=== block 1 ===
### Register map, names as in the netlist, block 1

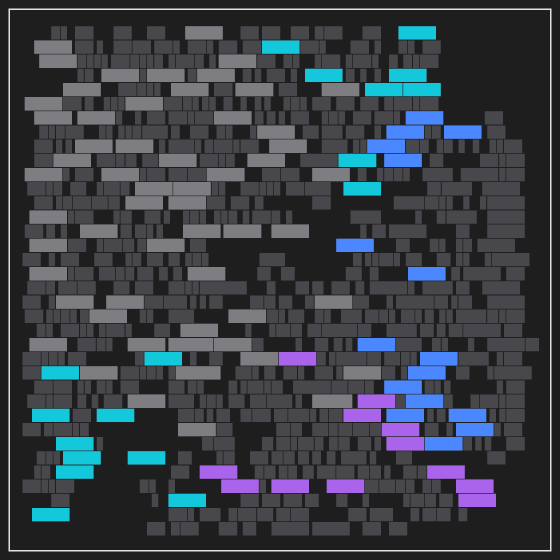
### The metal 1 layer, block 1

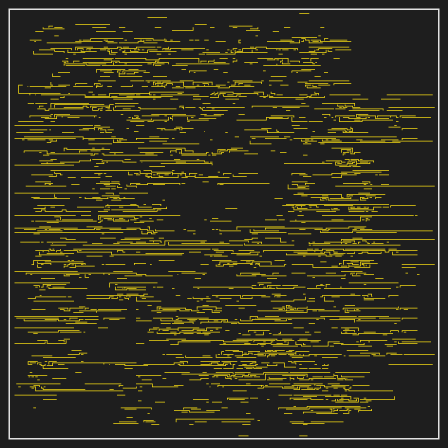
==> config.mk <==
export PLATFORM = sky130hd
export DESIGN_NAME = turbo_enc_ctrl_flat
export DESIGN_NICKNAME = d
export VERILOG_FILES = /design/src/rtl/turbo_pkg.sv /design/src/rtl/turbo_enc_ctrl_if.sv /design/src/rtl/turbo_ilv16.sv /design/src/rtl/turbo_enc_ctrl.sv /design/src/flat_wrapper.sv
export SDC_FILE = /design/constraint.sdc
export NUM_CORES = 1
export LEC_CHECK = 0
export ABC_CLOCK_PERIOD_IN_PS = 2400
export CORE_MARGIN = 2
export CORE_UTILIZATION = 45
export DETAILED_ROUTE_END_ITERATION = 12
export MAX_ROUTING_LAYER = met4
export PLACE_DENSITY = 0.8
export SLEW_MARGIN = 15
export SYNTH_ARGS = -nofsm -noshare
export SYNTH_HDL_FRONTEND = slang
export SYNTH_HIERARCHICAL = 1
export SYNTH_SLANG_ARGS = --single-unit
==> constraint.sdc <==
create_clock -name clk_p_i -period 2.4 [get_ports clk_p_i]
set_input_delay 0.48 -clock clk_p_i [delete_from_list [all_inputs] [get_ports clk_p_i]]
set_output_delay 0.48 -clock clk_p_i [all_outputs]
set_load 0.05 [all_outputs]
==> src/rtl/turbo_pkg.sv <==
// Shared turbo-codec definitions: block/tail widths, interleaver constants,
// the encoder sequencer state type and the 16-bit interleaver map.
package turbo_pkg;

    localparam int DW         = 16;
    localparam int TW         = 2;
    localparam int CW         = DW + TW;
    localparam int ILV_STRIDE = 5;
    localparam int ILV_OFFSET = 3;

    typedef enum logic [2:0] {
        ST_IDLE,
        ST_REQ1,
        ST_WAIT1,
        ST_REQ2,
        ST_WAIT2,
        ST_OUT
    } state_t;

    // Output bit (5*i+3) mod 16 takes input bit i; stride 5 is odd, so the map is a bijection.
    function automatic logic [DW-1:0] ilv16(input logic [DW-1:0] d);
        logic [DW-1:0]         o;
        logic [$clog2(DW)-1:0] src;
        logic [$clog2(DW)-1:0] dst;
        o = '0;
        for (int i = 0; i < DW; i++) begin
            src    = $clog2(DW)'(i);
            dst    = $clog2(DW)'((ILV_STRIDE * i + ILV_OFFSET) % DW);
            o[dst] = d[src];
        end
        return o;
    endfunction

endpackage

==> src/rtl/turbo_enc_ctrl_if.sv <==
// Upstream block, RSC core and downstream codeword signals of the turbo
// encoder sequencer; slave is the controller side, master the surroundings.
interface turbo_enc_ctrl_if;
    import turbo_pkg::*;

    logic          in_valid_i;
    logic          in_ready_o;
    logic [DW-1:0] in_data_i;

    logic          rsc_start_o;
    logic          rsc_abort_o;
    logic [DW-1:0] rsc_data_o;
    logic          rsc_done_i;
    logic [CW-1:0] rsc_sys_i;
    logic [CW-1:0] rsc_enc_i;

    logic          out_valid_o;
    logic          out_ready_i;
    logic [CW-1:0] out_sys_o;
    logic [CW-1:0] out_par1_o;
    logic [CW-1:0] out_par2_o;

    modport slave (
        input  in_valid_i, in_data_i, rsc_done_i, rsc_sys_i, rsc_enc_i, out_ready_i,
        output in_ready_o, rsc_start_o, rsc_abort_o, rsc_data_o,
               out_valid_o, out_sys_o, out_par1_o, out_par2_o
    );

    modport master (
        output in_valid_i, in_data_i, rsc_done_i, rsc_sys_i, rsc_enc_i, out_ready_i,
        input  in_ready_o, rsc_start_o, rsc_abort_o, rsc_data_o,
               out_valid_o, out_sys_o, out_par1_o, out_par2_o
    );

endinterface

==> src/rtl/turbo_ilv16.sv <==
// Combinational 16-bit turbo interleaver; no registers, no added latency.
module turbo_ilv16
    import turbo_pkg::*;
(
    input  logic [DW-1:0] data,
    output logic [DW-1:0] perm
);

    assign perm = ilv16(data);

endmodule

==> src/rtl/turbo_enc_ctrl.sv <==
// Turbo encoder sequencer: runs one shared RSC core on the natural and then the
// interleaved block, and holds systematic + two parity words for the packer.
module turbo_enc_ctrl
    import turbo_pkg::*;
#(
    parameter int TIMEOUT = 64,
    parameter int CNT_W   = 12
) (
    input  logic             clk_p_i,
    input  logic             reset_p_i,
    turbo_enc_ctrl_if.slave  bus,
    output logic             err_o,
    output logic [CNT_W-1:0] blk_cnt_o,
    output logic [CNT_W-1:0] err_cnt_o
);

    localparam int TMO_W = $clog2(TIMEOUT);

    state_t           state;
    state_t           state_nxt;
    logic [DW-1:0]    blk_r;
    logic [DW-1:0]    blk_ilv;
    logic [CW-1:0]    sys_r;
    logic [CW-1:0]    par1_r;
    logic [CW-1:0]    par2_r;
    logic [TMO_W-1:0] tmo_cnt;
    logic [CNT_W-1:0] blk_cnt;
    logic [CNT_W-1:0] err_cnt;
    logic             waiting;
    logic             tmo_hit;

    turbo_ilv16 u_ilv (
        .data (blk_r),
        .perm (blk_ilv)
    );

    assign waiting = (state == ST_WAIT1) || (state == ST_WAIT2);
    // A done arriving on the last allowed cycle wins over the timeout.
    assign tmo_hit = waiting && !bus.rsc_done_i && (tmo_cnt == TMO_W'(TIMEOUT - 1));

    // NOTE: every output of this block gets a default first, so no path can infer a latch.
    always_comb begin
        state_nxt       = state;
        bus.in_ready_o  = 1'b0;
        bus.rsc_start_o = 1'b0;
        bus.rsc_data_o  = '0;
        bus.out_valid_o = 1'b0;
        case (state)
            ST_IDLE: begin
                bus.in_ready_o = 1'b1;
                if (bus.in_valid_i) state_nxt = ST_REQ1;
            end
            ST_REQ1: begin
                bus.rsc_start_o = 1'b1;
                bus.rsc_data_o  = blk_r;
                state_nxt       = ST_WAIT1;
            end
            ST_WAIT1: begin
                bus.rsc_data_o = blk_r;
                if (bus.rsc_done_i) state_nxt = ST_REQ2;
                else if (tmo_hit)   state_nxt = ST_IDLE;
            end
            ST_REQ2: begin
                bus.rsc_start_o = 1'b1;
                bus.rsc_data_o  = blk_ilv;
                state_nxt       = ST_WAIT2;
            end
            ST_WAIT2: begin
                bus.rsc_data_o = blk_ilv;
                if (bus.rsc_done_i) state_nxt = ST_OUT;
                else if (tmo_hit)   state_nxt = ST_IDLE;
            end
            ST_OUT: begin
                bus.out_valid_o = 1'b1;
                if (bus.out_ready_i) state_nxt = ST_IDLE;
            end
            default: state_nxt = ST_IDLE;
        endcase
    end

    // NOTE: state is updated with non-blocking assignments so every register samples pre-edge values.
    always_ff @(posedge clk_p_i) begin
        if (reset_p_i) begin
            state   <= ST_IDLE;
            blk_r   <= '0;
            sys_r   <= '0;
            par1_r  <= '0;
            par2_r  <= '0;
            tmo_cnt <= '0;
            blk_cnt <= '0;
            err_cnt <= '0;
        end else begin
            state <= state_nxt;
            if (state == ST_IDLE && bus.in_valid_i) blk_r <= bus.in_data_i;
            if (state == ST_REQ1 || state == ST_REQ2) tmo_cnt <= '0;
            else if (waiting)                         tmo_cnt <= tmo_cnt + 1'b1;
            if (state == ST_WAIT1 && bus.rsc_done_i) begin
                sys_r  <= bus.rsc_sys_i;
                par1_r <= bus.rsc_enc_i;
            end
            if (state == ST_WAIT2 && bus.rsc_done_i) par2_r <= bus.rsc_enc_i;
            if (state == ST_OUT && bus.out_ready_i)  blk_cnt <= blk_cnt + 1'b1;
            if (tmo_hit && err_cnt != '1)             err_cnt <= err_cnt + 1'b1;
        end
    end

    assign bus.rsc_abort_o = tmo_hit;
    assign bus.out_sys_o   = sys_r;
    assign bus.out_par1_o  = par1_r;
    assign bus.out_par2_o  = par2_r;
    assign err_o           = tmo_hit;
    assign blk_cnt_o       = blk_cnt;
    assign err_cnt_o       = err_cnt;

endmodule

==> src/flat_wrapper.sv <==
// flat-port wrapper written by rule: the top's interface ports become plain ports
module turbo_enc_ctrl_flat import turbo_pkg::*;
#(
    parameter int TIMEOUT = 64,
    parameter int CNT_W   = 12
)
  (clk_p_i, reset_p_i, err_o, blk_cnt_o, err_cnt_o, bus_in_valid_i, bus_in_data_i, bus_rsc_done_i, bus_rsc_sys_i, bus_rsc_enc_i, bus_out_ready_i, bus_in_ready_o, bus_rsc_start_o, bus_rsc_abort_o, bus_rsc_data_o, bus_out_valid_o, bus_out_sys_o, bus_out_par1_o, bus_out_par2_o);
  turbo_enc_ctrl_if bus_i ();
  input  logic clk_p_i;
  input  logic reset_p_i;
  output logic err_o;
  output logic [CNT_W-1:0] blk_cnt_o;
  output logic [CNT_W-1:0] err_cnt_o;
  input wire logic [$bits(bus_i.in_valid_i)-1:0] bus_in_valid_i;
  input wire logic [$bits(bus_i.in_data_i)-1:0] bus_in_data_i;
  input wire logic [$bits(bus_i.rsc_done_i)-1:0] bus_rsc_done_i;
  input wire logic [$bits(bus_i.rsc_sys_i)-1:0] bus_rsc_sys_i;
  input wire logic [$bits(bus_i.rsc_enc_i)-1:0] bus_rsc_enc_i;
  input wire logic [$bits(bus_i.out_ready_i)-1:0] bus_out_ready_i;
  output wire logic [$bits(bus_i.in_ready_o)-1:0] bus_in_ready_o;
  output wire logic [$bits(bus_i.rsc_start_o)-1:0] bus_rsc_start_o;
  output wire logic [$bits(bus_i.rsc_abort_o)-1:0] bus_rsc_abort_o;
  output wire logic [$bits(bus_i.rsc_data_o)-1:0] bus_rsc_data_o;
  output wire logic [$bits(bus_i.out_valid_o)-1:0] bus_out_valid_o;
  output wire logic [$bits(bus_i.out_sys_o)-1:0] bus_out_sys_o;
  output wire logic [$bits(bus_i.out_par1_o)-1:0] bus_out_par1_o;
  output wire logic [$bits(bus_i.out_par2_o)-1:0] bus_out_par2_o;
  assign bus_i.in_valid_i = bus_in_valid_i;
  assign bus_i.in_data_i = bus_in_data_i;
  assign bus_i.rsc_done_i = bus_rsc_done_i;
  assign bus_i.rsc_sys_i = bus_rsc_sys_i;
  assign bus_i.rsc_enc_i = bus_rsc_enc_i;
  assign bus_i.out_ready_i = bus_out_ready_i;
  assign bus_in_ready_o = bus_i.in_ready_o;
  assign bus_rsc_start_o = bus_i.rsc_start_o;
  assign bus_rsc_abort_o = bus_i.rsc_abort_o;
  assign bus_rsc_data_o = bus_i.rsc_data_o;
  assign bus_out_valid_o = bus_i.out_valid_o;
  assign bus_out_sys_o = bus_i.out_sys_o;
  assign bus_out_par1_o = bus_i.out_par1_o;
  assign bus_out_par2_o = bus_i.out_par2_o;
  turbo_enc_ctrl #(.TIMEOUT(TIMEOUT), .CNT_W(CNT_W)) u_core (.clk_p_i(clk_p_i), .reset_p_i(reset_p_i), .bus(bus_i), .err_o(err_o), .blk_cnt_o(blk_cnt_o), .err_cnt_o(err_cnt_o));
endmodule
==> impl_metrics.tcl <==
# metrics dict for downstream scripts
set metrics [dict create \
    yosysMostFrequentCell "nand2_1" \
    reg2reg_slack_ns 0.17 \
    largest_area_cell "dfxtp_1" \
    edf_count 0 \
    outcome "complete, no violations" \
    flop_area_sq_um 2070 \
    met2_usage 0.419 \
    setup_slack_ns 0.0507 \
    combPwrFrac 0.183 \
    r2r_start "u_core/tmo_cnt[0]$_SDFFE_PP0N_" \
    dieWidth_microns 104 \
    io_pins 156 \
    logic_family "simple AND/OR/NAND/NOR gates" \
    routabilityCongestion 0.876 \
    totalPowerFinal_uw 3490 \
    drive_gt1_frac 0.120 \
    met3_usage 0.0598 \
    crit_buf_inv 2 \
    core_area_sq_um 9730 \
]
Notes on 'Register map, names as in the netlist' of block 1 above:
| colour | name in the netlist | placed flops |
|---|---|---|
| purple | u_core/err_cnt_o | 12 |
| blue | u_core/blk_r | 16 |
| cyan | u_core/bus.out_sys_o | 18 |
not coloured: 57

Notes on 'The metal 1 layer' of block 1 above:
nets with wire on the layer: 687
longest straight run: 33.1 microns
main direction: horizontal


=== block 2 ===
### Placement by cell class, block 2

Fill, decap, tap and diode cells in grey.
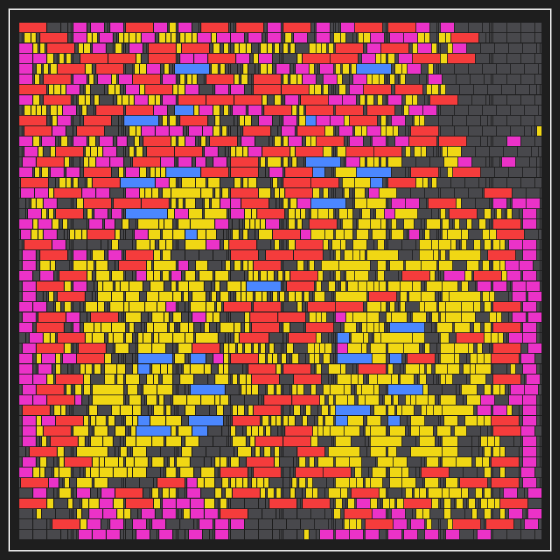
### Wires at chosen ports, followed through buffers, block 2

Scale bar: 50 microns.
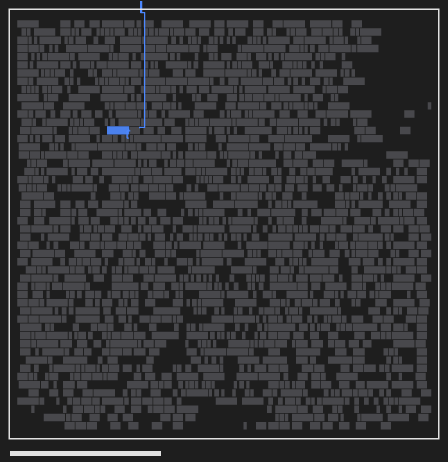
$ cat config.mk
export PLATFORM = sky130hd
export DESIGN_NAME = mem_access_unit
export DESIGN_NICKNAME = d
export VERILOG_FILES = /design/src/rtl/mem_access_unit.sv
export SDC_FILE = /design/constraint.sdc
export NUM_CORES = 1
export LEC_CHECK = 0
export CORE_MARGIN = 2
export CORE_UTILIZATION = 53
export CTS_CLUSTER_DIAMETER = 120
export CTS_CLUSTER_SIZE = 20
export DETAILED_ROUTE_END_ITERATION = 10
export HOLD_SLACK_MARGIN = 0.15
export PLACE_DENSITY_LB_ADDON = 0.25
export SLEW_MARGIN = 20
export SYNTH_ARGS = -nofsm -noshare
export SYNTH_HDL_FRONTEND = slang
export SYNTH_SLANG_ARGS = --single-unit
$ cat constraint.sdc
create_clock -name clk -period 4.4 [get_ports clk]
set_clock_uncertainty 0.15 [all_clocks]
set_input_delay 0.66 -clock clk [delete_from_list [all_inputs] [get_ports clk]]
set_output_delay 0.66 -clock clk [all_outputs]
set_load 0.05 [all_outputs]
$ cat src/rtl/mem_access_unit.sv
// Memory-access stage: one data-bus transaction per instruction, big-endian store lane
// alignment and load extract/extend/merge (LWL/LWR). LL/SC link bit enabled by `MEM_LLSC_EN`.
module mem_access_unit (
  input  logic        clk,
  input  logic        rst,
  input  logic        i_valid,
  output logic        o_ready,
  input  logic [5:0]  i_instr_op,
  input  logic [31:0] i_mem_addr,
  input  logic [1:0]  i_byte_off,
  input  logic [3:0]  i_mem_sel,
  input  logic        i_bad_addr,
  input  logic [31:0] i_rt_value,
  input  logic [4:0]  i_dest_reg,
  input  logic        i_flush,
  input  logic        i_llbit_clr,
  output logic        o_bus_req,
  output logic        o_bus_we,
  output logic [31:0] o_bus_addr,
  output logic [3:0]  o_bus_sel,
  output logic [31:0] o_bus_wdata,
  input  logic        i_bus_ack,
  input  logic [31:0] i_bus_rdata,
  output logic        o_done,
  output logic        o_wb_we,
  output logic [4:0]  o_wb_reg,
  output logic [31:0] o_wb_data,
  output logic        o_exc_valid,
  output logic [4:0]  o_exc_code,
  output logic [31:0] o_badvaddr
);

  localparam logic [5:0] OP_LB  = 6'h20;
  localparam logic [5:0] OP_LH  = 6'h21;
  localparam logic [5:0] OP_LWL = 6'h22;
  localparam logic [5:0] OP_LW  = 6'h23;
  localparam logic [5:0] OP_LBU = 6'h24;
  localparam logic [5:0] OP_LHU = 6'h25;
  localparam logic [5:0] OP_LWR = 6'h26;
  localparam logic [5:0] OP_SB  = 6'h28;
  localparam logic [5:0] OP_SH  = 6'h29;
  localparam logic [5:0] OP_SWL = 6'h2A;
  localparam logic [5:0] OP_SW  = 6'h2B;
  localparam logic [5:0] OP_SWR = 6'h2E;
  localparam logic [5:0] OP_LL  = 6'h30;
  localparam logic [5:0] OP_SC  = 6'h38;

  typedef enum logic [1:0] {
    IDLE = 2'd0,
    BUS  = 2'd1,
    DONE = 2'd2
  } state_t;

  function automatic logic is_load_op(input logic [5:0] op);
    return op inside {OP_LB, OP_LH, OP_LWL, OP_LW, OP_LBU, OP_LHU, OP_LWR, OP_LL};
  endfunction

  function automatic logic is_store_op(input logic [5:0] op);
    return op inside {OP_SB, OP_SH, OP_SWL, OP_SW, OP_SWR, OP_SC};
  endfunction

  state_t      state;
  logic [5:0]  op_q;
  logic [1:0]  off_q;
  logic [31:0] rt_q;
  logic [4:0]  dest_q;
  logic        flush_q;
  logic        wb_we_q;
  logic        exc_q;
  logic        sc_fail;
  logic [31:0] store_data;
  logic [31:0] load_data;
  logic [31:0] rd_shift;
  logic [15:0] rd_half;
  logic [31:0] lwl_mask;
  logic [31:0] lwr_mask;

`ifdef MEM_LLSC_EN
  logic llbit;

  // A clear request on the same edge as an LL completion wins.
  always_ff @(posedge clk) begin
    if (rst) begin
      llbit <= 1'b0;
    end else if (i_llbit_clr) begin
      llbit <= 1'b0;
    end else if (state == BUS && i_bus_ack && op_q == OP_LL) begin
      llbit <= 1'b1;
    end else if (state == BUS && i_bus_ack && op_q == OP_SC) begin
      llbit <= 1'b0;
    end
  end

  assign sc_fail = (i_instr_op == OP_SC) && !llbit;
`else
  logic unused_llbit_clr;
  assign unused_llbit_clr = i_llbit_clr;
  assign sc_fail = 1'b0;
`endif

  always_comb begin
    store_data = i_rt_value;
    case (i_instr_op)
      OP_SB:   store_data = {4{i_rt_value[7:0]}};
      OP_SH:   store_data = {2{i_rt_value[15:0]}};
      OP_SWL:  store_data = i_rt_value >> {i_byte_off, 3'b000};
      OP_SWR:  store_data = i_rt_value << {~i_byte_off, 3'b000};
      default: store_data = i_rt_value;
    endcase
  end

  // Byte k sits at rdata[31-8k -: 8]; shifting right by 8(3-k) brings it to [7:0].
  assign rd_shift = i_bus_rdata >> {~off_q, 3'b000};
  assign rd_half  = off_q[1] ? i_bus_rdata[15:0] : i_bus_rdata[31:16];
  assign lwl_mask = ~(32'hFFFF_FFFF << {off_q, 3'b000});
  assign lwr_mask = (off_q == 2'd3) ? 32'd0 : (32'hFFFF_FFFF << ({off_q, 3'b000} + 5'd8));

  always_comb begin
    load_data = i_bus_rdata;
    case (op_q)
      OP_LB:   load_data = {{24{rd_shift[7]}}, rd_shift[7:0]};
      OP_LBU:  load_data = {24'd0, rd_shift[7:0]};
      OP_LH:   load_data = {{16{rd_half[15]}}, rd_half};
      OP_LHU:  load_data = {16'd0, rd_half};
      OP_LWL:  load_data = (i_bus_rdata << {off_q, 3'b000}) | (rt_q & lwl_mask);
      OP_LWR:  load_data = (rt_q & lwr_mask) | (i_bus_rdata >> {~off_q, 3'b000});
      default: load_data = i_bus_rdata;
    endcase
  end

  // Handshakes: an instruction is taken on the edge where i_valid & o_ready; the bus
  // request then stays high with addr/sel/we/wdata frozen until the edge that samples
  // i_bus_ack, and i_bus_rdata is used only on that edge.
  always_ff @(posedge clk) begin
    if (rst) begin
      state       <= IDLE;
      o_ready     <= 1'b1;
      o_bus_req   <= 1'b0;
      o_bus_we    <= 1'b0;
      o_bus_addr  <= 32'd0;
      o_bus_sel   <= 4'd0;
      o_bus_wdata <= 32'd0;
      o_done      <= 1'b0;
      o_wb_reg    <= 5'd0;
      o_wb_data   <= 32'd0;
      o_exc_code  <= 5'd0;
      o_badvaddr  <= 32'd0;
      op_q        <= 6'd0;
      off_q       <= 2'd0;
      rt_q        <= 32'd0;
      dest_q      <= 5'd0;
      flush_q     <= 1'b0;
      wb_we_q     <= 1'b0;
      exc_q       <= 1'b0;
    end else begin
      o_done  <= 1'b0;
      wb_we_q <= 1'b0;
      exc_q   <= 1'b0;
      case (state)
        IDLE: begin
          if (i_valid && o_ready && (is_load_op(i_instr_op) || is_store_op(i_instr_op))) begin
            op_q    <= i_instr_op;
            off_q   <= i_byte_off;
            rt_q    <= i_rt_value;
            dest_q  <= i_dest_reg;
            flush_q <= 1'b0;
            o_ready <= 1'b0;
            if (i_bad_addr) begin
              state      <= DONE;
              o_done     <= 1'b1;
              exc_q      <= 1'b1;
              o_exc_code <= is_load_op(i_instr_op) ? 5'd4 : 5'd5;
              o_badvaddr <= {i_mem_addr[31:2], i_byte_off};
            end else if (sc_fail) begin
              state     <= DONE;
              o_done    <= 1'b1;
              wb_we_q   <= 1'b1;
              o_wb_reg  <= i_dest_reg;
              o_wb_data <= 32'd0;
            end else begin
              state       <= BUS;
              o_bus_req   <= 1'b1;
              o_bus_we    <= is_store_op(i_instr_op);
              o_bus_addr  <= i_mem_addr;
              o_bus_sel   <= i_mem_sel;
              o_bus_wdata <= store_data;
            end
          end
        end
        BUS: begin
          flush_q <= flush_q | i_flush;
          if (i_bus_ack) begin
            state     <= DONE;
            o_bus_req <= 1'b0;
            o_bus_we  <= 1'b0;
            o_done    <= 1'b1;
            if (is_load_op(op_q) || op_q == OP_SC) begin
              wb_we_q   <= ~(flush_q | i_flush);
              o_wb_reg  <= dest_q;
              o_wb_data <= is_load_op(op_q) ? load_data : 32'd1;
            end
          end
        end
        DONE: begin
          state   <= IDLE;
          o_ready <= 1'b1;
        end
        default: begin
          state   <= IDLE;
          o_ready <= 1'b1;
        end
      endcase
    end
  end

  // A flush landing in the completion cycle itself still squashes the pulse.
  assign o_wb_we     = wb_we_q & ~i_flush;
  assign o_exc_valid = exc_q & ~i_flush;

endmodule

==> impl_metrics.tcl <==
# metrics dict for downstream scripts
set metrics [dict create \
    outcome "complete, no violations" \
    dieWidth_microns 142 \
    largest_area_cell "dfxtp_1" \
    cts_resized 0 \
    xor_area_frac 0 \
    end_kind "flip-flop" \
    powerClk_uw 1550 \
    drv_slew 0 \
    cts_made_buffers 17 \
    num-clock-buffers 18 \
    hold_viol 0 \
    cts_tree "built" \
    tns_ns 0 \
    leakage_uw 0.00450 \
    syn_area_per_cell_sq_um 7.97 \
    critical_path.cell_chain "clkdlybuf4s50_1, mux2_4, o22ai_1, and3_2, buf_4, nor2_1, a311oi_1" \
    path_clk_slew_ns 0.07 \
    io_pins 268 \
    flop_area_sq_um 3870 \
    period_used_share 0.726 \
    placed_area_sq_um 12700 \
    met2_wirelength_mm 14.9 \
    period_needed_ns 3.20 \
    vias 10400 \
    clockBufferDepth 2 \
]
Notes on 'Placement by cell class' of block 2 above:
| colour | class | cells | share of their area |
|---|---|---|---|
| blue | clock drivers and dummy loads | 31 | 4.4% |
| magenta | other buffers and delay cells | 285 | 21% |
| yellow | all other logic | 962 | 44% |
| red | flops | 193 | 30% |
FP Rows: 50
core area: 18,700 sq um
flop share of the area: 0.291
fin area: 13,300 sq um

Notes on 'Wires at chosen ports, followed through buffers' of block 2 above:
| colour | port | bits | direction | end cells | wire |
|---|---|---|---|---|---|
| blue | o_bus_req | 1 | output | 1 | 46.1 microns |


=== block 3 ===
`src/rtl/ev_session_pkg.sv`:
```
// Purpose: shared types and helpers for the EV charging-session controller.
// Latency: n/a (types, constants and a pure function only).
// Backpressure: n/a.
// Contents: session FSM state encoding, bill/key widths, bill record struct,
//           and the keyed bill-tag construction.
package ev_session_pkg;

    typedef enum logic [2:0] {
        ST_IDLE      = 3'd0,
        ST_AUTH_WAIT = 3'd1,
        ST_CHARGING  = 3'd2,
        ST_STOPPING  = 3'd3,
        ST_BILLING   = 3'd4,
        ST_FAULT     = 3'd5
    } state_t;

    localparam int BILL_AMT_W = 48;
    localparam int KEY_W      = 64;

    typedef struct packed {
        logic [BILL_AMT_W-1:0] amount;
        logic [KEY_W-1:0]      tag;
    } bill_t;

    // Tag binds the amount to this session's key and station identity.
    function automatic logic [KEY_W-1:0] make_bill_tag(
        input logic [KEY_W-1:0]      key,
        input logic [KEY_W-1:0]      id,
        input logic [BILL_AMT_W-1:0] amount
    );
        return key ^ id ^ {{(KEY_W-BILL_AMT_W){1'b0}}, amount};
    endfunction

endpackage

```
`src/rtl/session_timer.sv`:
```
// Purpose: cycle counter with synchronous clear and terminal-count flag.
// Latency: tc_hit is combinational from the count register.
// Backpressure: none; the count holds at terminal count until cleared.
// Ports: clk, rst (async high), clr (sync clear, wins over en),
//        en (count enable), tc_hit (count == TC-1).
module session_timer #(
    parameter int TC = 1024
) (
    input  logic clk,
    input  logic rst,
    input  logic clr,
    input  logic en,
    output logic tc_hit
);

    localparam int CW = (TC > 2) ? $clog2(TC) : 1;

    logic [CW-1:0] count;

    assign tc_hit = (count == CW'(TC - 1));

    always_ff @(posedge clk or posedge rst) begin
        if (rst) begin
            count <= '0;
        end else if (clr) begin
            count <= '0;
        end else if (en && !tc_hit) begin
            count <= count + 1'b1;
        end
    end

endmodule

```
`src/rtl/ev_charge_session_ctrl.sv`:
```
// Purpose: one EV charging session per request: auth gate, metered charge, keyed bill.
// Latency: charge_en one cycle after auth_ok; bill presented two cycles after stop/cap.
// Backpressure: bill record held stable in BILLING until bill_valid && bill_ready.
// Ports: start_req/stop_req/tariff/cs_id (session control), auth_ok/session_key
//        (from authentication), meter_valid/meter_wh (energy samples), fault/fault_clr,
//        charge_en, energy_total, state, bill_valid/bill_ready/bill_amount/bill_tag,
//        session_done, timeout_err, fault_flag.
// Build option: SESSION_WATCHDOG_EN adds a meter-sample watchdog in CHARGING.
module ev_charge_session_ctrl
    import ev_session_pkg::*;
#(
    parameter int                  ENERGY_W      = 32,
    parameter logic [ENERGY_W-1:0] MAX_ENERGY    = 32'h0001_0000,
    parameter int                  AUTH_TIMEOUT  = 1024,
    parameter int                  METER_TIMEOUT = 4096
) (
    input  logic                  clk,
    input  logic                  rst,
    input  logic                  start_req,
    input  logic                  stop_req,
    input  logic [15:0]           tariff,
    input  logic                  auth_ok,
    input  logic [63:0]           session_key,
    input  logic [63:0]           cs_id,
    input  logic                  meter_valid,
    input  logic [15:0]           meter_wh,
    input  logic                  fault,
    input  logic                  fault_clr,
    output logic                  charge_en,
    output logic [ENERGY_W-1:0]   energy_total,
    output logic [2:0]            state,
    output logic                  bill_valid,
    input  logic                  bill_ready,
    output logic [47:0]           bill_amount,
    output logic [63:0]           bill_tag,
    output logic                  session_done,
    output logic                  timeout_err,
    output logic                  fault_flag
);

    state_t              state_q, state_nxt;
    logic [15:0]         tariff_q;
    logic [KEY_W-1:0]    key_q, cs_id_q;
    logic [ENERGY_W-1:0] energy_q;
    bill_t               bill_q;
    logic                done_q, tmo_q;
    logic                auth_tc, meter_tc, tmo_set;

    // Accumulate one bit wider so the sum cannot wrap before the cap compare.
    logic [ENERGY_W:0]     sum_c;
    logic                  cap_hit;
    logic [ENERGY_W-1:0]   energy_capped;
    logic [BILL_AMT_W-1:0] amount_c;

    assign sum_c         = {1'b0, energy_q} + (ENERGY_W+1)'(meter_wh);
    assign cap_hit       = (sum_c >= {1'b0, MAX_ENERGY});
    assign energy_capped = cap_hit ? MAX_ENERGY : sum_c[ENERGY_W-1:0];
    assign amount_c      = BILL_AMT_W'(energy_q) * BILL_AMT_W'(tariff_q);

    session_timer #(.TC(AUTH_TIMEOUT)) u_auth_tmr (
        .clk    (clk),
        .rst    (rst),
        .clr    (state_q != ST_AUTH_WAIT),
        .en     (1'b1),
        .tc_hit (auth_tc)
    );

`ifdef SESSION_WATCHDOG_EN
    // Restarts on entry to CHARGING and on every meter sample.
    session_timer #(.TC(METER_TIMEOUT)) u_meter_tmr (
        .clk    (clk),
        .rst    (rst),
        .clr    ((state_q != ST_CHARGING) || meter_valid),
        .en     (1'b1),
        .tc_hit (meter_tc)
    );
`else
    logic unused_meter_cfg;
    assign unused_meter_cfg = (METER_TIMEOUT != 0);
    assign meter_tc         = 1'b0;
`endif

    always_ff @(posedge clk or posedge rst) begin
        if (rst) state_q <= ST_IDLE;
        else     state_q <= state_nxt;
    end

    always_comb begin
        state_nxt = state_q;
        tmo_set   = 1'b0;
        case (state_q)
            ST_IDLE: begin
                if (start_req) state_nxt = ST_AUTH_WAIT;
            end
            ST_AUTH_WAIT: begin
                if (fault) begin
                    state_nxt = ST_FAULT;
                end else if (auth_ok) begin
                    state_nxt = ST_CHARGING;
                end else if (stop_req) begin
                    state_nxt = ST_IDLE;
                end else if (auth_tc) begin
                    state_nxt = ST_FAULT;
                    tmo_set   = 1'b1;
                end
            end
            ST_CHARGING: begin
                if (fault || !auth_ok) begin
                    state_nxt = ST_FAULT;
                end else if (meter_tc && !meter_valid) begin
                    state_nxt = ST_FAULT;
                    tmo_set   = 1'b1;
                end else if (stop_req || (meter_valid && cap_hit)) begin
                    state_nxt = ST_STOPPING;
                end
            end
            ST_STOPPING: begin
                state_nxt = fault ? ST_FAULT : ST_BILLING;
            end
            ST_BILLING: begin
                if (fault)           state_nxt = ST_FAULT;
                else if (bill_ready) state_nxt = ST_IDLE;
            end
            ST_FAULT: begin
                if (fault_clr && !fault) state_nxt = ST_IDLE;
            end
            default: state_nxt = ST_IDLE;
        endcase
    end

    always_ff @(posedge clk or posedge rst) begin
        if (rst) begin
            tariff_q <= '0;
            cs_id_q  <= '0;
            key_q    <= '0;
            energy_q <= '0;
            bill_q   <= '0;
            done_q   <= 1'b0;
            tmo_q    <= 1'b0;
        end else begin
            done_q <= (state_q == ST_BILLING) && (state_nxt == ST_IDLE);
            if (state_q == ST_IDLE && start_req) begin
                tariff_q <= tariff;
                cs_id_q  <= cs_id;
                energy_q <= '0;
            end
            if (state_q == ST_AUTH_WAIT && state_nxt == ST_CHARGING) begin
                key_q <= session_key;
            end
            // A sample coinciding with a fault or auth loss is dropped.
            if (state_q == ST_CHARGING && meter_valid && state_nxt != ST_FAULT) begin
                energy_q <= energy_capped;
            end
            if (state_q == ST_STOPPING) begin
                bill_q.amount <= amount_c;
                bill_q.tag    <= make_bill_tag(key_q, cs_id_q, amount_c);
            end
            if (tmo_set) begin
                tmo_q <= 1'b1;
            end else if (state_q == ST_FAULT && state_nxt == ST_IDLE) begin
                tmo_q <= 1'b0;
            end
        end
    end

    assign charge_en    = (state_q == ST_CHARGING);
    assign bill_valid   = (state_q == ST_BILLING);
    assign fault_flag   = (state_q == ST_FAULT);
    assign state        = state_q;
    assign energy_total = energy_q;
    assign bill_amount  = bill_q.amount;
    assign bill_tag     = bill_q.tag;
    assign session_done = done_q;
    assign timeout_err  = tmo_q;

endmodule

```
`config.mk`:
```
export PLATFORM = sky130hd
export DESIGN_NAME = ev_charge_session_ctrl
export DESIGN_NICKNAME = d
export VERILOG_FILES = /design/src/rtl/ev_session_pkg.sv /design/src/rtl/session_timer.sv /design/src/rtl/ev_charge_session_ctrl.sv
export SDC_FILE = /design/constraint.sdc
export NUM_CORES = 2
export LEC_CHECK = 0
export CAP_MARGIN = 30
export CORE_UTILIZATION = 47
export DETAILED_ROUTE_END_ITERATION = 12
export PLACE_DENSITY = 0.68
export SLEW_MARGIN = 10
export SYNTH_ARGS = -nofsm -noshare
export SYNTH_HDL_FRONTEND = slang
export SYNTH_SLANG_ARGS = --single-unit
```
`constraint.sdc`:
```
create_clock -name clk -period 17.73 [get_ports clk]
set_input_delay 3.546 -clock clk [delete_from_list [all_inputs] [get_ports clk]]
set_output_delay 3.546 -clock clk [all_outputs]
set_load 0.1 [all_outputs]
```
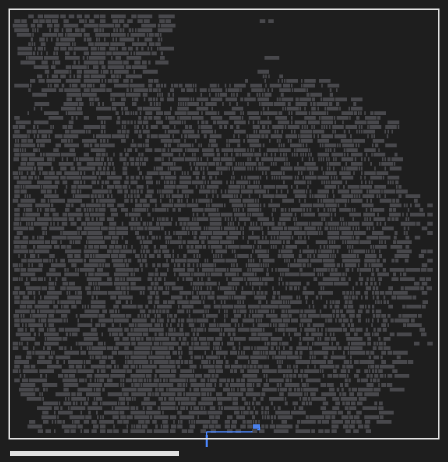
*Wires at chosen ports, followed through buffers, block 3*
Scale bar: 100 microns.
| colour | port | bits | direction | end cells | wire |
|---|---|---|---|---|---|
| blue | bill_ready | 1 | input | 1 | 33.3 microns |

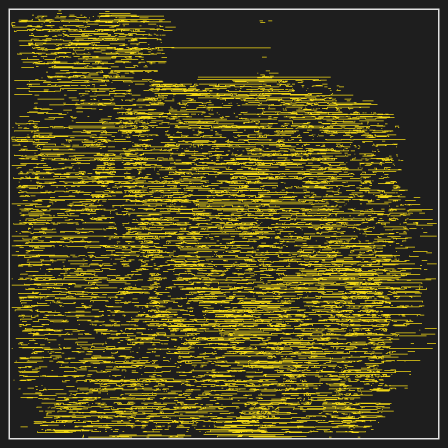
*The metal 1 layer, block 3*
wire length on this layer: 33.9 mm
longest straight run: 78.2 microns
nets with wire on the layer: 3,764
share of all routed wire: 42%
main direction: horizontal
M1 GR Usage: 0.354
via count: 22,500
drt total wl: 81.4 mm

==> impl_metrics.tcl <==
# metrics dict for downstream scripts
set metrics [dict create \
    hp-class "reg2reg" \
    hpwl_mm 59.9 \
    end_kind "flip-flop" \
    grt_most_used_layer "met2" \
    cts_resized 0 \
    cts_tree "built" \
    warnings 28 \
    non_clock_buffer_area_share 0.127 \
    outcome "complete, no violations" \
    htreeDepth 2 \
    setup_slack_ns 10.21 \
    syn_nets 3915 \
    n_fill_cell 5443 \
    syn_area_per_cell_sq_um 9.26 \
    diodes 0 \
    met2_usage 0.437 \
    ys_cells 3190 \
    top_layer "met4" \
    period_used_share 0.424 \
    r2r_start "energy_total[13]$_DFFE_PP0P_" \
    top_area_frac 0.284 \
    final_cell_mix "nand2_1 (736), inv_1 (508), fa_1 (419)" \
    routabilityCongestion 0.899 \
    dp.cells 4258 \
    hp-start "bill_tag[54]$_DFFE_PP0N_" \
    powerClk_uw 800 \
    crit_cells 23 \
    cts.sinks 303 \
    reg2reg_slack_ns 10.21 \
    hold_depth 2 \
    clockBufferDepth 3 \
    critical_path.cell_chain "nand2_1, fa_1, inv_1, fa_1, inv_1, fa_1, inv_1, fa_1, fa_1, inv_1, fa_1, inv_1, ha_1, and3_1, nor3b_1, and3_1, o21ai_1, a2111o_1, and3_1, nand2b_1, o311ai_1, xnor2_1, o21ai_0" \
    maxPowerGroup "combinational cells" \
    worstSetupPathType "reg2reg" \
    tns_ns 0 \
    powerDensity_nw_per_um2 129 \
    ir_worst_vdd_mv 0.116 \
    worst-slew-pin-transition_ns 1.06 \
    edf_count 0 \
    logic_area_sq_um 19400 \
    met3_usage 0.0709 \
    switchingPower_uw 2250 \
    comb_area_share 0.543 \
    dr.pass1.iters 7 \
]

=== block 4 ===
### Register map, names as in the netlist, block 4

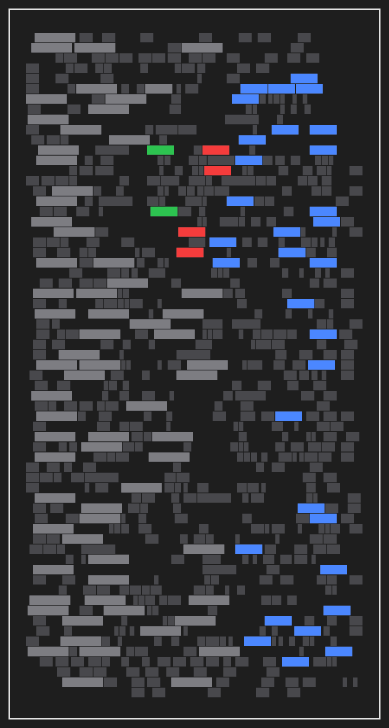
### The metal 1 layer, block 4

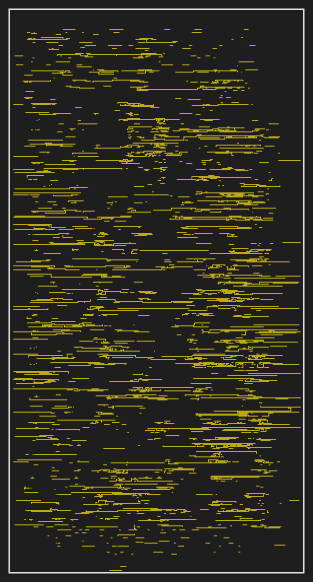
## src/rtl/mem_pkg.sv

```systemverilog
// Shared encodings and lane helpers for the data-memory access controller.
package mem_pkg;

    localparam logic [1:0] SZ_BYTE = 2'b01;
    localparam logic [1:0] SZ_HALF = 2'b10;
    localparam logic [1:0] SZ_WORD = 2'b00;

    typedef enum logic [1:0] {
        IDLE,
        ACCESS,
        DONE
    } state_t;

    // Encoding 2'b11 is treated as a word, same as SZ_WORD.
    function automatic logic [3:0] byte_enables(input logic [1:0] size,
                                                input logic [1:0] offset);
        case (size)
            SZ_BYTE: byte_enables = 4'b0001 << offset;
            SZ_HALF: byte_enables = offset[1] ? 4'b1100 : 4'b0011;
            default: byte_enables = 4'b1111;
        endcase
    endfunction

    function automatic logic is_misaligned(input logic [1:0] size,
                                           input logic [1:0] offset);
        case (size)
            SZ_BYTE: is_misaligned = 1'b0;
            SZ_HALF: is_misaligned = offset[0];
            default: is_misaligned = |offset;
        endcase
    endfunction

endpackage

```

## src/rtl/mem_lane_align.sv

```systemverilog
// Little-endian lane steering: store replication, byte enables, load extraction and extension.
module mem_lane_align
    import mem_pkg::*;
#(
    parameter int DATA_WIDTH = 32
) (
    input  logic [1:0]            size,
    input  logic [1:0]            offset,
    input  logic                  is_signed,
    input  logic [DATA_WIDTH-1:0] store_data,
    input  logic [DATA_WIDTH-1:0] load_word,
    output logic [3:0]            byteen,
    output logic [DATA_WIDTH-1:0] write_data,
    output logic [DATA_WIDTH-1:0] load_data
);

    logic [7:0]         lane_byte;
    logic [15:0]        lane_half;
    logic signed [7:0]  lane_byte_s;
    logic signed [15:0] lane_half_s;

    always_comb begin
        byteen      = byte_enables(size, offset);
        lane_byte   = load_word[{offset, 3'b000} +: 8];
        lane_half   = offset[1] ? load_word[31:16] : load_word[15:0];
        lane_byte_s = lane_byte;
        lane_half_s = lane_half;
        case (size)
            SZ_BYTE: begin
                write_data = DATA_WIDTH'({4{store_data[7:0]}});
                load_data  = is_signed ? DATA_WIDTH'(lane_byte_s) : DATA_WIDTH'(lane_byte);
            end
            SZ_HALF: begin
                write_data = DATA_WIDTH'({2{store_data[15:0]}});
                load_data  = is_signed ? DATA_WIDTH'(lane_half_s) : DATA_WIDTH'(lane_half);
            end
            default: begin
                write_data = store_data;
                load_data  = load_word;
            end
        endcase
    end

endmodule

```

## src/rtl/mem_access_ctrl.sv

```systemverilog
// Multi-cycle load/store controller: latches one request, holds memory strobes for
// WAIT_CYCLES cycles while stalling the pipeline, then pulses o_valid with the load result.
module mem_access_ctrl
    import mem_pkg::*;
#(
    parameter int DATA_WIDTH  = 32,
    parameter int WAIT_CYCLES = 1
) (
    input  logic                  i_clock,
    input  logic                  i_reset,
    input  logic                  i_valid,
    input  logic [DATA_WIDTH-1:0] i_address,
    input  logic [DATA_WIDTH-1:0] i_datawrite,
    input  logic                  i_memread,
    input  logic                  i_memwrite,
    input  logic                  i_signed,
    input  logic [1:0]            i_size,
    input  logic [DATA_WIDTH-1:0] i_mem_dataread,
    output logic [DATA_WIDTH-1:0] o_mem_address,
    output logic [DATA_WIDTH-1:0] o_mem_datawrite,
    output logic [3:0]            o_mem_byteen,
    output logic                  o_mem_read,
    output logic                  o_mem_write,
    output logic                  o_stall,
    output logic                  o_valid,
    output logic [DATA_WIDTH-1:0] o_dataread,
    output logic                  o_misaligned
);

    state_t                state, state_next;
    logic [3:0]            count, count_next;
    logic                  accept;
    logic                  misaligned_in;
    logic                  in_access;
    logic [DATA_WIDTH-1:0] addr_q;
    logic [DATA_WIDTH-1:0] data_q;
    logic [1:0]            size_q;
    logic                  signed_q;
    logic                  write_q;
    logic [3:0]            lane_byteen;
    logic [DATA_WIDTH-1:0] lane_wdata;
    logic [DATA_WIDTH-1:0] lane_rdata;

    assign accept        = i_valid && (i_memread || i_memwrite);
    assign misaligned_in = is_misaligned(i_size, i_address[1:0]);
    assign in_access     = (state == ACCESS);

    always_ff @(posedge i_clock) begin
        if (i_reset) begin
            state <= IDLE;
            count <= 4'd0;
        end else begin
            state <= state_next;
            count <= count_next;
        end
    end

    always_comb begin
        state_next = state;
        count_next = count;
        case (state)
            IDLE: begin
                if (accept) begin
                    if (misaligned_in) begin
                        state_next = DONE;
                    end else begin
                        state_next = ACCESS;
                        count_next = 4'(WAIT_CYCLES - 1);
                    end
                end
            end
            ACCESS: begin
                if (count == 4'd0) begin
                    state_next = DONE;
                end else begin
                    count_next = count - 4'd1;
                end
            end
            DONE:    state_next = IDLE;
            default: state_next = IDLE;
        endcase
    end

    // Request fields are only observed while in ACCESS, so they need no reset.
    always_ff @(posedge i_clock) begin
        if (state == IDLE && accept) begin
            addr_q   <= i_address;
            data_q   <= i_datawrite;
            size_q   <= i_size;
            signed_q <= i_signed;
            write_q  <= i_memwrite;
        end
    end

    always_ff @(posedge i_clock) begin
        if (i_reset) begin
            o_dataread   <= '0;
            o_misaligned <= 1'b0;
        end else if (state == IDLE && accept && misaligned_in) begin
            o_dataread   <= '0;
            o_misaligned <= 1'b1;
        end else if (in_access && count == 4'd0) begin
            o_dataread   <= write_q ? '0 : lane_rdata;
            o_misaligned <= 1'b0;
        end
    end

    mem_lane_align #(
        .DATA_WIDTH(DATA_WIDTH)
    ) u_lane_align (
        .size      (size_q),
        .offset    (addr_q[1:0]),
        .is_signed (signed_q),
        .store_data(data_q),
        .load_word (i_mem_dataread),
        .byteen    (lane_byteen),
        .write_data(lane_wdata),
        .load_data (lane_rdata)
    );

    // Memory-side outputs are forced to zero outside ACCESS so a reset clears them at once.
    always_comb begin
        o_mem_address   = in_access ? {2'b00, addr_q[DATA_WIDTH-1:2]} : '0;
        o_mem_datawrite = in_access ? lane_wdata : '0;
        o_mem_byteen    = in_access ? lane_byteen : 4'b0000;
        o_mem_read      = in_access && !write_q;
        o_mem_write     = in_access && write_q;
        o_stall         = (state == IDLE && accept) || in_access;
        o_valid         = (state == DONE);
    end

endmodule

```

## config.mk

```make
export PLATFORM = sky130hd
export DESIGN_NAME = mem_access_ctrl
export DESIGN_NICKNAME = d
export VERILOG_FILES = /design/src/rtl/mem_pkg.sv /design/src/rtl/mem_lane_align.sv /design/src/rtl/mem_access_ctrl.sv
export SDC_FILE = /design/constraint.sdc
export NUM_CORES = 1
export LEC_CHECK = 0
export CAP_MARGIN = 5
export CELL_PAD_IN_SITES_DETAIL_PLACEMENT = 0
export CELL_PAD_IN_SITES_GLOBAL_PLACEMENT = 1
export CORE_ASPECT_RATIO = 2
export CORE_MARGIN = 4
export CORE_UTILIZATION = 33
export DETAILED_ROUTE_END_ITERATION = 7
export MAX_ROUTING_LAYER = met4
export PLACE_DENSITY_LB_ADDON = 0.08
export SLEW_MARGIN = 20
export SYNTH_ARGS = -nofsm -noshare
export SYNTH_HDL_FRONTEND = slang
export SYNTH_HIERARCHICAL = 1
export SYNTH_SLANG_ARGS = --single-unit
export TNS_END_PERCENT = 5
```

## constraint.sdc

```tcl
create_clock -name i_clock -period 15.88 [get_ports i_clock]
set_input_delay 4.764 -clock i_clock [delete_from_list [all_inputs] [get_ports i_clock]]
set_output_delay 4.764 -clock i_clock [all_outputs]
set_load 0.01 [all_outputs]
```

==> impl_metrics.tcl <==
# metrics dict for downstream scripts
set metrics [dict create \
    clock_latency_ns 0.34 \
    p_int_uw 494 \
    cp-startpoint "i_memwrite" \
    wl_per_cell_microns 19.3 \
    dr_wl_met3_mm 1.16 \
    drt_iter0_markers 207 \
    hold_viol 0 \
    reg2reg_slack_ns 13.09 \
    antenna_found_initial 0 \
    period_used_share 0.701 \
    cts_hold_buf 0 \
    num-clock-buffers 14 \
    aoi_share 0.163 \
    nMultiInputCombCells 341 \
    top_layer "met4" \
    r2r_start "size_q[0]$_DFFE_PP_" \
    timing.rr.end "o_dataread[0]$_SDFFE_PP0P_" \
    outcome "complete, no violations" \
    final_cell_area_sq_um 7690 \
    drv_slew 0 \
    holdWs_ns 0.450 \
    cp_top_family "buffers and inverters" \
    synthMuxAreaShare 0.0252 \
    ys_top_cells_by_area "edfxtp_1 (38%), dfxtp_1 (15%), and2_1 (7.8%), nand3b_1 (4.5%), nand2_1 (4.3%)" \
    grt_start_max_net_pins 72 \
    top_area_frac 0.381 \
    dp.cells 868 \
    routabilityCongestion 0.851 \
    sequentialPowerShare 0.486 \
    fp.dieH_microns 188 \
    reg_top3 "addr_q x32, data_q x32, o_dataread x32" \
    r2r_cells 9 \
    switchingPower_uw 166 \
    cts_made_buffers 9 \
    synthAdderAreaFrac 0.0117 \
    hp-class "reg2reg" \
    ys_ff 107 \
    swShare 0.252 \
    synth_async_sr_flop_share 0 \
    edf_count 68 \
]
Notes on 'Register map, names as in the netlist' of block 4 above:
| colour | name in the netlist | placed flops |
|---|---|---|
| green | state | 2 |
| red | count | 4 |
| blue | o_dataread | 32 |

Notes on 'The metal 1 layer' of block 4 above:
main direction: horizontal
nets with wire on the layer: 685
wire length on this layer: 6,030 microns
longest straight run: 33.1 microns
share of all routed wire: 35%
drt total wl: 17.1 mm
M1 GR Usage: 0.185
via count: 4,454


=== block 5 ===
### The metal 1 layer, block 5

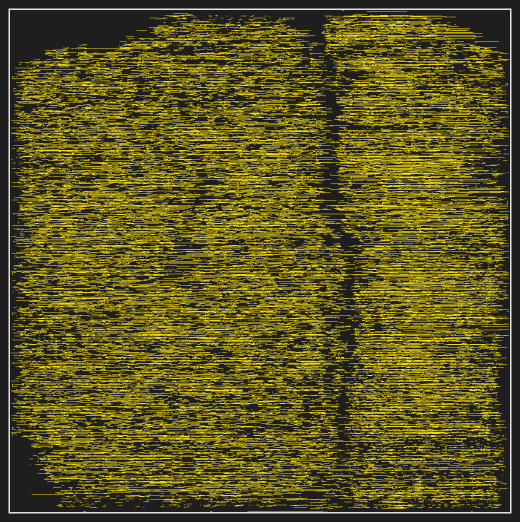
### Routed clock nets over the placement, block 5

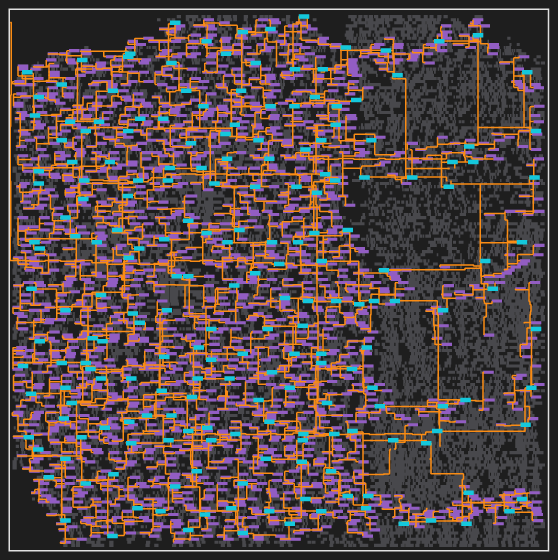
File: src/rtl/sync_io_mc.sv
// sync_io_mc: multi-channel RTC event timestamping and periodic pulse generation.
// Capture side: each event input is synchronised and edge-filtered. Each accepted
// edge pushes {rtc_std, rtc_fns, rise} into a per-channel first-word fall-through
// FIFO, and all channels are read through one shared pop port.
// Pulse side: each output runs a fractional-ns phase accumulator. The accumulator
// restarts on every RTC second change, so pulses stay phase-aligned to the second.
module sync_io_mc #(
  parameter int NCH_IN      = 4,
  parameter int NCH_OUT     = 2,
  parameter int FIFO_DEPTH  = 4,
  parameter int SYNC_STAGES = 2,
  parameter int FNS_W       = 26,
  parameter int CW          = 2
) (
  input  logic                   rtc_clk,
  input  logic                   rtc_rst_n,
  input  logic [31:0]            tick_inc_i,
  input  logic [79:0]            rtc_std_i,
  input  logic [15:0]            rtc_fns_i,
  input  logic [NCH_IN-1:0]      evt_i,
  input  logic [2*NCH_IN-1:0]    evt_edge_sel_i,
  input  logic [CW-1:0]          rd_ch_i,
  input  logic                   rd_pop_i,
  output logic                   rd_valid_o,
  output logic [79:0]            rd_std_o,
  output logic [15:0]            rd_fns_o,
  output logic                   rd_rise_o,
  output logic [NCH_IN-1:0]      fifo_ne_o,
  output logic [NCH_IN-1:0]      fifo_ovf_o,
  input  logic [NCH_IN-1:0]      ovf_clr_i,
  input  logic [NCH_OUT-1:0]     out_en_i,
  input  logic [32*NCH_OUT-1:0]  out_period_i,
  input  logic [32*NCH_OUT-1:0]  out_width_i,
  output logic [NCH_OUT-1:0]     pulse_o,
  output logic [NCH_OUT-1:0]     pulse_start_o
);

  localparam int AW    = $clog2(FIFO_DEPTH);
  localparam int EW    = 80 + 16 + 1;
  localparam int ACC_W = 32 + FNS_W;

  // A zero width, or a width that would cover the whole period, falls back to 50% duty.
  function automatic logic [31:0] eff_width(input logic [31:0] period, input logic [31:0] width);
    if (width == 32'd0 || width >= period) return period >> 1;
    return width;
  endfunction

  // ---------------------------------------------------------------------------
  // Event capture
  // ---------------------------------------------------------------------------
  logic [SYNC_STAGES-1:0] sync_q [NCH_IN];
  logic [NCH_IN-1:0]      hist_q;
  logic [NCH_IN-1:0]      sync_out;
  logic [NCH_IN-1:0]      det;

  // Synchroniser chain plus one history flop per channel; it runs even when the channel is filtered off.
  always_ff @(posedge rtc_clk or negedge rtc_rst_n) begin
    if (!rtc_rst_n) begin
      for (int k = 0; k < NCH_IN; k++) sync_q[k] <= '0;
      hist_q <= '0;
    end else begin
      for (int k = 0; k < NCH_IN; k++) begin
        sync_q[k] <= {sync_q[k][SYNC_STAGES-2:0], evt_i[k]};
        hist_q[k] <= sync_q[k][SYNC_STAGES-1];
      end
    end
  end

  // Edge detection: sel bit 0 enables rising edges and sel bit 1 enables falling edges.
  always_comb begin
    sync_out = '0;
    det      = '0;
    for (int k = 0; k < NCH_IN; k++) begin
      sync_out[k] = sync_q[k][SYNC_STAGES-1];
      det[k]      = (sync_out[k] != hist_q[k]) &&
                    (sync_out[k] ? evt_edge_sel_i[2*k] : evt_edge_sel_i[2*k+1]);
    end
  end

  // ---------------------------------------------------------------------------
  // Per-channel timestamp FIFOs
  // ---------------------------------------------------------------------------
  logic [EW-1:0]     mem_q    [NCH_IN][FIFO_DEPTH];
  logic [AW:0]       wr_ptr_q [NCH_IN];
  logic [AW:0]       rd_ptr_q [NCH_IN];
  logic [NCH_IN-1:0] empty, full, pop, push, ovf_set, ovf_q;
  logic [EW-1:0]     head;

  // FIFO status and handshake decode. A pop frees a slot in the same cycle, so push+pop on a full FIFO is legal.
  always_comb begin
    empty   = '0;
    full    = '0;
    pop     = '0;
    push    = '0;
    ovf_set = '0;
    for (int k = 0; k < NCH_IN; k++) begin
      empty[k]   = (wr_ptr_q[k] == rd_ptr_q[k]);
      full[k]    = (wr_ptr_q[k][AW] != rd_ptr_q[k][AW]) &&
                   (wr_ptr_q[k][AW-1:0] == rd_ptr_q[k][AW-1:0]);
      pop[k]     = rd_pop_i && (int'(rd_ch_i) == k) && !empty[k];
      push[k]    = det[k] && (!full[k] || pop[k]);
      ovf_set[k] = det[k] && full[k] && !pop[k];
    end
  end

  // FIFO storage, pointers and the sticky overflow flag; a new overflow wins over a clear.
  always_ff @(posedge rtc_clk or negedge rtc_rst_n) begin
    if (!rtc_rst_n) begin
      for (int k = 0; k < NCH_IN; k++) begin
        wr_ptr_q[k] <= '0;
        rd_ptr_q[k] <= '0;
        for (int d = 0; d < FIFO_DEPTH; d++) mem_q[k][d] <= '0;
      end
      ovf_q <= '0;
    end else begin
      for (int k = 0; k < NCH_IN; k++) begin
        if (push[k]) begin
          mem_q[k][wr_ptr_q[k][AW-1:0]] <= {rtc_std_i, rtc_fns_i, sync_out[k]};
          wr_ptr_q[k] <= wr_ptr_q[k] + 1'b1;
        end
        if (pop[k]) rd_ptr_q[k] <= rd_ptr_q[k] + 1'b1;
        ovf_q[k] <= ovf_set[k] | (ovf_q[k] & ~ovf_clr_i[k]);
      end
    end
  end

  // Shared read port: fall-through head of the selected channel; it reads as all zeros when that channel is empty or out of range.
  always_comb begin
    head       = '0;
    rd_valid_o = 1'b0;
    for (int k = 0; k < NCH_IN; k++) begin
      if ((int'(rd_ch_i) == k) && !empty[k]) begin
        head       = mem_q[k][rd_ptr_q[k][AW-1:0]];
        rd_valid_o = 1'b1;
      end
    end
    rd_std_o  = head[EW-1:17];
    rd_fns_o  = head[16:1];
    rd_rise_o = head[0];
  end

  assign fifo_ne_o  = ~empty;
  assign fifo_ovf_o = ovf_q;

  // ---------------------------------------------------------------------------
  // Periodic pulse outputs
  // ---------------------------------------------------------------------------
  logic [31:0]        per_p0 [NCH_OUT];
  logic [31:0]        wid_p0 [NCH_OUT];
  logic [47:0]        sec_p0;
  logic               sec_vld_p0;
  logic               sec_chg;
  logic [ACC_W-1:0]   acc_q  [NCH_OUT];
  logic [ACC_W-1:0]   acc_n  [NCH_OUT];
  logic [31:0]        acc_int[NCH_OUT];
  logic [NCH_OUT-1:0] armed_q, pulse_q, start_q;

  // Register the sanitised period/width and the previous seconds value. The valid flag stops the first sample after reset from counting as a second change.
  always_ff @(posedge rtc_clk or negedge rtc_rst_n) begin
    if (!rtc_rst_n) begin
      for (int j = 0; j < NCH_OUT; j++) begin
        per_p0[j] <= '0;
        wid_p0[j] <= '0;
      end
      sec_p0     <= '0;
      sec_vld_p0 <= 1'b0;
    end else begin
      for (int j = 0; j < NCH_OUT; j++) begin
        per_p0[j] <= out_period_i[32*j +: 32];
        wid_p0[j] <= eff_width(out_period_i[32*j +: 32], out_width_i[32*j +: 32]);
      end
      sec_p0     <= rtc_std_i[79:32];
      sec_vld_p0 <= 1'b1;
    end
  end

  // Second-change detect and next accumulator value; a jump in the seconds field also counts as a change.
  always_comb begin
    sec_chg = sec_vld_p0 && (rtc_std_i[79:32] != sec_p0);
    for (int j = 0; j < NCH_OUT; j++) begin
      acc_n[j]   = acc_q[j] + ACC_W'(tick_inc_i);
      acc_int[j] = acc_n[j][ACC_W-1:FNS_W];
    end
  end

  // Pulse engine. Priority: disable, then second change, then period rollover (which keeps the fraction), then width end.
  always_ff @(posedge rtc_clk or negedge rtc_rst_n) begin
    if (!rtc_rst_n) begin
      for (int j = 0; j < NCH_OUT; j++) acc_q[j] <= '0;
      armed_q <= '0;
      pulse_q <= '0;
      start_q <= '0;
    end else begin
      for (int j = 0; j < NCH_OUT; j++) begin
        start_q[j] <= 1'b0;
        if (!out_en_i[j] || per_p0[j] == 32'd0) begin
          acc_q[j]   <= '0;
          armed_q[j] <= 1'b0;
          pulse_q[j] <= 1'b0;
        end else if (sec_chg) begin
          acc_q[j]   <= '0;
          armed_q[j] <= 1'b1;
          pulse_q[j] <= 1'b1;
          start_q[j] <= 1'b1;
        end else if (armed_q[j]) begin
          if (acc_int[j] >= per_p0[j]) begin
            acc_q[j]   <= acc_n[j] - {per_p0[j], {FNS_W{1'b0}}};
            pulse_q[j] <= 1'b1;
            start_q[j] <= 1'b1;
          end else begin
            acc_q[j] <= acc_n[j];
            if (acc_int[j] >= wid_p0[j]) pulse_q[j] <= 1'b0;
          end
        end
      end
    end
  end

  assign pulse_o       = pulse_q;
  assign pulse_start_o = start_q;

endmodule

File: config.mk
export PLATFORM = sky130hd
export DESIGN_NAME = sync_io_mc
export DESIGN_NICKNAME = d
export VERILOG_FILES = /design/src/rtl/sync_io_mc.sv
export SDC_FILE = /design/constraint.sdc
export NUM_CORES = 2
export LEC_CHECK = 0
export ABC_AREA = 1
export CORE_AREA = 2 2 471 473
export CTS_CLUSTER_DIAMETER = 80
export DETAILED_ROUTE_END_ITERATION = 10
export DIE_AREA = 0 0 473 475
export PLACE_DENSITY_LB_ADDON = 0.12
export SYNTH_ARGS = -nofsm -noshare
export SYNTH_HDL_FRONTEND = slang
export SYNTH_SLANG_ARGS = --single-unit
File: constraint.sdc
create_clock -name rtc_clk -period 3.4 [get_ports rtc_clk]
set_input_delay 0.34 -clock rtc_clk [delete_from_list [all_inputs] [get_ports rtc_clk]]
set_output_delay 0.34 -clock rtc_clk [all_outputs]
set_load 0.005 [all_outputs]
==> impl_metrics.tcl <==
# metrics dict for downstream scripts
set metrics [dict create \
    netlist_top_cells_count "nand2_1 (3,988), dfrtp_1 (1,891), o21ai_0 (1,352)" \
    r2r_cells 28 \
    final_cell_area_sq_um 130000 \
    fmax_mhz 267 \
    yosysMostFrequentCell "nand2_1" \
    setup_slack_ns -0.342 \
    outcome "finished with violations" \
    worst-slew-pin-transition_ns 0.873 \
    overflow 0 \
    die-area_sq_um 225000 \
    hold_viol 0 \
    powerClk_uw 22900 \
    clk_share 0.0529 \
    setup_viol 77 \
    htreeDepth 4 \
    clock_latency_ns 0.90 \
    tns_ns -17.60 \
    n_tap_cell 2871 \
    cts_made_buffers 206 \
    drt_iter0_markers 8258 \
    cp_top_family "simple AND/OR/NAND/NOR gates" \
    nFlopsAndLatches 1891 \
    violations "negative setup slack" \
    r2r_start "acc_q[28]$_DFFE_PN0P_" \
    ys_warn_count 0 \
    arrival_ns 4.53 \
    max_cap_viol_count 0 \
    synthFlopType "dfrtp_1" \
    critPathMaxStageDelay_ns 0.45 \
    dieWidth_microns 473 \
    syn_nets 13200 \
    maxPowerGroup "combinational cells" \
    switchingPower_uw 39200 \
    reg_top3 "mem_q x1552, acc_q x116" \
    dr.pass1.iters 6 \
    period_needed_ns 3.74 \
    ant_nets 0 \
    simple_gate_area_frac 0.213 \
]
Notes on 'The metal 1 layer' of block 5 above:
nets with wire on the layer: 13,660
share of all routed wire: 43%
wire length on this layer: 160 mm
via count: 93,100
drt total wl: 367 mm

Notes on 'Routed clock nets over the placement' of block 5 above:
[purple] flip-flops | count: 1,891
[orange] clock wires | length: 25.2 mm
[cyan] cells driving clock nets | count: 206
routed clock nets: 207


=== block 6 ===
### Wires at chosen ports, followed through buffers, block 6

Scale bar: 20 microns.
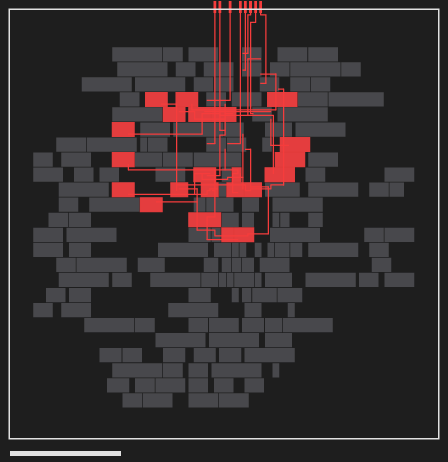
--- src/rtl/sys_ctrl_pkg.sv ---
// Shared constants for the system command controllers: the UART command opcodes and the
// command FSM state encoding.
package sys_ctrl_pkg;

  localparam logic [7:0] WrCmd = 8'hAA;
  localparam logic [7:0] RdCmd = 8'hBB;

  localparam int unsigned StateW = 3;

  localparam logic [StateW-1:0] StIdle   = 3'd0;
  localparam logic [StateW-1:0] StWrAddr = 3'd1;
  localparam logic [StateW-1:0] StWrData = 3'd2;
  localparam logic [StateW-1:0] StRdAddr = 3'd3;
  localparam logic [StateW-1:0] StRdWait = 3'd4;
  localparam logic [StateW-1:0] StTxSend = 3'd5;

endpackage

--- src/rtl/regfile_cmd_ctrl.sv ---
// UART command parser driving the system register file: write (AA,addr,data) and read (BB,addr)
// commands; read data is returned as a single byte to the TX FIFO.
module regfile_cmd_ctrl
  import sys_ctrl_pkg::*;
#(
  parameter int unsigned     WIDTH      = 8,
  parameter int unsigned     DEPTH      = 16,
  parameter int unsigned     ADDR       = $clog2(DEPTH),
  parameter logic [WIDTH-1:0] WR_CMD    = WIDTH'(WrCmd),
  parameter logic [WIDTH-1:0] RD_CMD    = WIDTH'(RdCmd),
  parameter int unsigned     RD_TIMEOUT = 4
) (
  input  logic             CLK,
  input  logic             RST,
  input  logic [WIDTH-1:0] RX_P_DATA,
  input  logic             RX_D_VLD,
  input  logic [WIDTH-1:0] RdData,
  input  logic             RdData_VLD,
  input  logic             TX_FULL,
  output logic             WrEn,
  output logic             RdEn,
  output logic [ADDR-1:0]  Address,
  output logic [WIDTH-1:0] WrData,
  output logic [WIDTH-1:0] TX_P_DATA,
  output logic             TX_D_VLD,
  output logic             CMD_ERR
);

  localparam int unsigned CntW = $clog2(RD_TIMEOUT + 1);
  localparam logic [CntW-1:0] CntLast = CntW'(RD_TIMEOUT - 1);
  localparam logic [WIDTH:0]  DepthW  = (WIDTH + 1)'(DEPTH);

  logic [StateW-1:0] state_q, state_d;
  logic [CntW-1:0]   tmo_cnt_q, tmo_cnt_d;
  logic              wr_en_q, wr_en_d;
  logic              rd_en_q, rd_en_d;
  logic [ADDR-1:0]   address_q, address_d;
  logic [WIDTH-1:0]  wr_data_q, wr_data_d;
  logic [WIDTH-1:0]  tx_p_data_q, tx_p_data_d;
  logic              tx_d_vld_q, tx_d_vld_d;
  logic              cmd_err_q, cmd_err_d;
  logic              addr_oob;

  // Widen by one bit so DEPTH == 2**WIDTH still compares correctly.
  assign addr_oob = ({1'b0, RX_P_DATA} >= DepthW);

  always_comb begin
    state_d     = state_q;
    tmo_cnt_d   = tmo_cnt_q;
    address_d   = address_q;
    wr_data_d   = wr_data_q;
    tx_p_data_d = tx_p_data_q;
    wr_en_d     = 1'b0;
    rd_en_d     = 1'b0;
    tx_d_vld_d  = 1'b0;
    cmd_err_d   = 1'b0;

    case (state_q)
      StIdle: begin
        if (RX_D_VLD) begin
          if (RX_P_DATA == WR_CMD) begin
            state_d = StWrAddr;
          end else if (RX_P_DATA == RD_CMD) begin
            state_d = StRdAddr;
          end else begin
            cmd_err_d = 1'b1;
          end
        end
      end

      StWrAddr, StRdAddr: begin
        if (RX_D_VLD) begin
          if (addr_oob) begin
            cmd_err_d = 1'b1;
            state_d   = StIdle;
          end else begin
            address_d = RX_P_DATA[ADDR-1:0];
            if (state_q == StWrAddr) begin
              state_d = StWrData;
            end else begin
              rd_en_d   = 1'b1;
              tmo_cnt_d = '0;
              state_d   = StRdWait;
            end
          end
        end
      end

      StWrData: begin
        if (RX_D_VLD) begin
          wr_data_d = RX_P_DATA;
          wr_en_d   = 1'b1;
          state_d   = StIdle;
        end
      end

      StRdWait: begin
        // A byte arriving mid-read is dropped but flagged.
        cmd_err_d = RX_D_VLD;
        if (RdData_VLD) begin
          tx_p_data_d = RdData;
          // Push straight away when the FIFO has room, keeping the nominal latency.
          if (!TX_FULL) begin
            tx_d_vld_d = 1'b1;
            state_d    = StIdle;
          end else begin
            state_d = StTxSend;
          end
        end else if (tmo_cnt_q == CntLast) begin
          cmd_err_d = 1'b1;
          state_d   = StIdle;
        end else begin
          tmo_cnt_d = tmo_cnt_q + 1'b1;
        end
      end

      StTxSend: begin
        cmd_err_d = RX_D_VLD;
        if (!TX_FULL) begin
          tx_d_vld_d = 1'b1;
          state_d    = StIdle;
        end
      end

      default: state_d = StIdle;
    endcase
  end

  always_ff @(posedge CLK or negedge RST) begin
    if (!RST) begin
      state_q     <= StIdle;
      tmo_cnt_q   <= '0;
      wr_en_q     <= 1'b0;
      rd_en_q     <= 1'b0;
      address_q   <= '0;
      wr_data_q   <= '0;
      tx_p_data_q <= '0;
      tx_d_vld_q  <= 1'b0;
      cmd_err_q   <= 1'b0;
    end else begin
      state_q     <= state_d;
      tmo_cnt_q   <= tmo_cnt_d;
      wr_en_q     <= wr_en_d;
      rd_en_q     <= rd_en_d;
      address_q   <= address_d;
      wr_data_q   <= wr_data_d;
      tx_p_data_q <= tx_p_data_d;
      tx_d_vld_q  <= tx_d_vld_d;
      cmd_err_q   <= cmd_err_d;
    end
  end

  assign WrEn      = wr_en_q;
  assign RdEn      = rd_en_q;
  assign Address   = address_q;
  assign WrData    = wr_data_q;
  assign TX_P_DATA = tx_p_data_q;
  assign TX_D_VLD  = tx_d_vld_q;
  assign CMD_ERR   = cmd_err_q;

endmodule

--- config.mk ---
export PLATFORM = sky130hd
export DESIGN_NAME = regfile_cmd_ctrl
export DESIGN_NICKNAME = d
export VERILOG_FILES = /design/src/rtl/sys_ctrl_pkg.sv /design/src/rtl/regfile_cmd_ctrl.sv
export SDC_FILE = /design/constraint.sdc
export NUM_CORES = 1
export LEC_CHECK = 0
export CAP_MARGIN = 40
export CORE_MARGIN = 4
export CORE_UTILIZATION = 29
export CTS_BUF_LIST = sky130_fd_sc_hd__clkbuf_8
export CTS_CLUSTER_SIZE = 16
export DETAILED_ROUTE_END_ITERATION = 10
export GPL_TIMING_DRIVEN = 0
export PLACE_DENSITY = 0.63
export SYNTH_ARGS = -nofsm -noshare
export SYNTH_HDL_FRONTEND = slang
export SYNTH_SLANG_ARGS = --single-unit
--- constraint.sdc ---
create_clock -name CLK -period 3.9 [get_ports CLK]
set_clock_uncertainty 0.2 [all_clocks]
set_input_delay 0.78 -clock CLK [delete_from_list [all_inputs] [get_ports CLK]]
set_output_delay 0.78 -clock CLK [all_outputs]
set_load 0.1 [all_outputs]
==> impl_metrics.tcl <==
# metrics dict for downstream scripts
set metrics [dict create \
    cts.sinks 30 \
    overflow 0 \
    met2_usage 0.200 \
    max_cap_viol_count 0 \
    tns_ns 0 \
    period_needed_ns 2.50 \
    non_clock_buffer_area_share 0.362 \
    vias 1084 \
    setup_viol 0 \
    ant_nets 0 \
    ys_cells 101 \
    n_all_buffers 73 \
    comb_area_share 0.249 \
    dr_wl_met3_microns 156 \
    finalNonFillerCells 229 \
    wl_met1_mm 1.34 \
    top_area_frac 0.538 \
    crit_buf_inv 1 \
    outcome "complete, no violations" \
    wl_per_cell_microns 14.7 \
    drive_gt1_frac 0.384 \
    ys_ff 30 \
    r2r_start "tmo_cnt_q[0]$_DFFE_PN0P_" \
    timing.rr.end "state_q[0]$_DFFE_PN0P_" \
    nMultiInputCombCells 62 \
    logic_family "multiplexers" \
    port_buffers 43 \
    cp_top_family "simple AND/OR/NAND/NOR gates" \
    cp-startpoint "RX_P_DATA[5]" \
    worstSetupPathType "in2reg" \
    cp_slowest_cell "or4b_1" \
    critical_path.cell_chain "clkdlybuf4s50_1, or4b_1, nor3_2, nor2_1, mux2_2" \
    warnings 26 \
    num-nets-final 199 \
    routabilityCongestion 0.807 \
    yosysMostFrequentCell "dfrtp_1" \
    hp-start "tmo_cnt_q[2]$_DFFE_PN0P_" \
    die-area_sq_um 5980 \
    clock_latency_ns 0.28 \
    track_usage 0.119 \
    pre_cts_ws_ns 1.11 \
]
## Picture notes: 'Wires at chosen ports, followed through buffers' of block 6
| colour | port | bits | direction | end cells | wire |
|---|---|---|---|---|---|
| red | RX_P_DATA | 8 | input | 22 | 478 microns |


=== block 7 ===
--- src/rtl/mem_stage_defs_pkg.sv ---
// Shared encodings for the MEM pipeline stage: access FSM states and write-back source select.
package mem_stage_defs;

  typedef enum logic [1:0] {
    IDLE = 2'd0,
    BUSY = 2'd1,
    DONE = 2'd2
  } state_t;

  localparam logic [1:0] WB_ALU = 2'b00;
  localparam logic [1:0] WB_MEM = 2'b01;
  localparam logic [1:0] WB_NPC = 2'b10;

endpackage

--- src/rtl/mem_wait_timer.sv ---
// Cycle counter bounding how long the MEM stage waits for a data-memory ack.
// o_expire fires on the counting cycle whose count equals TIMEOUT-1.
module mem_wait_timer #(
  parameter int TIMEOUT = 64
) (
  input  logic clk,
  input  logic rst,
  input  logic i_clear,
  input  logic i_count,
  output logic o_expire
);

  localparam int CW = (TIMEOUT > 1) ? $clog2(TIMEOUT) : 1;

  logic [CW-1:0] r_count;

  always_ff @(posedge clk or posedge rst) begin
    if (rst)          r_count <= '0;
    else if (i_clear) r_count <= '0;
    else if (i_count) r_count <= r_count + 1'b1;
  end

  assign o_expire = i_count && (r_count == CW'(TIMEOUT - 1));

endmodule

--- src/rtl/mem_access_stage.sv ---
// MEM stage: drives a req/ack data-memory port, stalls the front of the pipe during an access,
// and selects the write-back value. Define MEM_TIMEOUT_EN to bound the wait with a sticky mem_err.
module mem_access_stage
  import mem_stage_defs::*;
#(
  parameter int ADDR_W  = 16,
  parameter int TIMEOUT = 64
) (
  input  logic              clk,
  input  logic              rst,
  input  logic              RegWr_MEM,
  input  logic              MemWr_MEM,
  input  logic              MemRd_MEM,
  input  logic [1:0]        WBdata_MEM,
  input  logic [31:0]       ALUout_MEM,
  input  logic [31:0]       D_MEM,
  input  logic [31:0]       NPC_MEM,
  input  logic [4:0]        Rd_MEM,
  output logic              dmem_req,
  output logic              dmem_we,
  output logic [ADDR_W-1:0] dmem_addr,
  output logic [31:0]       dmem_wdata,
  input  logic [31:0]       dmem_rdata,
  input  logic              dmem_ack,
  output logic              mem_stall,
  output logic              RegWrite_o,
  output logic [4:0]        Rd_o,
  output logic [31:0]       Data_o,
  output logic              mem_err
);

  state_t              r_state;
  logic                r_req;
  logic                r_we;
  logic [ADDR_W-1:0]   r_addr;
  logic [31:0]         r_wdata;
  logic [31:0]         r_rdata_q;
  logic                r_err;
  logic                w_access;
  logic                w_expire;
  logic                w_unused;

  assign w_access = MemRd_MEM | MemWr_MEM;
  // Upper address bits beyond the word-address width are deliberately dropped.
  assign w_unused = &{1'b0, ALUout_MEM[31:ADDR_W], TIMEOUT[0]};

`ifdef MEM_TIMEOUT_EN
  mem_wait_timer #(.TIMEOUT(TIMEOUT)) u_wait_timer (
    .clk      (clk),
    .rst      (rst),
    .i_clear  ((r_state == IDLE) && w_access),
    .i_count  (r_state == BUSY),
    .o_expire (w_expire)
  );
`else
  assign w_expire = 1'b0;
`endif

  // NOTE: sequential state uses non-blocking assignments so every register samples pre-edge values.
  always_ff @(posedge clk or posedge rst) begin
    if (rst) begin
      r_state   <= IDLE;
      r_req     <= 1'b0;
      r_we      <= 1'b0;
      r_addr    <= '0;
      r_wdata   <= '0;
      r_rdata_q <= '0;
      r_err     <= 1'b0;
    end else begin
      case (r_state)
        IDLE: if (w_access) begin
          r_state <= BUSY;
          r_req   <= 1'b1;
          r_we    <= MemWr_MEM;
          r_addr  <= ALUout_MEM[ADDR_W-1:0];
          r_wdata <= D_MEM;
        end
        BUSY: if (dmem_ack || w_expire) begin
          // A real ack on the terminal cycle wins over the timeout.
          r_state <= DONE;
          r_req   <= 1'b0;
          if (!r_we) r_rdata_q <= dmem_ack ? dmem_rdata : 32'h0;
          if (!dmem_ack) r_err <= 1'b1;
        end
        DONE:    r_state <= IDLE;
        default: r_state <= IDLE;
      endcase
    end
  end

  assign dmem_req   = r_req;
  assign dmem_we    = r_we;
  assign dmem_addr  = r_addr;
  assign dmem_wdata = r_wdata;
  assign mem_err    = r_err;

  assign mem_stall  = (r_state == BUSY) || ((r_state == IDLE) && w_access);
  assign RegWrite_o = RegWr_MEM & ~mem_stall;
  assign Rd_o       = Rd_MEM;

  // NOTE: every always_comb output gets a default first so no latch can be inferred.
  always_comb begin
    Data_o = ALUout_MEM;
    case (WBdata_MEM)
      WB_MEM:  Data_o = r_rdata_q;
      WB_NPC:  Data_o = NPC_MEM;
      default: Data_o = ALUout_MEM;
    endcase
  end

endmodule
--- config.mk ---
export PLATFORM = sky130hd
export DESIGN_NAME = mem_access_stage
export DESIGN_NICKNAME = d
export VERILOG_FILES = /design/src/rtl/mem_stage_defs_pkg.sv /design/src/rtl/mem_wait_timer.sv /design/src/rtl/mem_access_stage.sv
export SDC_FILE = /design/constraint.sdc
export NUM_CORES = 1
export LEC_CHECK = 0
export CAP_MARGIN = 30
export CORE_MARGIN = 3
export CORE_UTILIZATION = 38
export CTS_BUF_LIST = sky130_fd_sc_hd__clkbuf_4 sky130_fd_sc_hd__clkbuf_8 sky130_fd_sc_hd__clkbuf_16
export DETAILED_ROUTE_END_ITERATION = 16
export PLACE_DENSITY = 0.81
export SLEW_MARGIN = 20
export SYNTH_ARGS = -nofsm -noshare
export SYNTH_HDL_FRONTEND = slang
export SYNTH_SLANG_ARGS = --single-unit
--- constraint.sdc ---
create_clock -name clk -period 3.9 [get_ports clk]
set_input_delay 1.17 -clock clk [delete_from_list [all_inputs] [get_ports clk]]
set_output_delay 1.17 -clock clk [all_outputs]
set_load 0.005 [all_outputs]
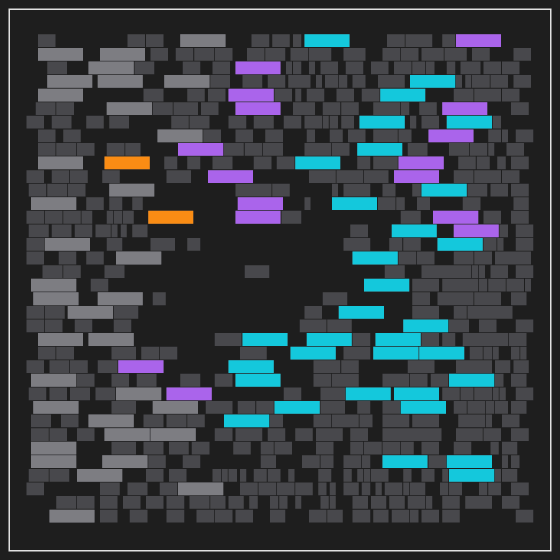
*Register map, names as in the netlist, block 7*
| colour | name in the netlist | placed flops |
|---|---|---|
| orange | r_state | 2 |
| purple | dmem_addr | 16 |
| cyan | r_rdata_q | 32 |
not coloured: 34

==> impl_metrics.tcl <==
# metrics dict for downstream scripts
set metrics [dict create \
    period_used_share 0.981 \
    powerClk_uw 625 \
    logic_area_sq_um 1680 \
    yosysMostFrequentCell "dfrtp_1" \
    logic_family "multiplexers" \
    cp-start-kind "input port" \
    simple_gate_area_frac 0.0448 \
    dieWidth_microns 108 \
    area_growth_pct 64.9 \
    grt_most_used_layer "met2" \
    antenna_found_initial 0 \
    synthCells 307 \
    outcome "complete, no violations" \
    io_pins 231 \
    die-area_sq_um 11700 \
]
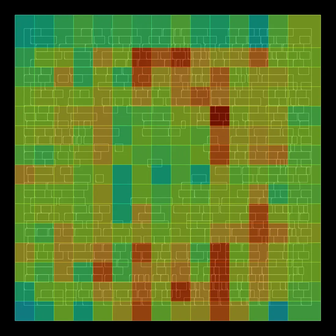
*Track usage over the die, block 7*
Util after Layout: 0.657
grt met3 use: 0.0627
GRT Overall Usage: 0.207
M1 GR Usage: 0.241


=== block 8 ===
**src/rtl/spi_tx.sv**
```systemverilog
// Byte-wide SPI master transmitter, mode 0, MSB first.
// A rising edge on load_data in IDLE captures data_in and clocks it out on spi_clock/spi_data.
module spi_tx #(
  parameter int HALF_PERIOD = 2
) (
  input  logic       clock,
  input  logic       reset,
  input  logic [7:0] data_in,
  input  logic       load_data,
  output logic       done_send,
  output logic       spi_clock,
  output logic       spi_data
);

  typedef enum logic [1:0] {
    IDLE,
    SHIFT,
    DONE
  } state_t;

  localparam int DIV_W = (HALF_PERIOD > 1) ? $clog2(HALF_PERIOD) : 1;
  localparam logic [DIV_W-1:0] DIV_LAST = DIV_W'(HALF_PERIOD - 1);

  state_t           r_state;
  logic [7:0]       r_shift;
  logic [2:0]       r_bit_cnt;
  logic [DIV_W-1:0] r_div_cnt;
  logic             r_load_prev;
  logic             r_spi_clock;
  logic             r_spi_data;
  logic             r_done;

  state_t           w_state_nxt;
  logic [7:0]       w_shift_nxt;
  logic [2:0]       w_bit_cnt_nxt;
  logic [DIV_W-1:0] w_div_cnt_nxt;
  logic             w_spi_clock_nxt;
  logic             w_spi_data_nxt;
  logic             w_done_nxt;
  logic             w_start;
  logic             w_div_wrap;

  assign w_start    = load_data && !r_load_prev;
  assign w_div_wrap = (r_div_cnt == DIV_LAST);

  always_ff @(posedge clock or posedge reset) begin
    if (reset) begin
      r_state     <= IDLE;
      r_shift     <= '0;
      r_bit_cnt   <= '0;
      r_div_cnt   <= '0;
      r_load_prev <= 1'b0;
      r_spi_clock <= 1'b0;
      r_spi_data  <= 1'b0;
      r_done      <= 1'b0;
    end else begin
      r_state     <= w_state_nxt;
      r_shift     <= w_shift_nxt;
      r_bit_cnt   <= w_bit_cnt_nxt;
      r_div_cnt   <= w_div_cnt_nxt;
      r_load_prev <= load_data;
      r_spi_clock <= w_spi_clock_nxt;
      r_spi_data  <= w_spi_data_nxt;
      r_done      <= w_done_nxt;
    end
  end

  always_comb begin
    w_state_nxt     = r_state;
    w_shift_nxt     = r_shift;
    w_bit_cnt_nxt   = r_bit_cnt;
    w_div_cnt_nxt   = r_div_cnt;
    w_spi_clock_nxt = r_spi_clock;
    w_spi_data_nxt  = r_spi_data;
    w_done_nxt      = 1'b0;

    case (r_state)
      IDLE: begin
        w_spi_clock_nxt = 1'b0;
        w_spi_data_nxt  = 1'b0;
        if (w_start) begin
          w_shift_nxt    = data_in;
          w_spi_data_nxt = data_in[7];
          w_bit_cnt_nxt  = '0;
          w_div_cnt_nxt  = '0;
          w_state_nxt    = SHIFT;
        end
      end

      SHIFT: begin
        if (w_div_wrap) begin
          w_div_cnt_nxt = '0;
          if (!r_spi_clock) begin
            w_spi_clock_nxt = 1'b1;
          end else begin
            // Data only moves on the falling toggle, so it is settled a full half period before each rise.
            w_spi_clock_nxt = 1'b0;
            if (r_bit_cnt != 3'd7) begin
              w_shift_nxt    = {r_shift[6:0], 1'b0};
              w_spi_data_nxt = r_shift[6];
              w_bit_cnt_nxt  = r_bit_cnt + 3'd1;
            end else begin
              w_spi_data_nxt = 1'b0;
              w_done_nxt     = 1'b1;
              w_state_nxt    = DONE;
            end
          end
        end else begin
          w_div_cnt_nxt = r_div_cnt + DIV_W'(1);
        end
      end

      DONE: begin
        w_state_nxt = IDLE;
      end

      default: begin
        w_state_nxt = IDLE;
      end
    endcase
  end

  assign done_send = r_done;
  assign spi_clock = r_spi_clock;
  assign spi_data  = r_spi_data;

endmodule

```
**config.mk**
```make
export PLATFORM = sky130hd
export DESIGN_NAME = spi_tx
export DESIGN_NICKNAME = d
export VERILOG_FILES = /design/src/rtl/spi_tx.sv
export SDC_FILE = /design/constraint.sdc
export NUM_CORES = 1
export LEC_CHECK = 0
export ABC_CLOCK_PERIOD_IN_PS = 3100
export CORE_MARGIN = 2
export CORE_UTILIZATION = 40
export DETAILED_ROUTE_END_ITERATION = 10
export DONT_BUFFER_PORTS = 1
export PLACE_DENSITY = 0.52
export SETUP_SLACK_MARGIN = 0.3
export SYNTH_ARGS = -nofsm -noshare
export SYNTH_HDL_FRONTEND = slang
export SYNTH_SLANG_ARGS = --single-unit
```
**constraint.sdc**
```tcl
create_clock -name clock -period 3.1 [get_ports clock]
set_input_delay 0.93 -clock clock [delete_from_list [all_inputs] [get_ports clock]]
set_output_delay 0.93 -clock clock [all_outputs]
set_load 0.05 [all_outputs]
```
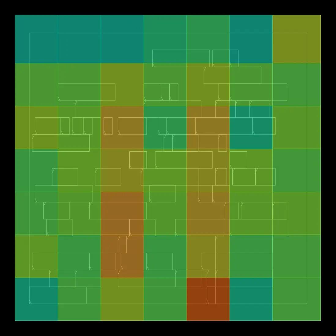
*Track usage over the die, block 8*
wire per inst: 13.1 microns
GR peak layer: met2
met2 Use GR: 0.207
Util after Layout: 0.448

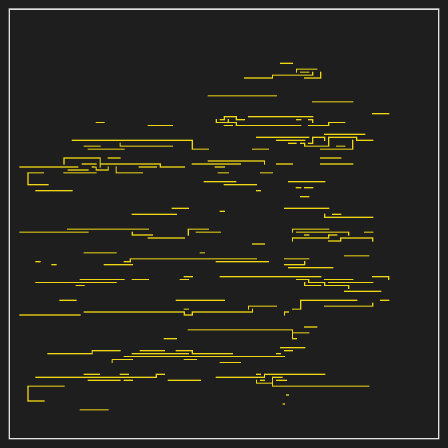
*The metal 1 layer, block 8*
nets with wire on the layer: 73
longest straight run: 18.4 microns
via count: 466
drt total wl: 1.23 mm
M1 GR Usage: 0.156

==> impl_metrics.tcl <==
# metrics dict for downstream scripts
set metrics [dict create \
    setup_slack_ns 1.07 \
    totalPowerFinal_uw 920 \
    synthMuxAreaShare 0.220 \
    combPwrFrac 0.418 \
    r2r_cells 3 \
    largest_area_cell "dfrtp_1" \
    syn_nets 77 \
    drive_gt1_frac 0.299 \
    crit_buf_inv 0 \
    swShare 0.376 \
    fmax_mhz 492 \
    simple_gate_area_frac 0.0968 \
    yosysMostFrequentCell "dfrtp_1" \
    synth_area_sq_um 815 \
    cp_top_family "AND-OR/OR-AND gates" \
    powerSeq_uw 423 \
    n_fill_cell 191 \
    arrival_ns 2.20 \
    regMostFlops "r_shift" \
    dr.pass1.iters 3 \
    fp_util 0.419 \
    outcome "complete, no violations" \
    ys_types 22 \
    period_used_share 0.656 \
    nFlopsAndLatches 17 \
    synth-area-yosys_sq_um 815 \
    worst-slew-pin-transition_ns 0.635 \
    met2_wirelength_microns 592 \
]

=== block 9 ===
### Routed clock nets over the placement, block 9

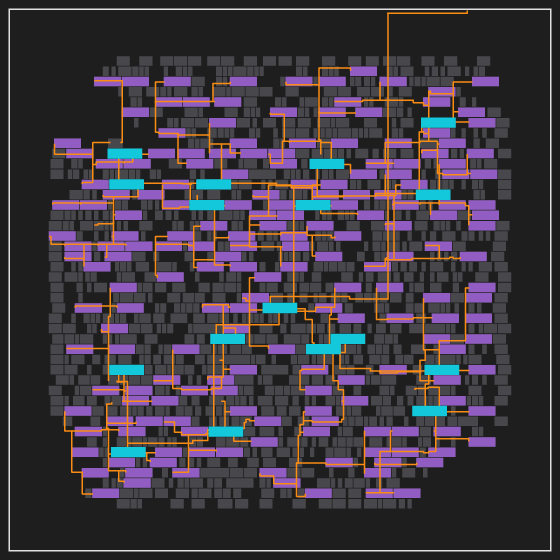
### The metal 1 layer, block 9

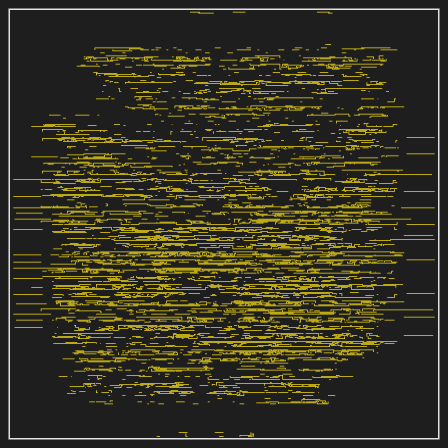
### Track usage over the die, block 9

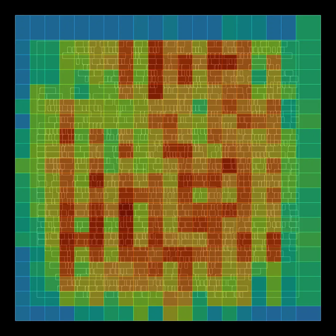
`src/rtl/if_pkg.sv`:
```
// Shared definitions for the instruction-fetch stage: FSM state encoding and
// default PC parameters.
package if_pkg;

    localparam int unsigned IF_STATE_W = 2;

    localparam logic [IF_STATE_W-1:0] IF_REQ  = 2'd0;
    localparam logic [IF_STATE_W-1:0] IF_WAIT = 2'd1;
    localparam logic [IF_STATE_W-1:0] IF_DROP = 2'd2;

    localparam logic [31:0] IF_DEFAULT_RESET_PC = 32'h0000_0000;
    localparam int unsigned IF_DEFAULT_PC_STEP  = 4;

endpackage : if_pkg

```
`src/rtl/if_pc_gen.sv`:
```
// Program counter register for the fetch stage: sequential increment on an
// accepted request, overridden by a redirect target.
module if_pc_gen
    import if_pkg::*;
#(
    parameter int unsigned     XLEN     = 32,
    parameter logic [XLEN-1:0] RESET_PC = XLEN'(IF_DEFAULT_RESET_PC),
    parameter int unsigned     PC_STEP  = IF_DEFAULT_PC_STEP
) (
    input  logic            clk,
    input  logic            reset,
    input  logic            redirect_valid_i,
    input  logic [XLEN-1:0] redirect_pc_i,
    input  logic            advance_i,
    output logic [XLEN-1:0] pc_o,
    output logic [XLEN-1:0] pc_plus_step_o
);

    logic [XLEN-1:0] pc_q;
    logic [XLEN-1:0] pc_d;
    logic [XLEN-1:0] pc_plus_step;

    // Wraps modulo 2^XLEN by construction.
    assign pc_plus_step = pc_q + XLEN'(PC_STEP);

    always_comb begin
        pc_d = pc_q;
        if (redirect_valid_i) begin
            pc_d = redirect_pc_i;
        end else if (advance_i) begin
            pc_d = pc_plus_step;
        end
    end

    always_ff @(posedge clk) begin
        if (reset) begin
            pc_q <= RESET_PC;
        end else begin
            pc_q <= pc_d;
        end
    end

    assign pc_o           = pc_q;
    assign pc_plus_step_o = pc_plus_step;

endmodule : if_pc_gen

```
`src/rtl/if_fetch_stage.sv`:
```
// Instruction-fetch stage: one-outstanding imem request FSM and IF/ID output slot.
// Defining IF_PERF_CNT_EN adds the fetch and stall performance counters.
module if_fetch_stage
    import if_pkg::*;
#(
    parameter int unsigned     XLEN     = 32,
    parameter int unsigned     ILEN     = 32,
    parameter logic [XLEN-1:0] RESET_PC = XLEN'(IF_DEFAULT_RESET_PC),
    parameter int unsigned     PC_STEP  = IF_DEFAULT_PC_STEP
) (
    input  logic            clk,
    input  logic            reset,
    input  logic            redirect_valid,
    input  logic [XLEN-1:0] redirect_pc,
    output logic            imem_req_valid,
    input  logic            imem_req_ready,
    output logic [XLEN-1:0] imem_req_addr,
    input  logic            imem_rsp_valid,
    input  logic [ILEN-1:0] imem_rsp_data,
    output logic            id_valid,
    input  logic            id_ready,
    output logic [ILEN-1:0] id_instr,
    output logic [XLEN-1:0] id_pc,
    output logic [XLEN-1:0] id_nextpc
`ifdef IF_PERF_CNT_EN
    ,
    output logic [31:0]     perf_fetch_cnt,
    output logic [31:0]     perf_stall_cnt
`endif
);

    logic [IF_STATE_W-1:0] state_q;
    logic [IF_STATE_W-1:0] state_d;

    logic [XLEN-1:0] pc;
    logic [XLEN-1:0] pc_plus_step;
    logic [XLEN-1:0] req_pc_q;
    logic [XLEN-1:0] req_nextpc_q;

    logic            id_valid_q;
    logic            id_valid_d;
    logic [ILEN-1:0] id_instr_q;
    logic [ILEN-1:0] id_instr_d;
    logic [XLEN-1:0] id_pc_q;
    logic [XLEN-1:0] id_pc_d;
    logic [XLEN-1:0] id_nextpc_q;
    logic [XLEN-1:0] id_nextpc_d;

    logic slot_free;
    logic req_fire;
    logic rsp_accept;

    // Only issue when the slot will be empty by the time any response can land.
    assign slot_free      = !id_valid_q || id_ready;
    assign imem_req_valid = (state_q == IF_REQ) && !reset && !redirect_valid && slot_free;
    assign imem_req_addr  = pc;
    assign req_fire       = imem_req_valid && imem_req_ready;

    if_pc_gen #(
        .XLEN     (XLEN),
        .RESET_PC (RESET_PC),
        .PC_STEP  (PC_STEP)
    ) u_pc_gen (
        .clk              (clk),
        .reset            (reset),
        .redirect_valid_i (redirect_valid),
        .redirect_pc_i    (redirect_pc),
        .advance_i        (req_fire),
        .pc_o             (pc),
        .pc_plus_step_o   (pc_plus_step)
    );

    always_comb begin
        state_d    = state_q;
        rsp_accept = 1'b0;
        case (state_q)
            IF_REQ: begin
                if (req_fire) begin
                    state_d = IF_WAIT;
                end
            end
            IF_WAIT: begin
                if (redirect_valid) begin
                    state_d = imem_rsp_valid ? IF_REQ : IF_DROP;
                end else if (imem_rsp_valid) begin
                    state_d    = IF_REQ;
                    rsp_accept = 1'b1;
                end
            end
            IF_DROP: begin
                // A response landing together with a new redirect is still the stale one.
                if (imem_rsp_valid) begin
                    state_d = IF_REQ;
                end
            end
            default: begin
                state_d = IF_REQ;
            end
        endcase
    end

    always_comb begin
        id_valid_d  = id_valid_q;
        id_instr_d  = id_instr_q;
        id_pc_d     = id_pc_q;
        id_nextpc_d = id_nextpc_q;
        if (id_valid_q && id_ready) begin
            id_valid_d = 1'b0;
        end
        if (rsp_accept) begin
            id_valid_d  = 1'b1;
            id_instr_d  = imem_rsp_data;
            id_pc_d     = req_pc_q;
            id_nextpc_d = req_nextpc_q;
        end
        if (redirect_valid) begin
            id_valid_d = 1'b0;
        end
    end

    always_ff @(posedge clk) begin
        if (reset) begin
            state_q      <= IF_REQ;
            req_pc_q     <= '0;
            req_nextpc_q <= '0;
            id_valid_q   <= 1'b0;
            id_instr_q   <= '0;
            id_pc_q      <= '0;
            id_nextpc_q  <= '0;
        end else begin
            state_q <= state_d;
            if (req_fire) begin
                req_pc_q     <= pc;
                req_nextpc_q <= pc_plus_step;
            end
            id_valid_q  <= id_valid_d;
            id_instr_q  <= id_instr_d;
            id_pc_q     <= id_pc_d;
            id_nextpc_q <= id_nextpc_d;
        end
    end

    assign id_valid  = id_valid_q;
    assign id_instr  = id_instr_q;
    assign id_pc     = id_pc_q;
    assign id_nextpc = id_nextpc_q;

`ifdef IF_PERF_CNT_EN
    logic [31:0] fetch_cnt_q;
    logic [31:0] stall_cnt_q;

    always_ff @(posedge clk) begin
        if (reset) begin
            fetch_cnt_q <= '0;
            stall_cnt_q <= '0;
        end else begin
            if (rsp_accept) begin
                fetch_cnt_q <= fetch_cnt_q + 32'd1;
            end
            if (id_valid_q && !id_ready) begin
                stall_cnt_q <= stall_cnt_q + 32'd1;
            end
        end
    end

    assign perf_fetch_cnt = fetch_cnt_q;
    assign perf_stall_cnt = stall_cnt_q;
`endif

endmodule : if_fetch_stage

```
`config.mk`:
```
export PLATFORM = sky130hd
export DESIGN_NAME = if_fetch_stage
export DESIGN_NICKNAME = d
export VERILOG_FILES = /design/src/rtl/if_pkg.sv /design/src/rtl/if_pc_gen.sv /design/src/rtl/if_fetch_stage.sv
export SDC_FILE = /design/constraint.sdc
export NUM_CORES = 1
export LEC_CHECK = 0
export CAP_MARGIN = 15
export CORE_MARGIN = 10
export CORE_UTILIZATION = 53
export DETAILED_ROUTE_END_ITERATION = 10
export PLACE_DENSITY = 0.85
export SLEW_MARGIN = 30
export SYNTH_ARGS = -nofsm -noshare
export SYNTH_HDL_FRONTEND = slang
export SYNTH_SLANG_ARGS = --single-unit
```
`constraint.sdc`:
```
create_clock -name clk -period 5.25 [get_ports clk]
set_input_delay 1.575 -clock clk [delete_from_list [all_inputs] [get_ports clk]]
set_output_delay 1.575 -clock clk [all_outputs]
set_load 0.01 [all_outputs]
```
==> impl_metrics.tcl <==
# metrics dict for downstream scripts
set metrics [dict create \
    outcome "complete, no violations" \
    grt_pass1_wl_mm 37.9 \
    hold_end "id_nextpc[24]$_SDFFE_PP0P_" \
    powerSeq_uw 1540 \
    critPathMaxStageDelay_ns 0.56 \
    cp_common_cell "clkdlybuf4s50_1" \
    cp-startpoint "id_ready" \
    critical_path.cell_chain "clkdlybuf4s50_1, nor2b_1, nor3_1, clkdlybuf4s50_1" \
    num-clock-buffers 18 \
    core_area_sq_um 14600 \
    drt_iter0_markers 818 \
    xor_area_frac 0.0198 \
    syn_area_per_cell_sq_um 7.96 \
    port_buffers 199 \
    cp-endpoint "imem_req_valid" \
    area_growth_pct 32.3 \
    combPwrFrac 0.090 \
    hp-class "reg2reg" \
    logic_area_sq_um 3740 \
    htreeDepth 4 \
]
Notes on 'Routed clock nets over the placement' of block 9 above:
[purple] flip-flops | count: 191
[orange] clock wires | length: 2,020 microns
[cyan] cells driving clock nets | count: 17
flops lie: all over the die
routed clock nets: 18
P_clk: 1230 uW
Late-Pin Clk Latency: 0.43 ns

Notes on 'The metal 1 layer' of block 9 above:
main direction: horizontal
share of all routed wire: 38%
nets with wire on the layer: 1,100
drt total wl: 24.1 mm
via count: 7,748

Notes on 'Track usage over the die' of block 9 above:
M1 GR Usage: 0.265
Util after Layout: 0.720


=== block 10 ===
### Wires at chosen ports, followed through buffers, block 10

Scale bar: 50 microns.
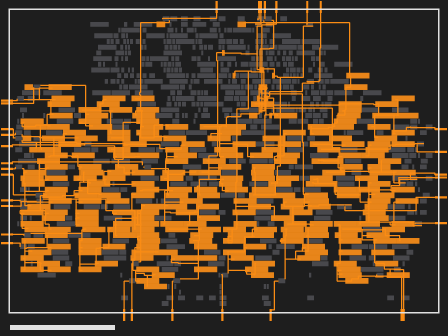
### src/rtl/cmd_dispatch.sv
// Command dispatcher: parses a header word (cmd id + argument count) from a
// 32-bit word stream, buffers the arguments, presents the command to a unit
// and waits (bounded by a timeout) for the unit to report completion.
// Oversized commands are drained from the stream and flagged.
module cmd_dispatch #(
  parameter int unsigned CMD_BITS = 8,
  parameter int unsigned MAX_ARGS = 8,
  parameter int unsigned TIMEOUT  = 65535
) (
  input  logic                clk,
  input  logic                rst,
  input  logic [31:0]         in_data,
  input  logic                in_valid,
  output logic                in_ready,
  output logic [CMD_BITS-1:0] cmd,
  output logic                cmd_ready,
  input  logic                cmd_done,
  output logic [31:0]         arg_data,
  input  logic                arg_advance,
  output logic                err_nargs,
  output logic                err_timeout
);

  localparam int unsigned AW = (MAX_ARGS > 1) ? $clog2(MAX_ARGS) : 1;
  localparam int unsigned TW = $clog2(TIMEOUT + 1);
  localparam logic [8:0]    NARGS_MAX = 9'(MAX_ARGS);
  localparam logic [TW-1:0] TMO_LAST  = TW'(TIMEOUT - 1);

  typedef enum logic [1:0] {
    S_IDLE,
    S_LOAD,
    S_DISPATCH,
    S_DRAIN
  } state_e;

  state_e              state_q, state_d;
  logic [CMD_BITS-1:0] cmd_q, cmd_d;
  logic [7:0]          nargs_q, nargs_d;
  logic [7:0]          wr_ptr_q, wr_ptr_d;  // words accepted so far (LOAD and DRAIN)
  logic [7:0]          rd_ptr_q, rd_ptr_d;
  logic [TW-1:0]       tmo_q, tmo_d;
  logic                err_nargs_q, err_nargs_d;
  logic                err_timeout_q, err_timeout_d;
  logic                mem_we;
  logic [31:0]         arg_mem [MAX_ARGS];

  logic [CMD_BITS-1:0] hdr_cmd;
  logic [7:0]          hdr_nargs;
  logic                accept;

  assign hdr_cmd   = in_data[CMD_BITS-1:0];
  assign hdr_nargs = in_data[CMD_BITS+7:CMD_BITS];

  // Stream is held off while a command is with the unit, and while in reset.
  assign in_ready  = !rst && (state_q != S_DISPATCH);
  assign accept    = in_valid && in_ready;

  // Dropping cmd_ready in the cmd_done cycle stops the unit from consuming
  // a stale argument on its way out.
  assign cmd_ready = (state_q == S_DISPATCH) && !cmd_done;

  assign arg_data  = ((state_q == S_DISPATCH) && (rd_ptr_q < nargs_q))
                     ? arg_mem[rd_ptr_q[AW-1:0]] : 32'h0;

  assign cmd         = cmd_q;
  assign err_nargs   = err_nargs_q;
  assign err_timeout = err_timeout_q;

  // Next-state logic: header decode, argument load/drain, dispatch and timeout.
  always_comb begin
    // NOTE: every variable gets a default first so no path can infer a latch.
    state_d       = state_q;
    cmd_d         = cmd_q;
    nargs_d       = nargs_q;
    wr_ptr_d      = wr_ptr_q;
    rd_ptr_d      = rd_ptr_q;
    tmo_d         = tmo_q;
    err_nargs_d   = err_nargs_q;
    err_timeout_d = err_timeout_q;
    mem_we        = 1'b0;

    case (state_q)
      S_IDLE: begin
        if (accept) begin
          cmd_d    = hdr_cmd;
          nargs_d  = hdr_nargs;
          wr_ptr_d = '0;
          if (hdr_nargs == 8'd0) begin
            state_d  = S_DISPATCH;
            rd_ptr_d = '0;
            tmo_d    = '0;
          end else if (9'(hdr_nargs) > NARGS_MAX) begin
            err_nargs_d = 1'b1;
            state_d     = S_DRAIN;
          end else begin
            state_d = S_LOAD;
          end
        end
      end

      S_LOAD: begin
        if (accept) begin
          mem_we   = 1'b1;
          wr_ptr_d = wr_ptr_q + 8'd1;
          if (wr_ptr_q + 8'd1 == nargs_q) begin
            state_d  = S_DISPATCH;
            rd_ptr_d = '0;
            tmo_d    = '0;
          end
        end
      end

      S_DRAIN: begin
        if (accept) begin
          wr_ptr_d = wr_ptr_q + 8'd1;
          if (wr_ptr_q + 8'd1 == nargs_q) begin
            state_d = S_IDLE;
          end
        end
      end

      S_DISPATCH: begin
        if (cmd_ready && arg_advance && (rd_ptr_q < nargs_q)) begin
          rd_ptr_d = rd_ptr_q + 8'd1;
        end
        // Completion takes priority over a timeout expiring in the same cycle.
        if (cmd_done) begin
          state_d = S_IDLE;
        end else if (tmo_q == TMO_LAST) begin
          err_timeout_d = 1'b1;
          state_d       = S_IDLE;
        end else begin
          tmo_d = tmo_q + 1'b1;
        end
      end

      default: state_d = S_IDLE;
    endcase
  end

  // Control state register with asynchronous reset.
  always_ff @(posedge clk or posedge rst) begin
    // NOTE: non-blocking assignments so every register samples pre-edge values.
    if (rst) begin
      state_q       <= S_IDLE;
      cmd_q         <= '0;
      nargs_q       <= '0;
      wr_ptr_q      <= '0;
      rd_ptr_q      <= '0;
      tmo_q         <= '0;
      err_nargs_q   <= 1'b0;
      err_timeout_q <= 1'b0;
    end else begin
      state_q       <= state_d;
      cmd_q         <= cmd_d;
      nargs_q       <= nargs_d;
      wr_ptr_q      <= wr_ptr_d;
      rd_ptr_q      <= rd_ptr_d;
      tmo_q         <= tmo_d;
      err_nargs_q   <= err_nargs_d;
      err_timeout_q <= err_timeout_d;
    end
  end

  // Argument buffer write port.
  always_ff @(posedge clk) begin
    // NOTE: the buffer has no reset; entries are only read after being written.
    if (mem_we) begin
      arg_mem[wr_ptr_q[AW-1:0]] <= in_data;
    end
  end

endmodule

### config.mk
export PLATFORM = sky130hd
export DESIGN_NAME = cmd_dispatch
export DESIGN_NICKNAME = d
export VERILOG_FILES = /design/src/rtl/cmd_dispatch.sv
export SDC_FILE = /design/constraint.sdc
export NUM_CORES = 1
export LEC_CHECK = 0
export CAP_MARGIN = 20
export CORE_ASPECT_RATIO = 0.7
export CORE_MARGIN = 2
export CORE_UTILIZATION = 45
export CTS_CLUSTER_SIZE = 28
export DETAILED_ROUTE_END_ITERATION = 12
export GPL_TIMING_DRIVEN = 1
export PLACE_DENSITY = 0.7
export SYNTH_ARGS = -nofsm -noshare
export SYNTH_HDL_FRONTEND = slang
export SYNTH_SLANG_ARGS = --single-unit
### constraint.sdc
create_clock -name clk -period 7.72 [get_ports clk]
set_clock_uncertainty 0.15 [all_clocks]
set_input_delay 0.772 -clock clk [delete_from_list [all_inputs] [get_ports clk]]
set_output_delay 0.772 -clock clk [all_outputs]
set_load 0.01 [all_outputs]
==> impl_metrics.tcl <==
# metrics dict for downstream scripts
set metrics [dict create \
    met2_wirelength_mm 11.6 \
    n_fill_cell 2215 \
    seq_area_frac 0.603 \
    vias 6731 \
    p_int_uw 3360 \
    grt_start_max_net_pins 68 \
    syn_area_per_cell_sq_um 17.4 \
    final_cell_area_sq_um 14900 \
    met2_usage 0.271 \
    top_area_frac 0.608 \
    gr-usage-met1 0.279 \
    die-area_sq_um 29500 \
    largest_area_cell "edfxtp_1" \
    overflow 0 \
    outcome "complete, no violations" \
    fin_util 0.539 \
    logic_area_sq_um 3520 \
    end_kind "primary output" \
    pre_cts_ws_ns 3.73 \
    wl_met1_mm 12.5 \
    ys_top_cells_by_area "edfxtp_1 (61%), mux4_2 (11%), dfrtp_1 (10%), mux2i_1 (2.8%), nor2_1 (1.8%)" \
    powerClk_uw 1440 \
    r2r_cells 5 \
    comb_area_share 0.236 \
    reg2reg_slack_ns 4.09 \
    cp_top_family "buffers and inverters" \
    top_layer "met4" \
]
About 'Wires at chosen ports, followed through buffers' of block 10:
| colour | port | bits | direction | end cells | wire |
|---|---|---|---|---|---|
| orange | in_data | 32 | input | 275 | 3,640 microns |


=== block 11 ===
### Wires at chosen ports, followed through buffers, block 11

Scale bar: 50 microns.
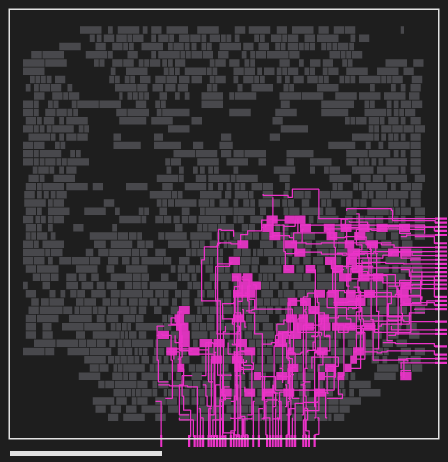
### The metal 1 layer, block 11

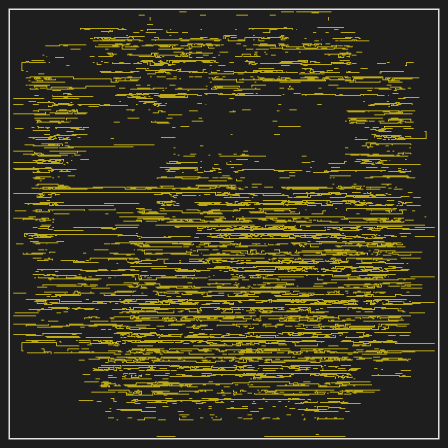
## config.mk

```make
export PLATFORM = sky130hd
export DESIGN_NAME = store_issue
export DESIGN_NICKNAME = d
export VERILOG_FILES = /design/src/rtl/store_issue.sv
export SDC_FILE = /design/constraint.sdc
export NUM_CORES = 1
export LEC_CHECK = 0
export CORE_MARGIN = 4
export CORE_UTILIZATION = 40
export CTS_CLUSTER_DIAMETER = 150
export CTS_CLUSTER_SIZE = 25
export DETAILED_ROUTE_END_ITERATION = 6
export PLACE_DENSITY = 0.86
export SYNTH_ARGS = -nofsm -noshare
export SYNTH_HDL_FRONTEND = slang
export SYNTH_SLANG_ARGS = --single-unit
```

## constraint.sdc

```tcl
create_clock -name clk -period 2.3 [get_ports clk]
set_clock_uncertainty 0.1 [all_clocks]
set_input_delay 0.69 -clock clk [delete_from_list [all_inputs] [get_ports clk]]
set_output_delay 0.69 -clock clk [all_outputs]
set_load 0.02 [all_outputs]
```

## src/rtl/store_issue.sv

```systemverilog
`default_nettype none
// ============================================================================
// Module   : store_issue
// Purpose  : Memory-stage store path. Shifts raw rs2 store data into its
//            64-bit lane, builds the byte strobe, detects misaligned stores,
//            and runs a valid / addr_ok / data_ok handshake on the data bus.
//            The memory stage is stalled until the write completes, or until
//            the request is dropped by a flush or a bus timeout.
// Revision : 1.0 - initial release
// ----------------------------------------------------------------------------
// Parameters
//   TIMEOUT_CYCLES : REQ cycles without data_ok before a bus-error abort;
//                    0 disables the timeout counter.
// Ports
//   clk            in   1  core clock
//   reset          in   1  synchronous, active-high reset
//   req_valid      in   1  memory stage has a store this cycle
//   req_addr       in  64  effective address
//   req_data       in  64  unshifted store data, low bytes significant
//   req_msize      in   2  0=byte 1=half 2=word 3=double
//   flush          in   1  pipeline flush
//   dreq_valid     out  1  bus request valid
//   dreq_addr      out 64  request address
//   dreq_size      out  3  log2 bytes
//   dreq_strobe    out  8  byte write enables
//   dreq_data      out 64  lane-aligned write data
//   dresp_addr_ok  in   1  bus accepted address
//   dresp_data_ok  in   1  bus completed write
//   stall          out  1  hold the memory stage
//   done           out  1  one-cycle pulse: store committed
//   st_misalign    out  1  store misalignment exception (IDLE only)
//   bus_err        out  1  one-cycle pulse: timeout abort
// ============================================================================
module store_issue #(
    parameter int TIMEOUT_CYCLES = 0
) (
    input  logic        clk,
    input  logic        reset,
    input  logic        req_valid,
    input  logic [63:0] req_addr,
    input  logic [63:0] req_data,
    input  logic [1:0]  req_msize,
    input  logic        flush,
    output logic        dreq_valid,
    output logic [63:0] dreq_addr,
    output logic [2:0]  dreq_size,
    output logic [7:0]  dreq_strobe,
    output logic [63:0] dreq_data,
    input  logic        dresp_addr_ok,
    input  logic        dresp_data_ok,
    output logic        stall,
    output logic        done,
    output logic        st_misalign,
    output logic        bus_err
);

    localparam logic [1:0] c_st_idle = 2'd0;
    localparam logic [1:0] c_st_req  = 2'd1;
    localparam logic [1:0] c_st_done = 2'd2;

    logic [1:0]  r_state;
    logic        r_accepted;
    logic        r_valid;
    logic [63:0] r_addr;
    logic [63:0] r_data;
    logic [7:0]  r_strobe;
    logic [2:0]  r_size;
    logic        r_done;
    logic        r_bus_err;

    logic [2:0]  w_off;
    logic [63:0] w_lane_data;
    logic [7:0]  w_strobe_base;
    logic [7:0]  w_lane_strobe;
    logic        w_misalign;
    logic        w_idle;
    logic        w_in_req;
    logic        w_take;
    logic        w_expire;

    // ------------------------------------------------------------------
    // Lane formation and alignment check, straight off the request inputs
    // ------------------------------------------------------------------
    assign w_off       = req_addr[2:0];
    assign w_lane_data = req_data << {w_off, 3'b000};

    always_comb begin
        w_strobe_base = 8'h01;
        w_misalign    = 1'b0;
        case (req_msize)
            2'd0: begin
                w_strobe_base = 8'h01;
                w_misalign    = 1'b0;
            end
            2'd1: begin
                w_strobe_base = 8'h03;
                w_misalign    = w_off[0];
            end
            2'd2: begin
                w_strobe_base = 8'h0F;
                w_misalign    = (w_off[1:0] != 2'b00);
            end
            default: begin
                w_strobe_base = 8'hFF;
                w_misalign    = (w_off != 3'b000);
            end
        endcase
    end

    assign w_lane_strobe = w_strobe_base << w_off;

    assign w_idle   = (r_state == c_st_idle);
    assign w_in_req = (r_state == c_st_req);

    // A flushed request is ignored entirely, including its exception.
    assign w_take      = w_idle & req_valid & ~w_misalign & ~flush & ~reset;
    assign st_misalign = w_idle & req_valid &  w_misalign & ~flush & ~reset;

    // The stall rises in the same cycle the request is taken so the memory
    // stage holds the instruction while the bus transaction is pending.
    assign stall = w_take | (w_in_req & ~reset);

    // ------------------------------------------------------------------
    // Optional bus timeout
    // ------------------------------------------------------------------
    generate
        if (TIMEOUT_CYCLES > 0) begin : g_timeout
            localparam int c_cnt_w = (TIMEOUT_CYCLES > 1) ? $clog2(TIMEOUT_CYCLES) : 1;
            localparam logic [c_cnt_w-1:0] c_cnt_last = c_cnt_w'(TIMEOUT_CYCLES - 1);

            logic [c_cnt_w-1:0] r_cnt;

            always_ff @(posedge clk) begin
                if (reset) begin
                    r_cnt <= '0;
                end else if (w_take) begin
                    r_cnt <= '0;
                end else if (w_in_req && !dresp_data_ok) begin
                    r_cnt <= r_cnt + 1'b1;
                end
            end

            // Expiry is the last waiting cycle; data_ok in that cycle wins.
            assign w_expire = w_in_req & ~dresp_data_ok & (r_cnt == c_cnt_last);
        end else begin : g_no_timeout
            assign w_expire = 1'b0;
        end
    endgenerate

    // ------------------------------------------------------------------
    // Store FSM with registered bus fields and pulses
    // ------------------------------------------------------------------
    always_ff @(posedge clk) begin
        if (reset) begin
            r_state    <= c_st_idle;
            r_accepted <= 1'b0;
            r_valid    <= 1'b0;
            r_addr     <= '0;
            r_data     <= '0;
            r_strobe   <= '0;
            r_size     <= '0;
            r_done     <= 1'b0;
            r_bus_err  <= 1'b0;
        end else begin
            r_done    <= 1'b0;
            r_bus_err <= 1'b0;
            case (r_state)
                c_st_idle: begin
                    if (w_take) begin
                        r_state    <= c_st_req;
                        r_valid    <= 1'b1;
                        r_accepted <= 1'b0;
                        r_addr     <= req_addr;
                        r_data     <= w_lane_data;
                        r_strobe   <= w_lane_strobe;
                        r_size     <= {1'b0, req_msize};
                    end
                end
                c_st_req: begin
                    if (dresp_addr_ok) begin
                        r_accepted <= 1'b1;
                    end
                    if (dresp_data_ok) begin
                        r_state <= c_st_done;
                        r_valid <= 1'b0;
                        r_done  <= 1'b1;
                    end else if (flush && !(r_accepted || dresp_addr_ok)) begin
                        // Once the bus has the address it owns the write, so
                        // a flush can only cancel a not-yet-accepted request.
                        r_state <= c_st_idle;
                        r_valid <= 1'b0;
                    end else if (w_expire) begin
                        r_state   <= c_st_idle;
                        r_valid   <= 1'b0;
                        r_bus_err <= 1'b1;
                    end
                end
                c_st_done: begin
                    r_state <= c_st_idle;
                end
                default: begin
                    r_state <= c_st_idle;
                    r_valid <= 1'b0;
                end
            endcase
        end
    end

    assign dreq_valid  = r_valid;
    assign dreq_addr   = r_addr;
    assign dreq_size   = r_size;
    assign dreq_strobe = r_strobe;
    assign dreq_data   = r_data;
    assign done        = r_done;
    assign bus_err     = r_bus_err;

endmodule
`default_nettype wire

```

==> impl_metrics.tcl <==
# metrics dict for downstream scripts
set metrics [dict create \
    ys_warn_count 0 \
    ys_ff 143 \
    switchingPower_uw 1910 \
    worst-slew-pin-transition_ns 0.831 \
    outcome "finished with violations" \
    grt_setup_unrepaired "true" \
    violations "negative setup slack" \
    top_area_cell_class "combinational gates" \
    ys_cells 827 \
    fp.dieH_microns 141 \
    cts_hold_buf 0 \
    hp-class "reg2reg" \
    wl_met1_mm 10.7 \
    largest_area_cell "dfxtp_1" \
    setup_slack_ns -0.0957 \
    setup_viol 2 \
    cp_common_cell "buf_6" \
]
About 'Wires at chosen ports, followed through buffers' of block 11:
| colour | port | bits | direction | end cells | wire |
|---|---|---|---|---|---|
| magenta | req_data | 64 | input | 96 | 3,540 microns |
# IOs: 280
Buffers on Ports: 277

About 'The metal 1 layer' of block 11:
longest straight run: 57.0 microns
nets with wire on the layer: 1,136
drt total wl: 28.9 mm
via count: 8,392
M1 GR Usage: 0.337


=== block 12 ===
## src/rtl/jtdd_romarb.sv

```systemverilog
// Three 8-bit ROM readers share one 16-bit SDRAM read port; each slot keeps a one-word cache.
// A miss reaches sdram_req one edge after cs; ok follows the rdy edge. Losing slots hold ok low until served.
module jtdd_romarb #(
    parameter int                AW0      = 18,
    parameter int                AW1      = 15,
    parameter int                AW2      = 14,
    parameter int                SDRAM_AW = 22,
    parameter logic [SDRAM_AW-1:0] OFFSET1 = 22'h2_0000,
    parameter logic [SDRAM_AW-1:0] OFFSET2 = 22'h2_4000
) (
    input  logic                clk,
    input  logic                rst,
    input  logic                main_cs,
    input  logic [AW0-1:0]      main_addr,
    output logic [7:0]          main_data,
    output logic                main_ok,
    input  logic                snd_cs,
    input  logic [AW1-1:0]      snd_addr,
    output logic [7:0]          snd_data,
    output logic                snd_ok,
    input  logic                mcu_cs,
    input  logic [AW2-1:0]      mcu_addr,
    output logic [7:0]          mcu_data,
    output logic                mcu_ok,
    output logic                sdram_req,
    output logic [SDRAM_AW-1:0] sdram_addr,
    input  logic                sdram_ack,
    input  logic                sdram_rdy,
    input  logic [15:0]         sdram_dout
);

    localparam int MAXAW = (AW0 > AW1) ? ((AW0 > AW2) ? AW0 : AW2)
                                       : ((AW1 > AW2) ? AW1 : AW2);
    localparam int TW = MAXAW - 1;

    typedef enum logic [1:0] {
        IDLE      = 2'd0,
        WAIT_ACK  = 2'd1,
        WAIT_DATA = 2'd2
    } state_t;

    state_t state, state_nxt;

    logic [AW0-2:0]      tag0;
    logic [AW1-2:0]      tag1;
    logic [AW2-2:0]      tag2;
    logic [15:0]         word0, word1, word2;
    logic [2:0]          valid;
    logic [1:0]          last, grant, grant_nxt;
    logic [TW-1:0]       lat_tag, lat_tag_nxt;
    logic                req_nxt;
    logic [SDRAM_AW-1:0] addr_nxt;
    logic                fill;

    logic [2:0]          hit, pend;
    logic [SDRAM_AW-1:0] waddr0, waddr1, waddr2, sel_waddr;
    logic [TW-1:0]       sel_tag;
    logic [1:0]          pick, rr_s;
    logic                any_pend;

    assign hit[0] = main_cs & valid[0] & (tag0 == main_addr[AW0-1:1]);
    assign hit[1] = snd_cs  & valid[1] & (tag1 == snd_addr[AW1-1:1]);
    assign hit[2] = mcu_cs  & valid[2] & (tag2 == mcu_addr[AW2-1:1]);
    assign pend   = {mcu_cs, snd_cs, main_cs} & ~hit;

    assign main_ok   = hit[0];
    assign snd_ok    = hit[1];
    assign mcu_ok    = hit[2];
    assign main_data = main_addr[0] ? word0[15:8] : word0[7:0];
    assign snd_data  = snd_addr[0]  ? word1[15:8] : word1[7:0];
    assign mcu_data  = mcu_addr[0]  ? word2[15:8] : word2[7:0];

    assign waddr0 = SDRAM_AW'(main_addr[AW0-1:1]);
    assign waddr1 = OFFSET1 + SDRAM_AW'(snd_addr[AW1-1:1]);
    assign waddr2 = OFFSET2 + SDRAM_AW'(mcu_addr[AW2-1:1]);

    // Round robin: scan slots starting just after the last one served.
    always_comb begin
        pick     = 2'd0;
        any_pend = 1'b0;
        rr_s     = last;
        for (int k = 0; k < 3; k++) begin
            rr_s = (rr_s == 2'd2) ? 2'd0 : rr_s + 2'd1;
            if (!any_pend && pend[rr_s]) begin
                pick     = rr_s;
                any_pend = 1'b1;
            end
        end
    end

    always_comb begin
        sel_tag   = TW'(main_addr[AW0-1:1]);
        sel_waddr = waddr0;
        case (pick)
            2'd1: begin
                sel_tag   = TW'(snd_addr[AW1-1:1]);
                sel_waddr = waddr1;
            end
            2'd2: begin
                sel_tag   = TW'(mcu_addr[AW2-1:1]);
                sel_waddr = waddr2;
            end
            default: ;
        endcase
    end

    always_comb begin
        state_nxt   = state;
        req_nxt     = sdram_req;
        addr_nxt    = sdram_addr;
        grant_nxt   = grant;
        lat_tag_nxt = lat_tag;
        fill        = 1'b0;
        case (state)
            IDLE: begin
                if (any_pend) begin
                    grant_nxt   = pick;
                    lat_tag_nxt = sel_tag;
                    addr_nxt    = sel_waddr;
                    req_nxt     = 1'b1;
                    state_nxt   = WAIT_ACK;
                end
            end
            WAIT_ACK: begin
                if (sdram_ack) begin
                    req_nxt = 1'b0;
                    // A controller may return data in the same cycle it accepts.
                    if (sdram_rdy) begin
                        fill      = 1'b1;
                        state_nxt = IDLE;
                    end else begin
                        state_nxt = WAIT_DATA;
                    end
                end
            end
            WAIT_DATA: begin
                if (sdram_rdy) begin
                    fill      = 1'b1;
                    state_nxt = IDLE;
                end
            end
            default: state_nxt = IDLE;
        endcase
    end

    always_ff @(posedge clk) begin
        if (rst) begin
            state      <= IDLE;
            sdram_req  <= 1'b0;
            sdram_addr <= '0;
            grant      <= 2'd0;
            lat_tag    <= '0;
            valid      <= 3'b000;
            last       <= 2'd2;
        end else begin
            state      <= state_nxt;
            sdram_req  <= req_nxt;
            sdram_addr <= addr_nxt;
            grant      <= grant_nxt;
            lat_tag    <= lat_tag_nxt;
            if (fill) begin
                valid[grant] <= 1'b1;
                last         <= grant;
            end
        end
    end

    // Tag and data need no reset: valid gates every use of them.
    always_ff @(posedge clk) begin
        if (fill) begin
            case (grant)
                2'd0: begin
                    tag0  <= lat_tag[AW0-2:0];
                    word0 <= sdram_dout;
                end
                2'd1: begin
                    tag1  <= lat_tag[AW1-2:0];
                    word1 <= sdram_dout;
                end
                default: begin
                    tag2  <= lat_tag[AW2-2:0];
                    word2 <= sdram_dout;
                end
            endcase
        end
    end

endmodule

```

## config.mk

```make
export PLATFORM = sky130hd
export DESIGN_NAME = jtdd_romarb
export DESIGN_NICKNAME = d
export VERILOG_FILES = /design/src/rtl/jtdd_romarb.sv
export SDC_FILE = /design/constraint.sdc
export NUM_CORES = 1
export LEC_CHECK = 0
export CAP_MARGIN = 0
export CORE_MARGIN = 2
export CORE_UTILIZATION = 52
export CTS_BUF_LIST = sky130_fd_sc_hd__clkbuf_8
export DETAILED_ROUTE_END_ITERATION = 8
export GPL_ROUTABILITY_DRIVEN = 0
export PLACE_DENSITY = 0.82
export SYNTH_ARGS = -nofsm -noshare
export SYNTH_HDL_FRONTEND = slang
export SYNTH_SLANG_ARGS = --single-unit
```

## constraint.sdc

```tcl
create_clock -name clk -period 4.92 [get_ports clk]
set_clock_uncertainty 0.05 [all_clocks]
set_input_delay 0.738 -clock clk [delete_from_list [all_inputs] [get_ports clk]]
set_output_delay 0.738 -clock clk [all_outputs]
set_load 0.05 [all_outputs]
```

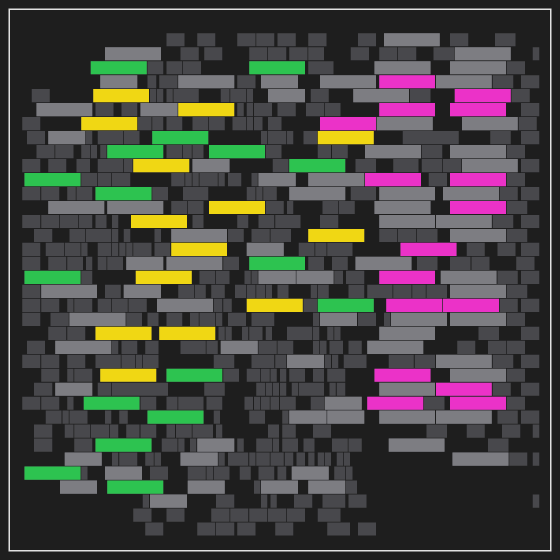
*Register map, names as in the netlist, block 12*
| colour | name in the netlist | placed flops |
|---|---|---|
| green | tag0 | 17 |
| yellow | tag1 | 14 |
| magenta | word1 | 16 |

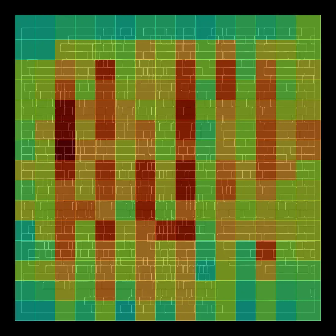
*Track usage over the die, block 12*
grt met3 use: 0.0643
met2 Use GR: 0.398
GR peak layer: met2

==> impl_metrics.tcl <==
# metrics dict for downstream scripts
set metrics [dict create \
    setup_viol 0 \
    cts_hold_buf 0 \
    simple_gate_area_frac 0.0853 \
    ys_types 39 \
    num-nets-final 598 \
    netlist_top_cells_count "edfxtp_1 (92), nand2_1 (54), dfxtp_1 (29)" \
    setup_slack_ns 0.782 \
    clock_latency_ns 0.44 \
    clockBufferDepth 2 \
    hpwl_mm 8.61 \
    logic_area_sq_um 1740 \
    ir_worst_vdd_mv 0.243 \
    clock_power_share 0.367 \
    wl_met1_mm 5.10 \
    dp.cells 637 \
    core_area_sq_um 9860 \
    top_area_cell_class "registers" \
    timing.rr.end "lat_tag[6]$_SDFFE_PP0P_" \
    postSynthSeqShare 0.629 \
    reg2reg_slack_ns 1.19 \
    synthAdderAreaFrac 0.0118 \
    worst-slew-pin-transition_ns 1.20 \
    critical_path.cell_chain "clkdlybuf4s50_1, xor2_1, nor4_1, nand3_1, o41a_1, a221o_1, ha_1, buf_4, nand2_1, o21ai_0, nand2_1, mux2i_1" \
    syn_area_per_cell_sq_um 12.9 \
    totalPowerFinal_uw 2420 \
    outcome "complete, no violations" \
]


==> gallery <==
The metal 1 layer.
panel A
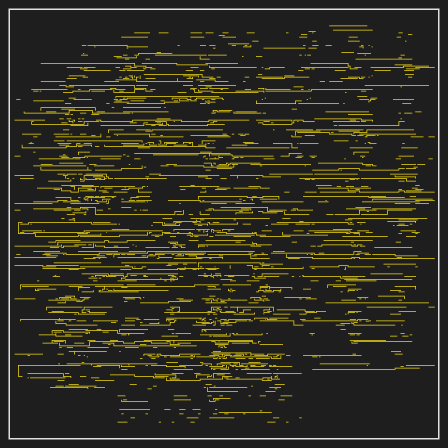
panel B
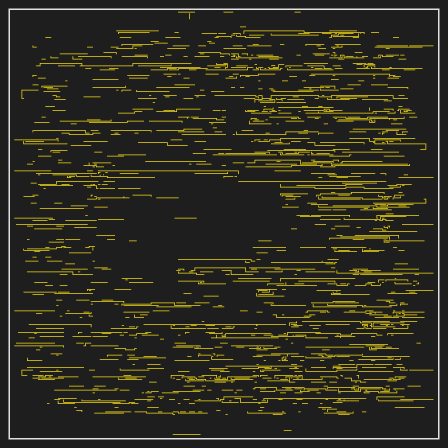
panel C
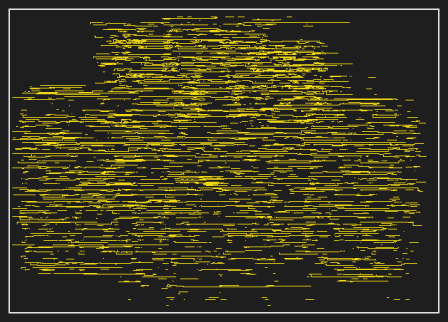
panel D
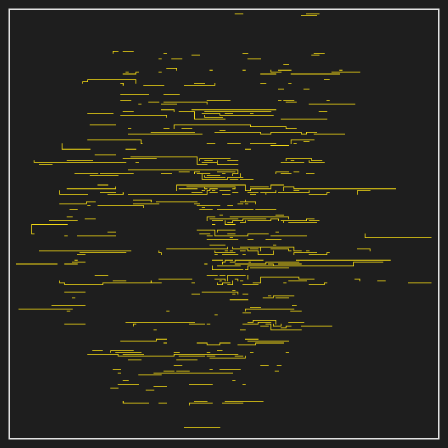
panel E
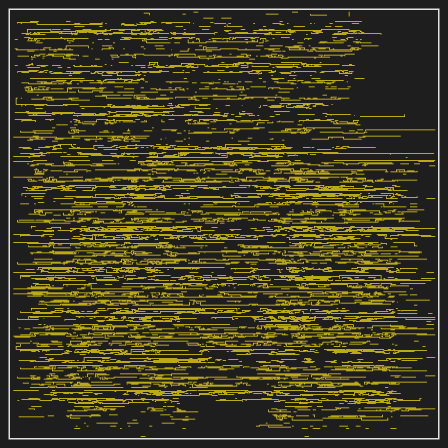
Panel B is block 7.
Panel D is block 6.
Panel E is block 2.
Panel C is block 10.
Panel A is block 12.

Key to panel D:
nets with wire on the layer: 173
longest straight run: 19.8 microns
wire length on this layer: 1,340 microns
main direction: horizontal
share of all routed wire: 40%


==> gallery <==
Register map, names as in the netlist.
Plate I
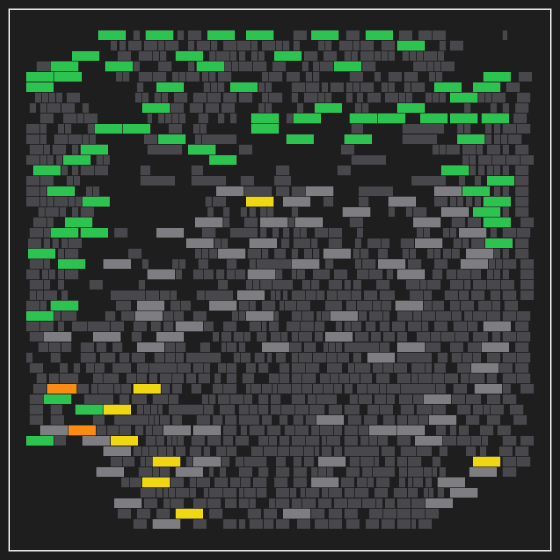
Plate II
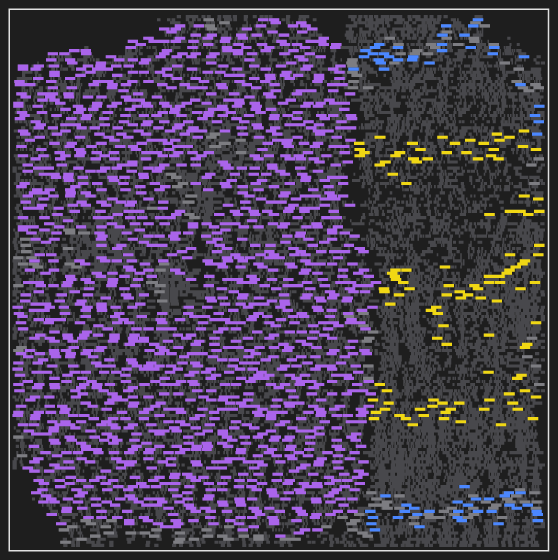
Plate III
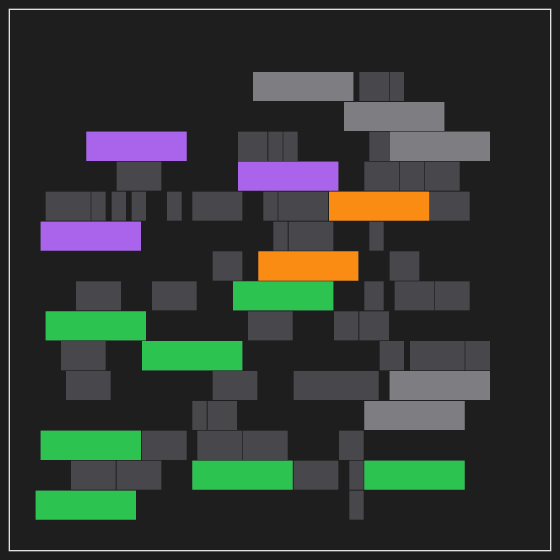
Plate IV
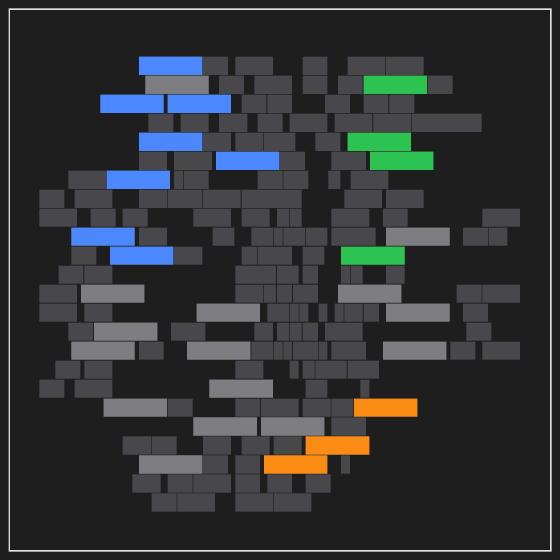
Plate V
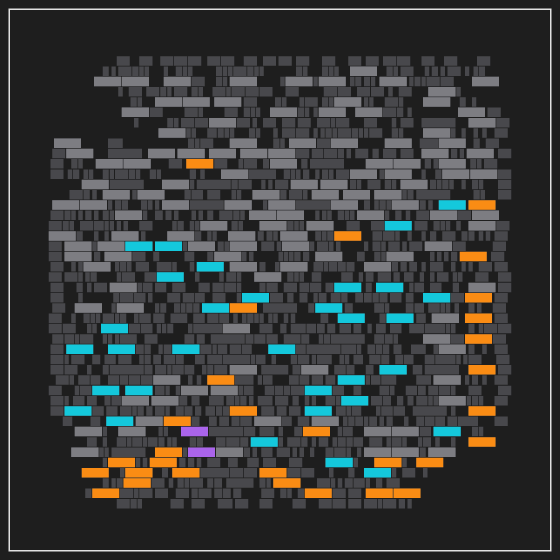
Plate VI
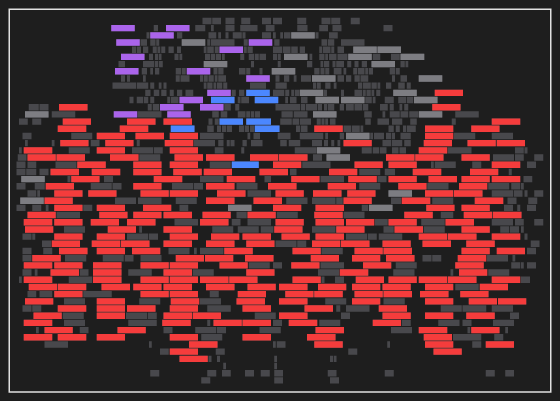
| from | picture |
|---|---|
| block 8 | Plate III |
| block 10 | Plate VI |
| block 11 | Plate I |
| block 9 | Plate V |
| block 5 | Plate II |
| block 6 | Plate IV |
The one with the fewest cells is Plate III.

Key to Plate II:
| colour | name in the netlist | placed flops |
|---|---|---|
| yellow | acc_q | 116 |
| purple | mem_q | 1,552 |
| blue | per_p0 | 64 |
not coloured: 159

Power and IR drop assume default switching activity.
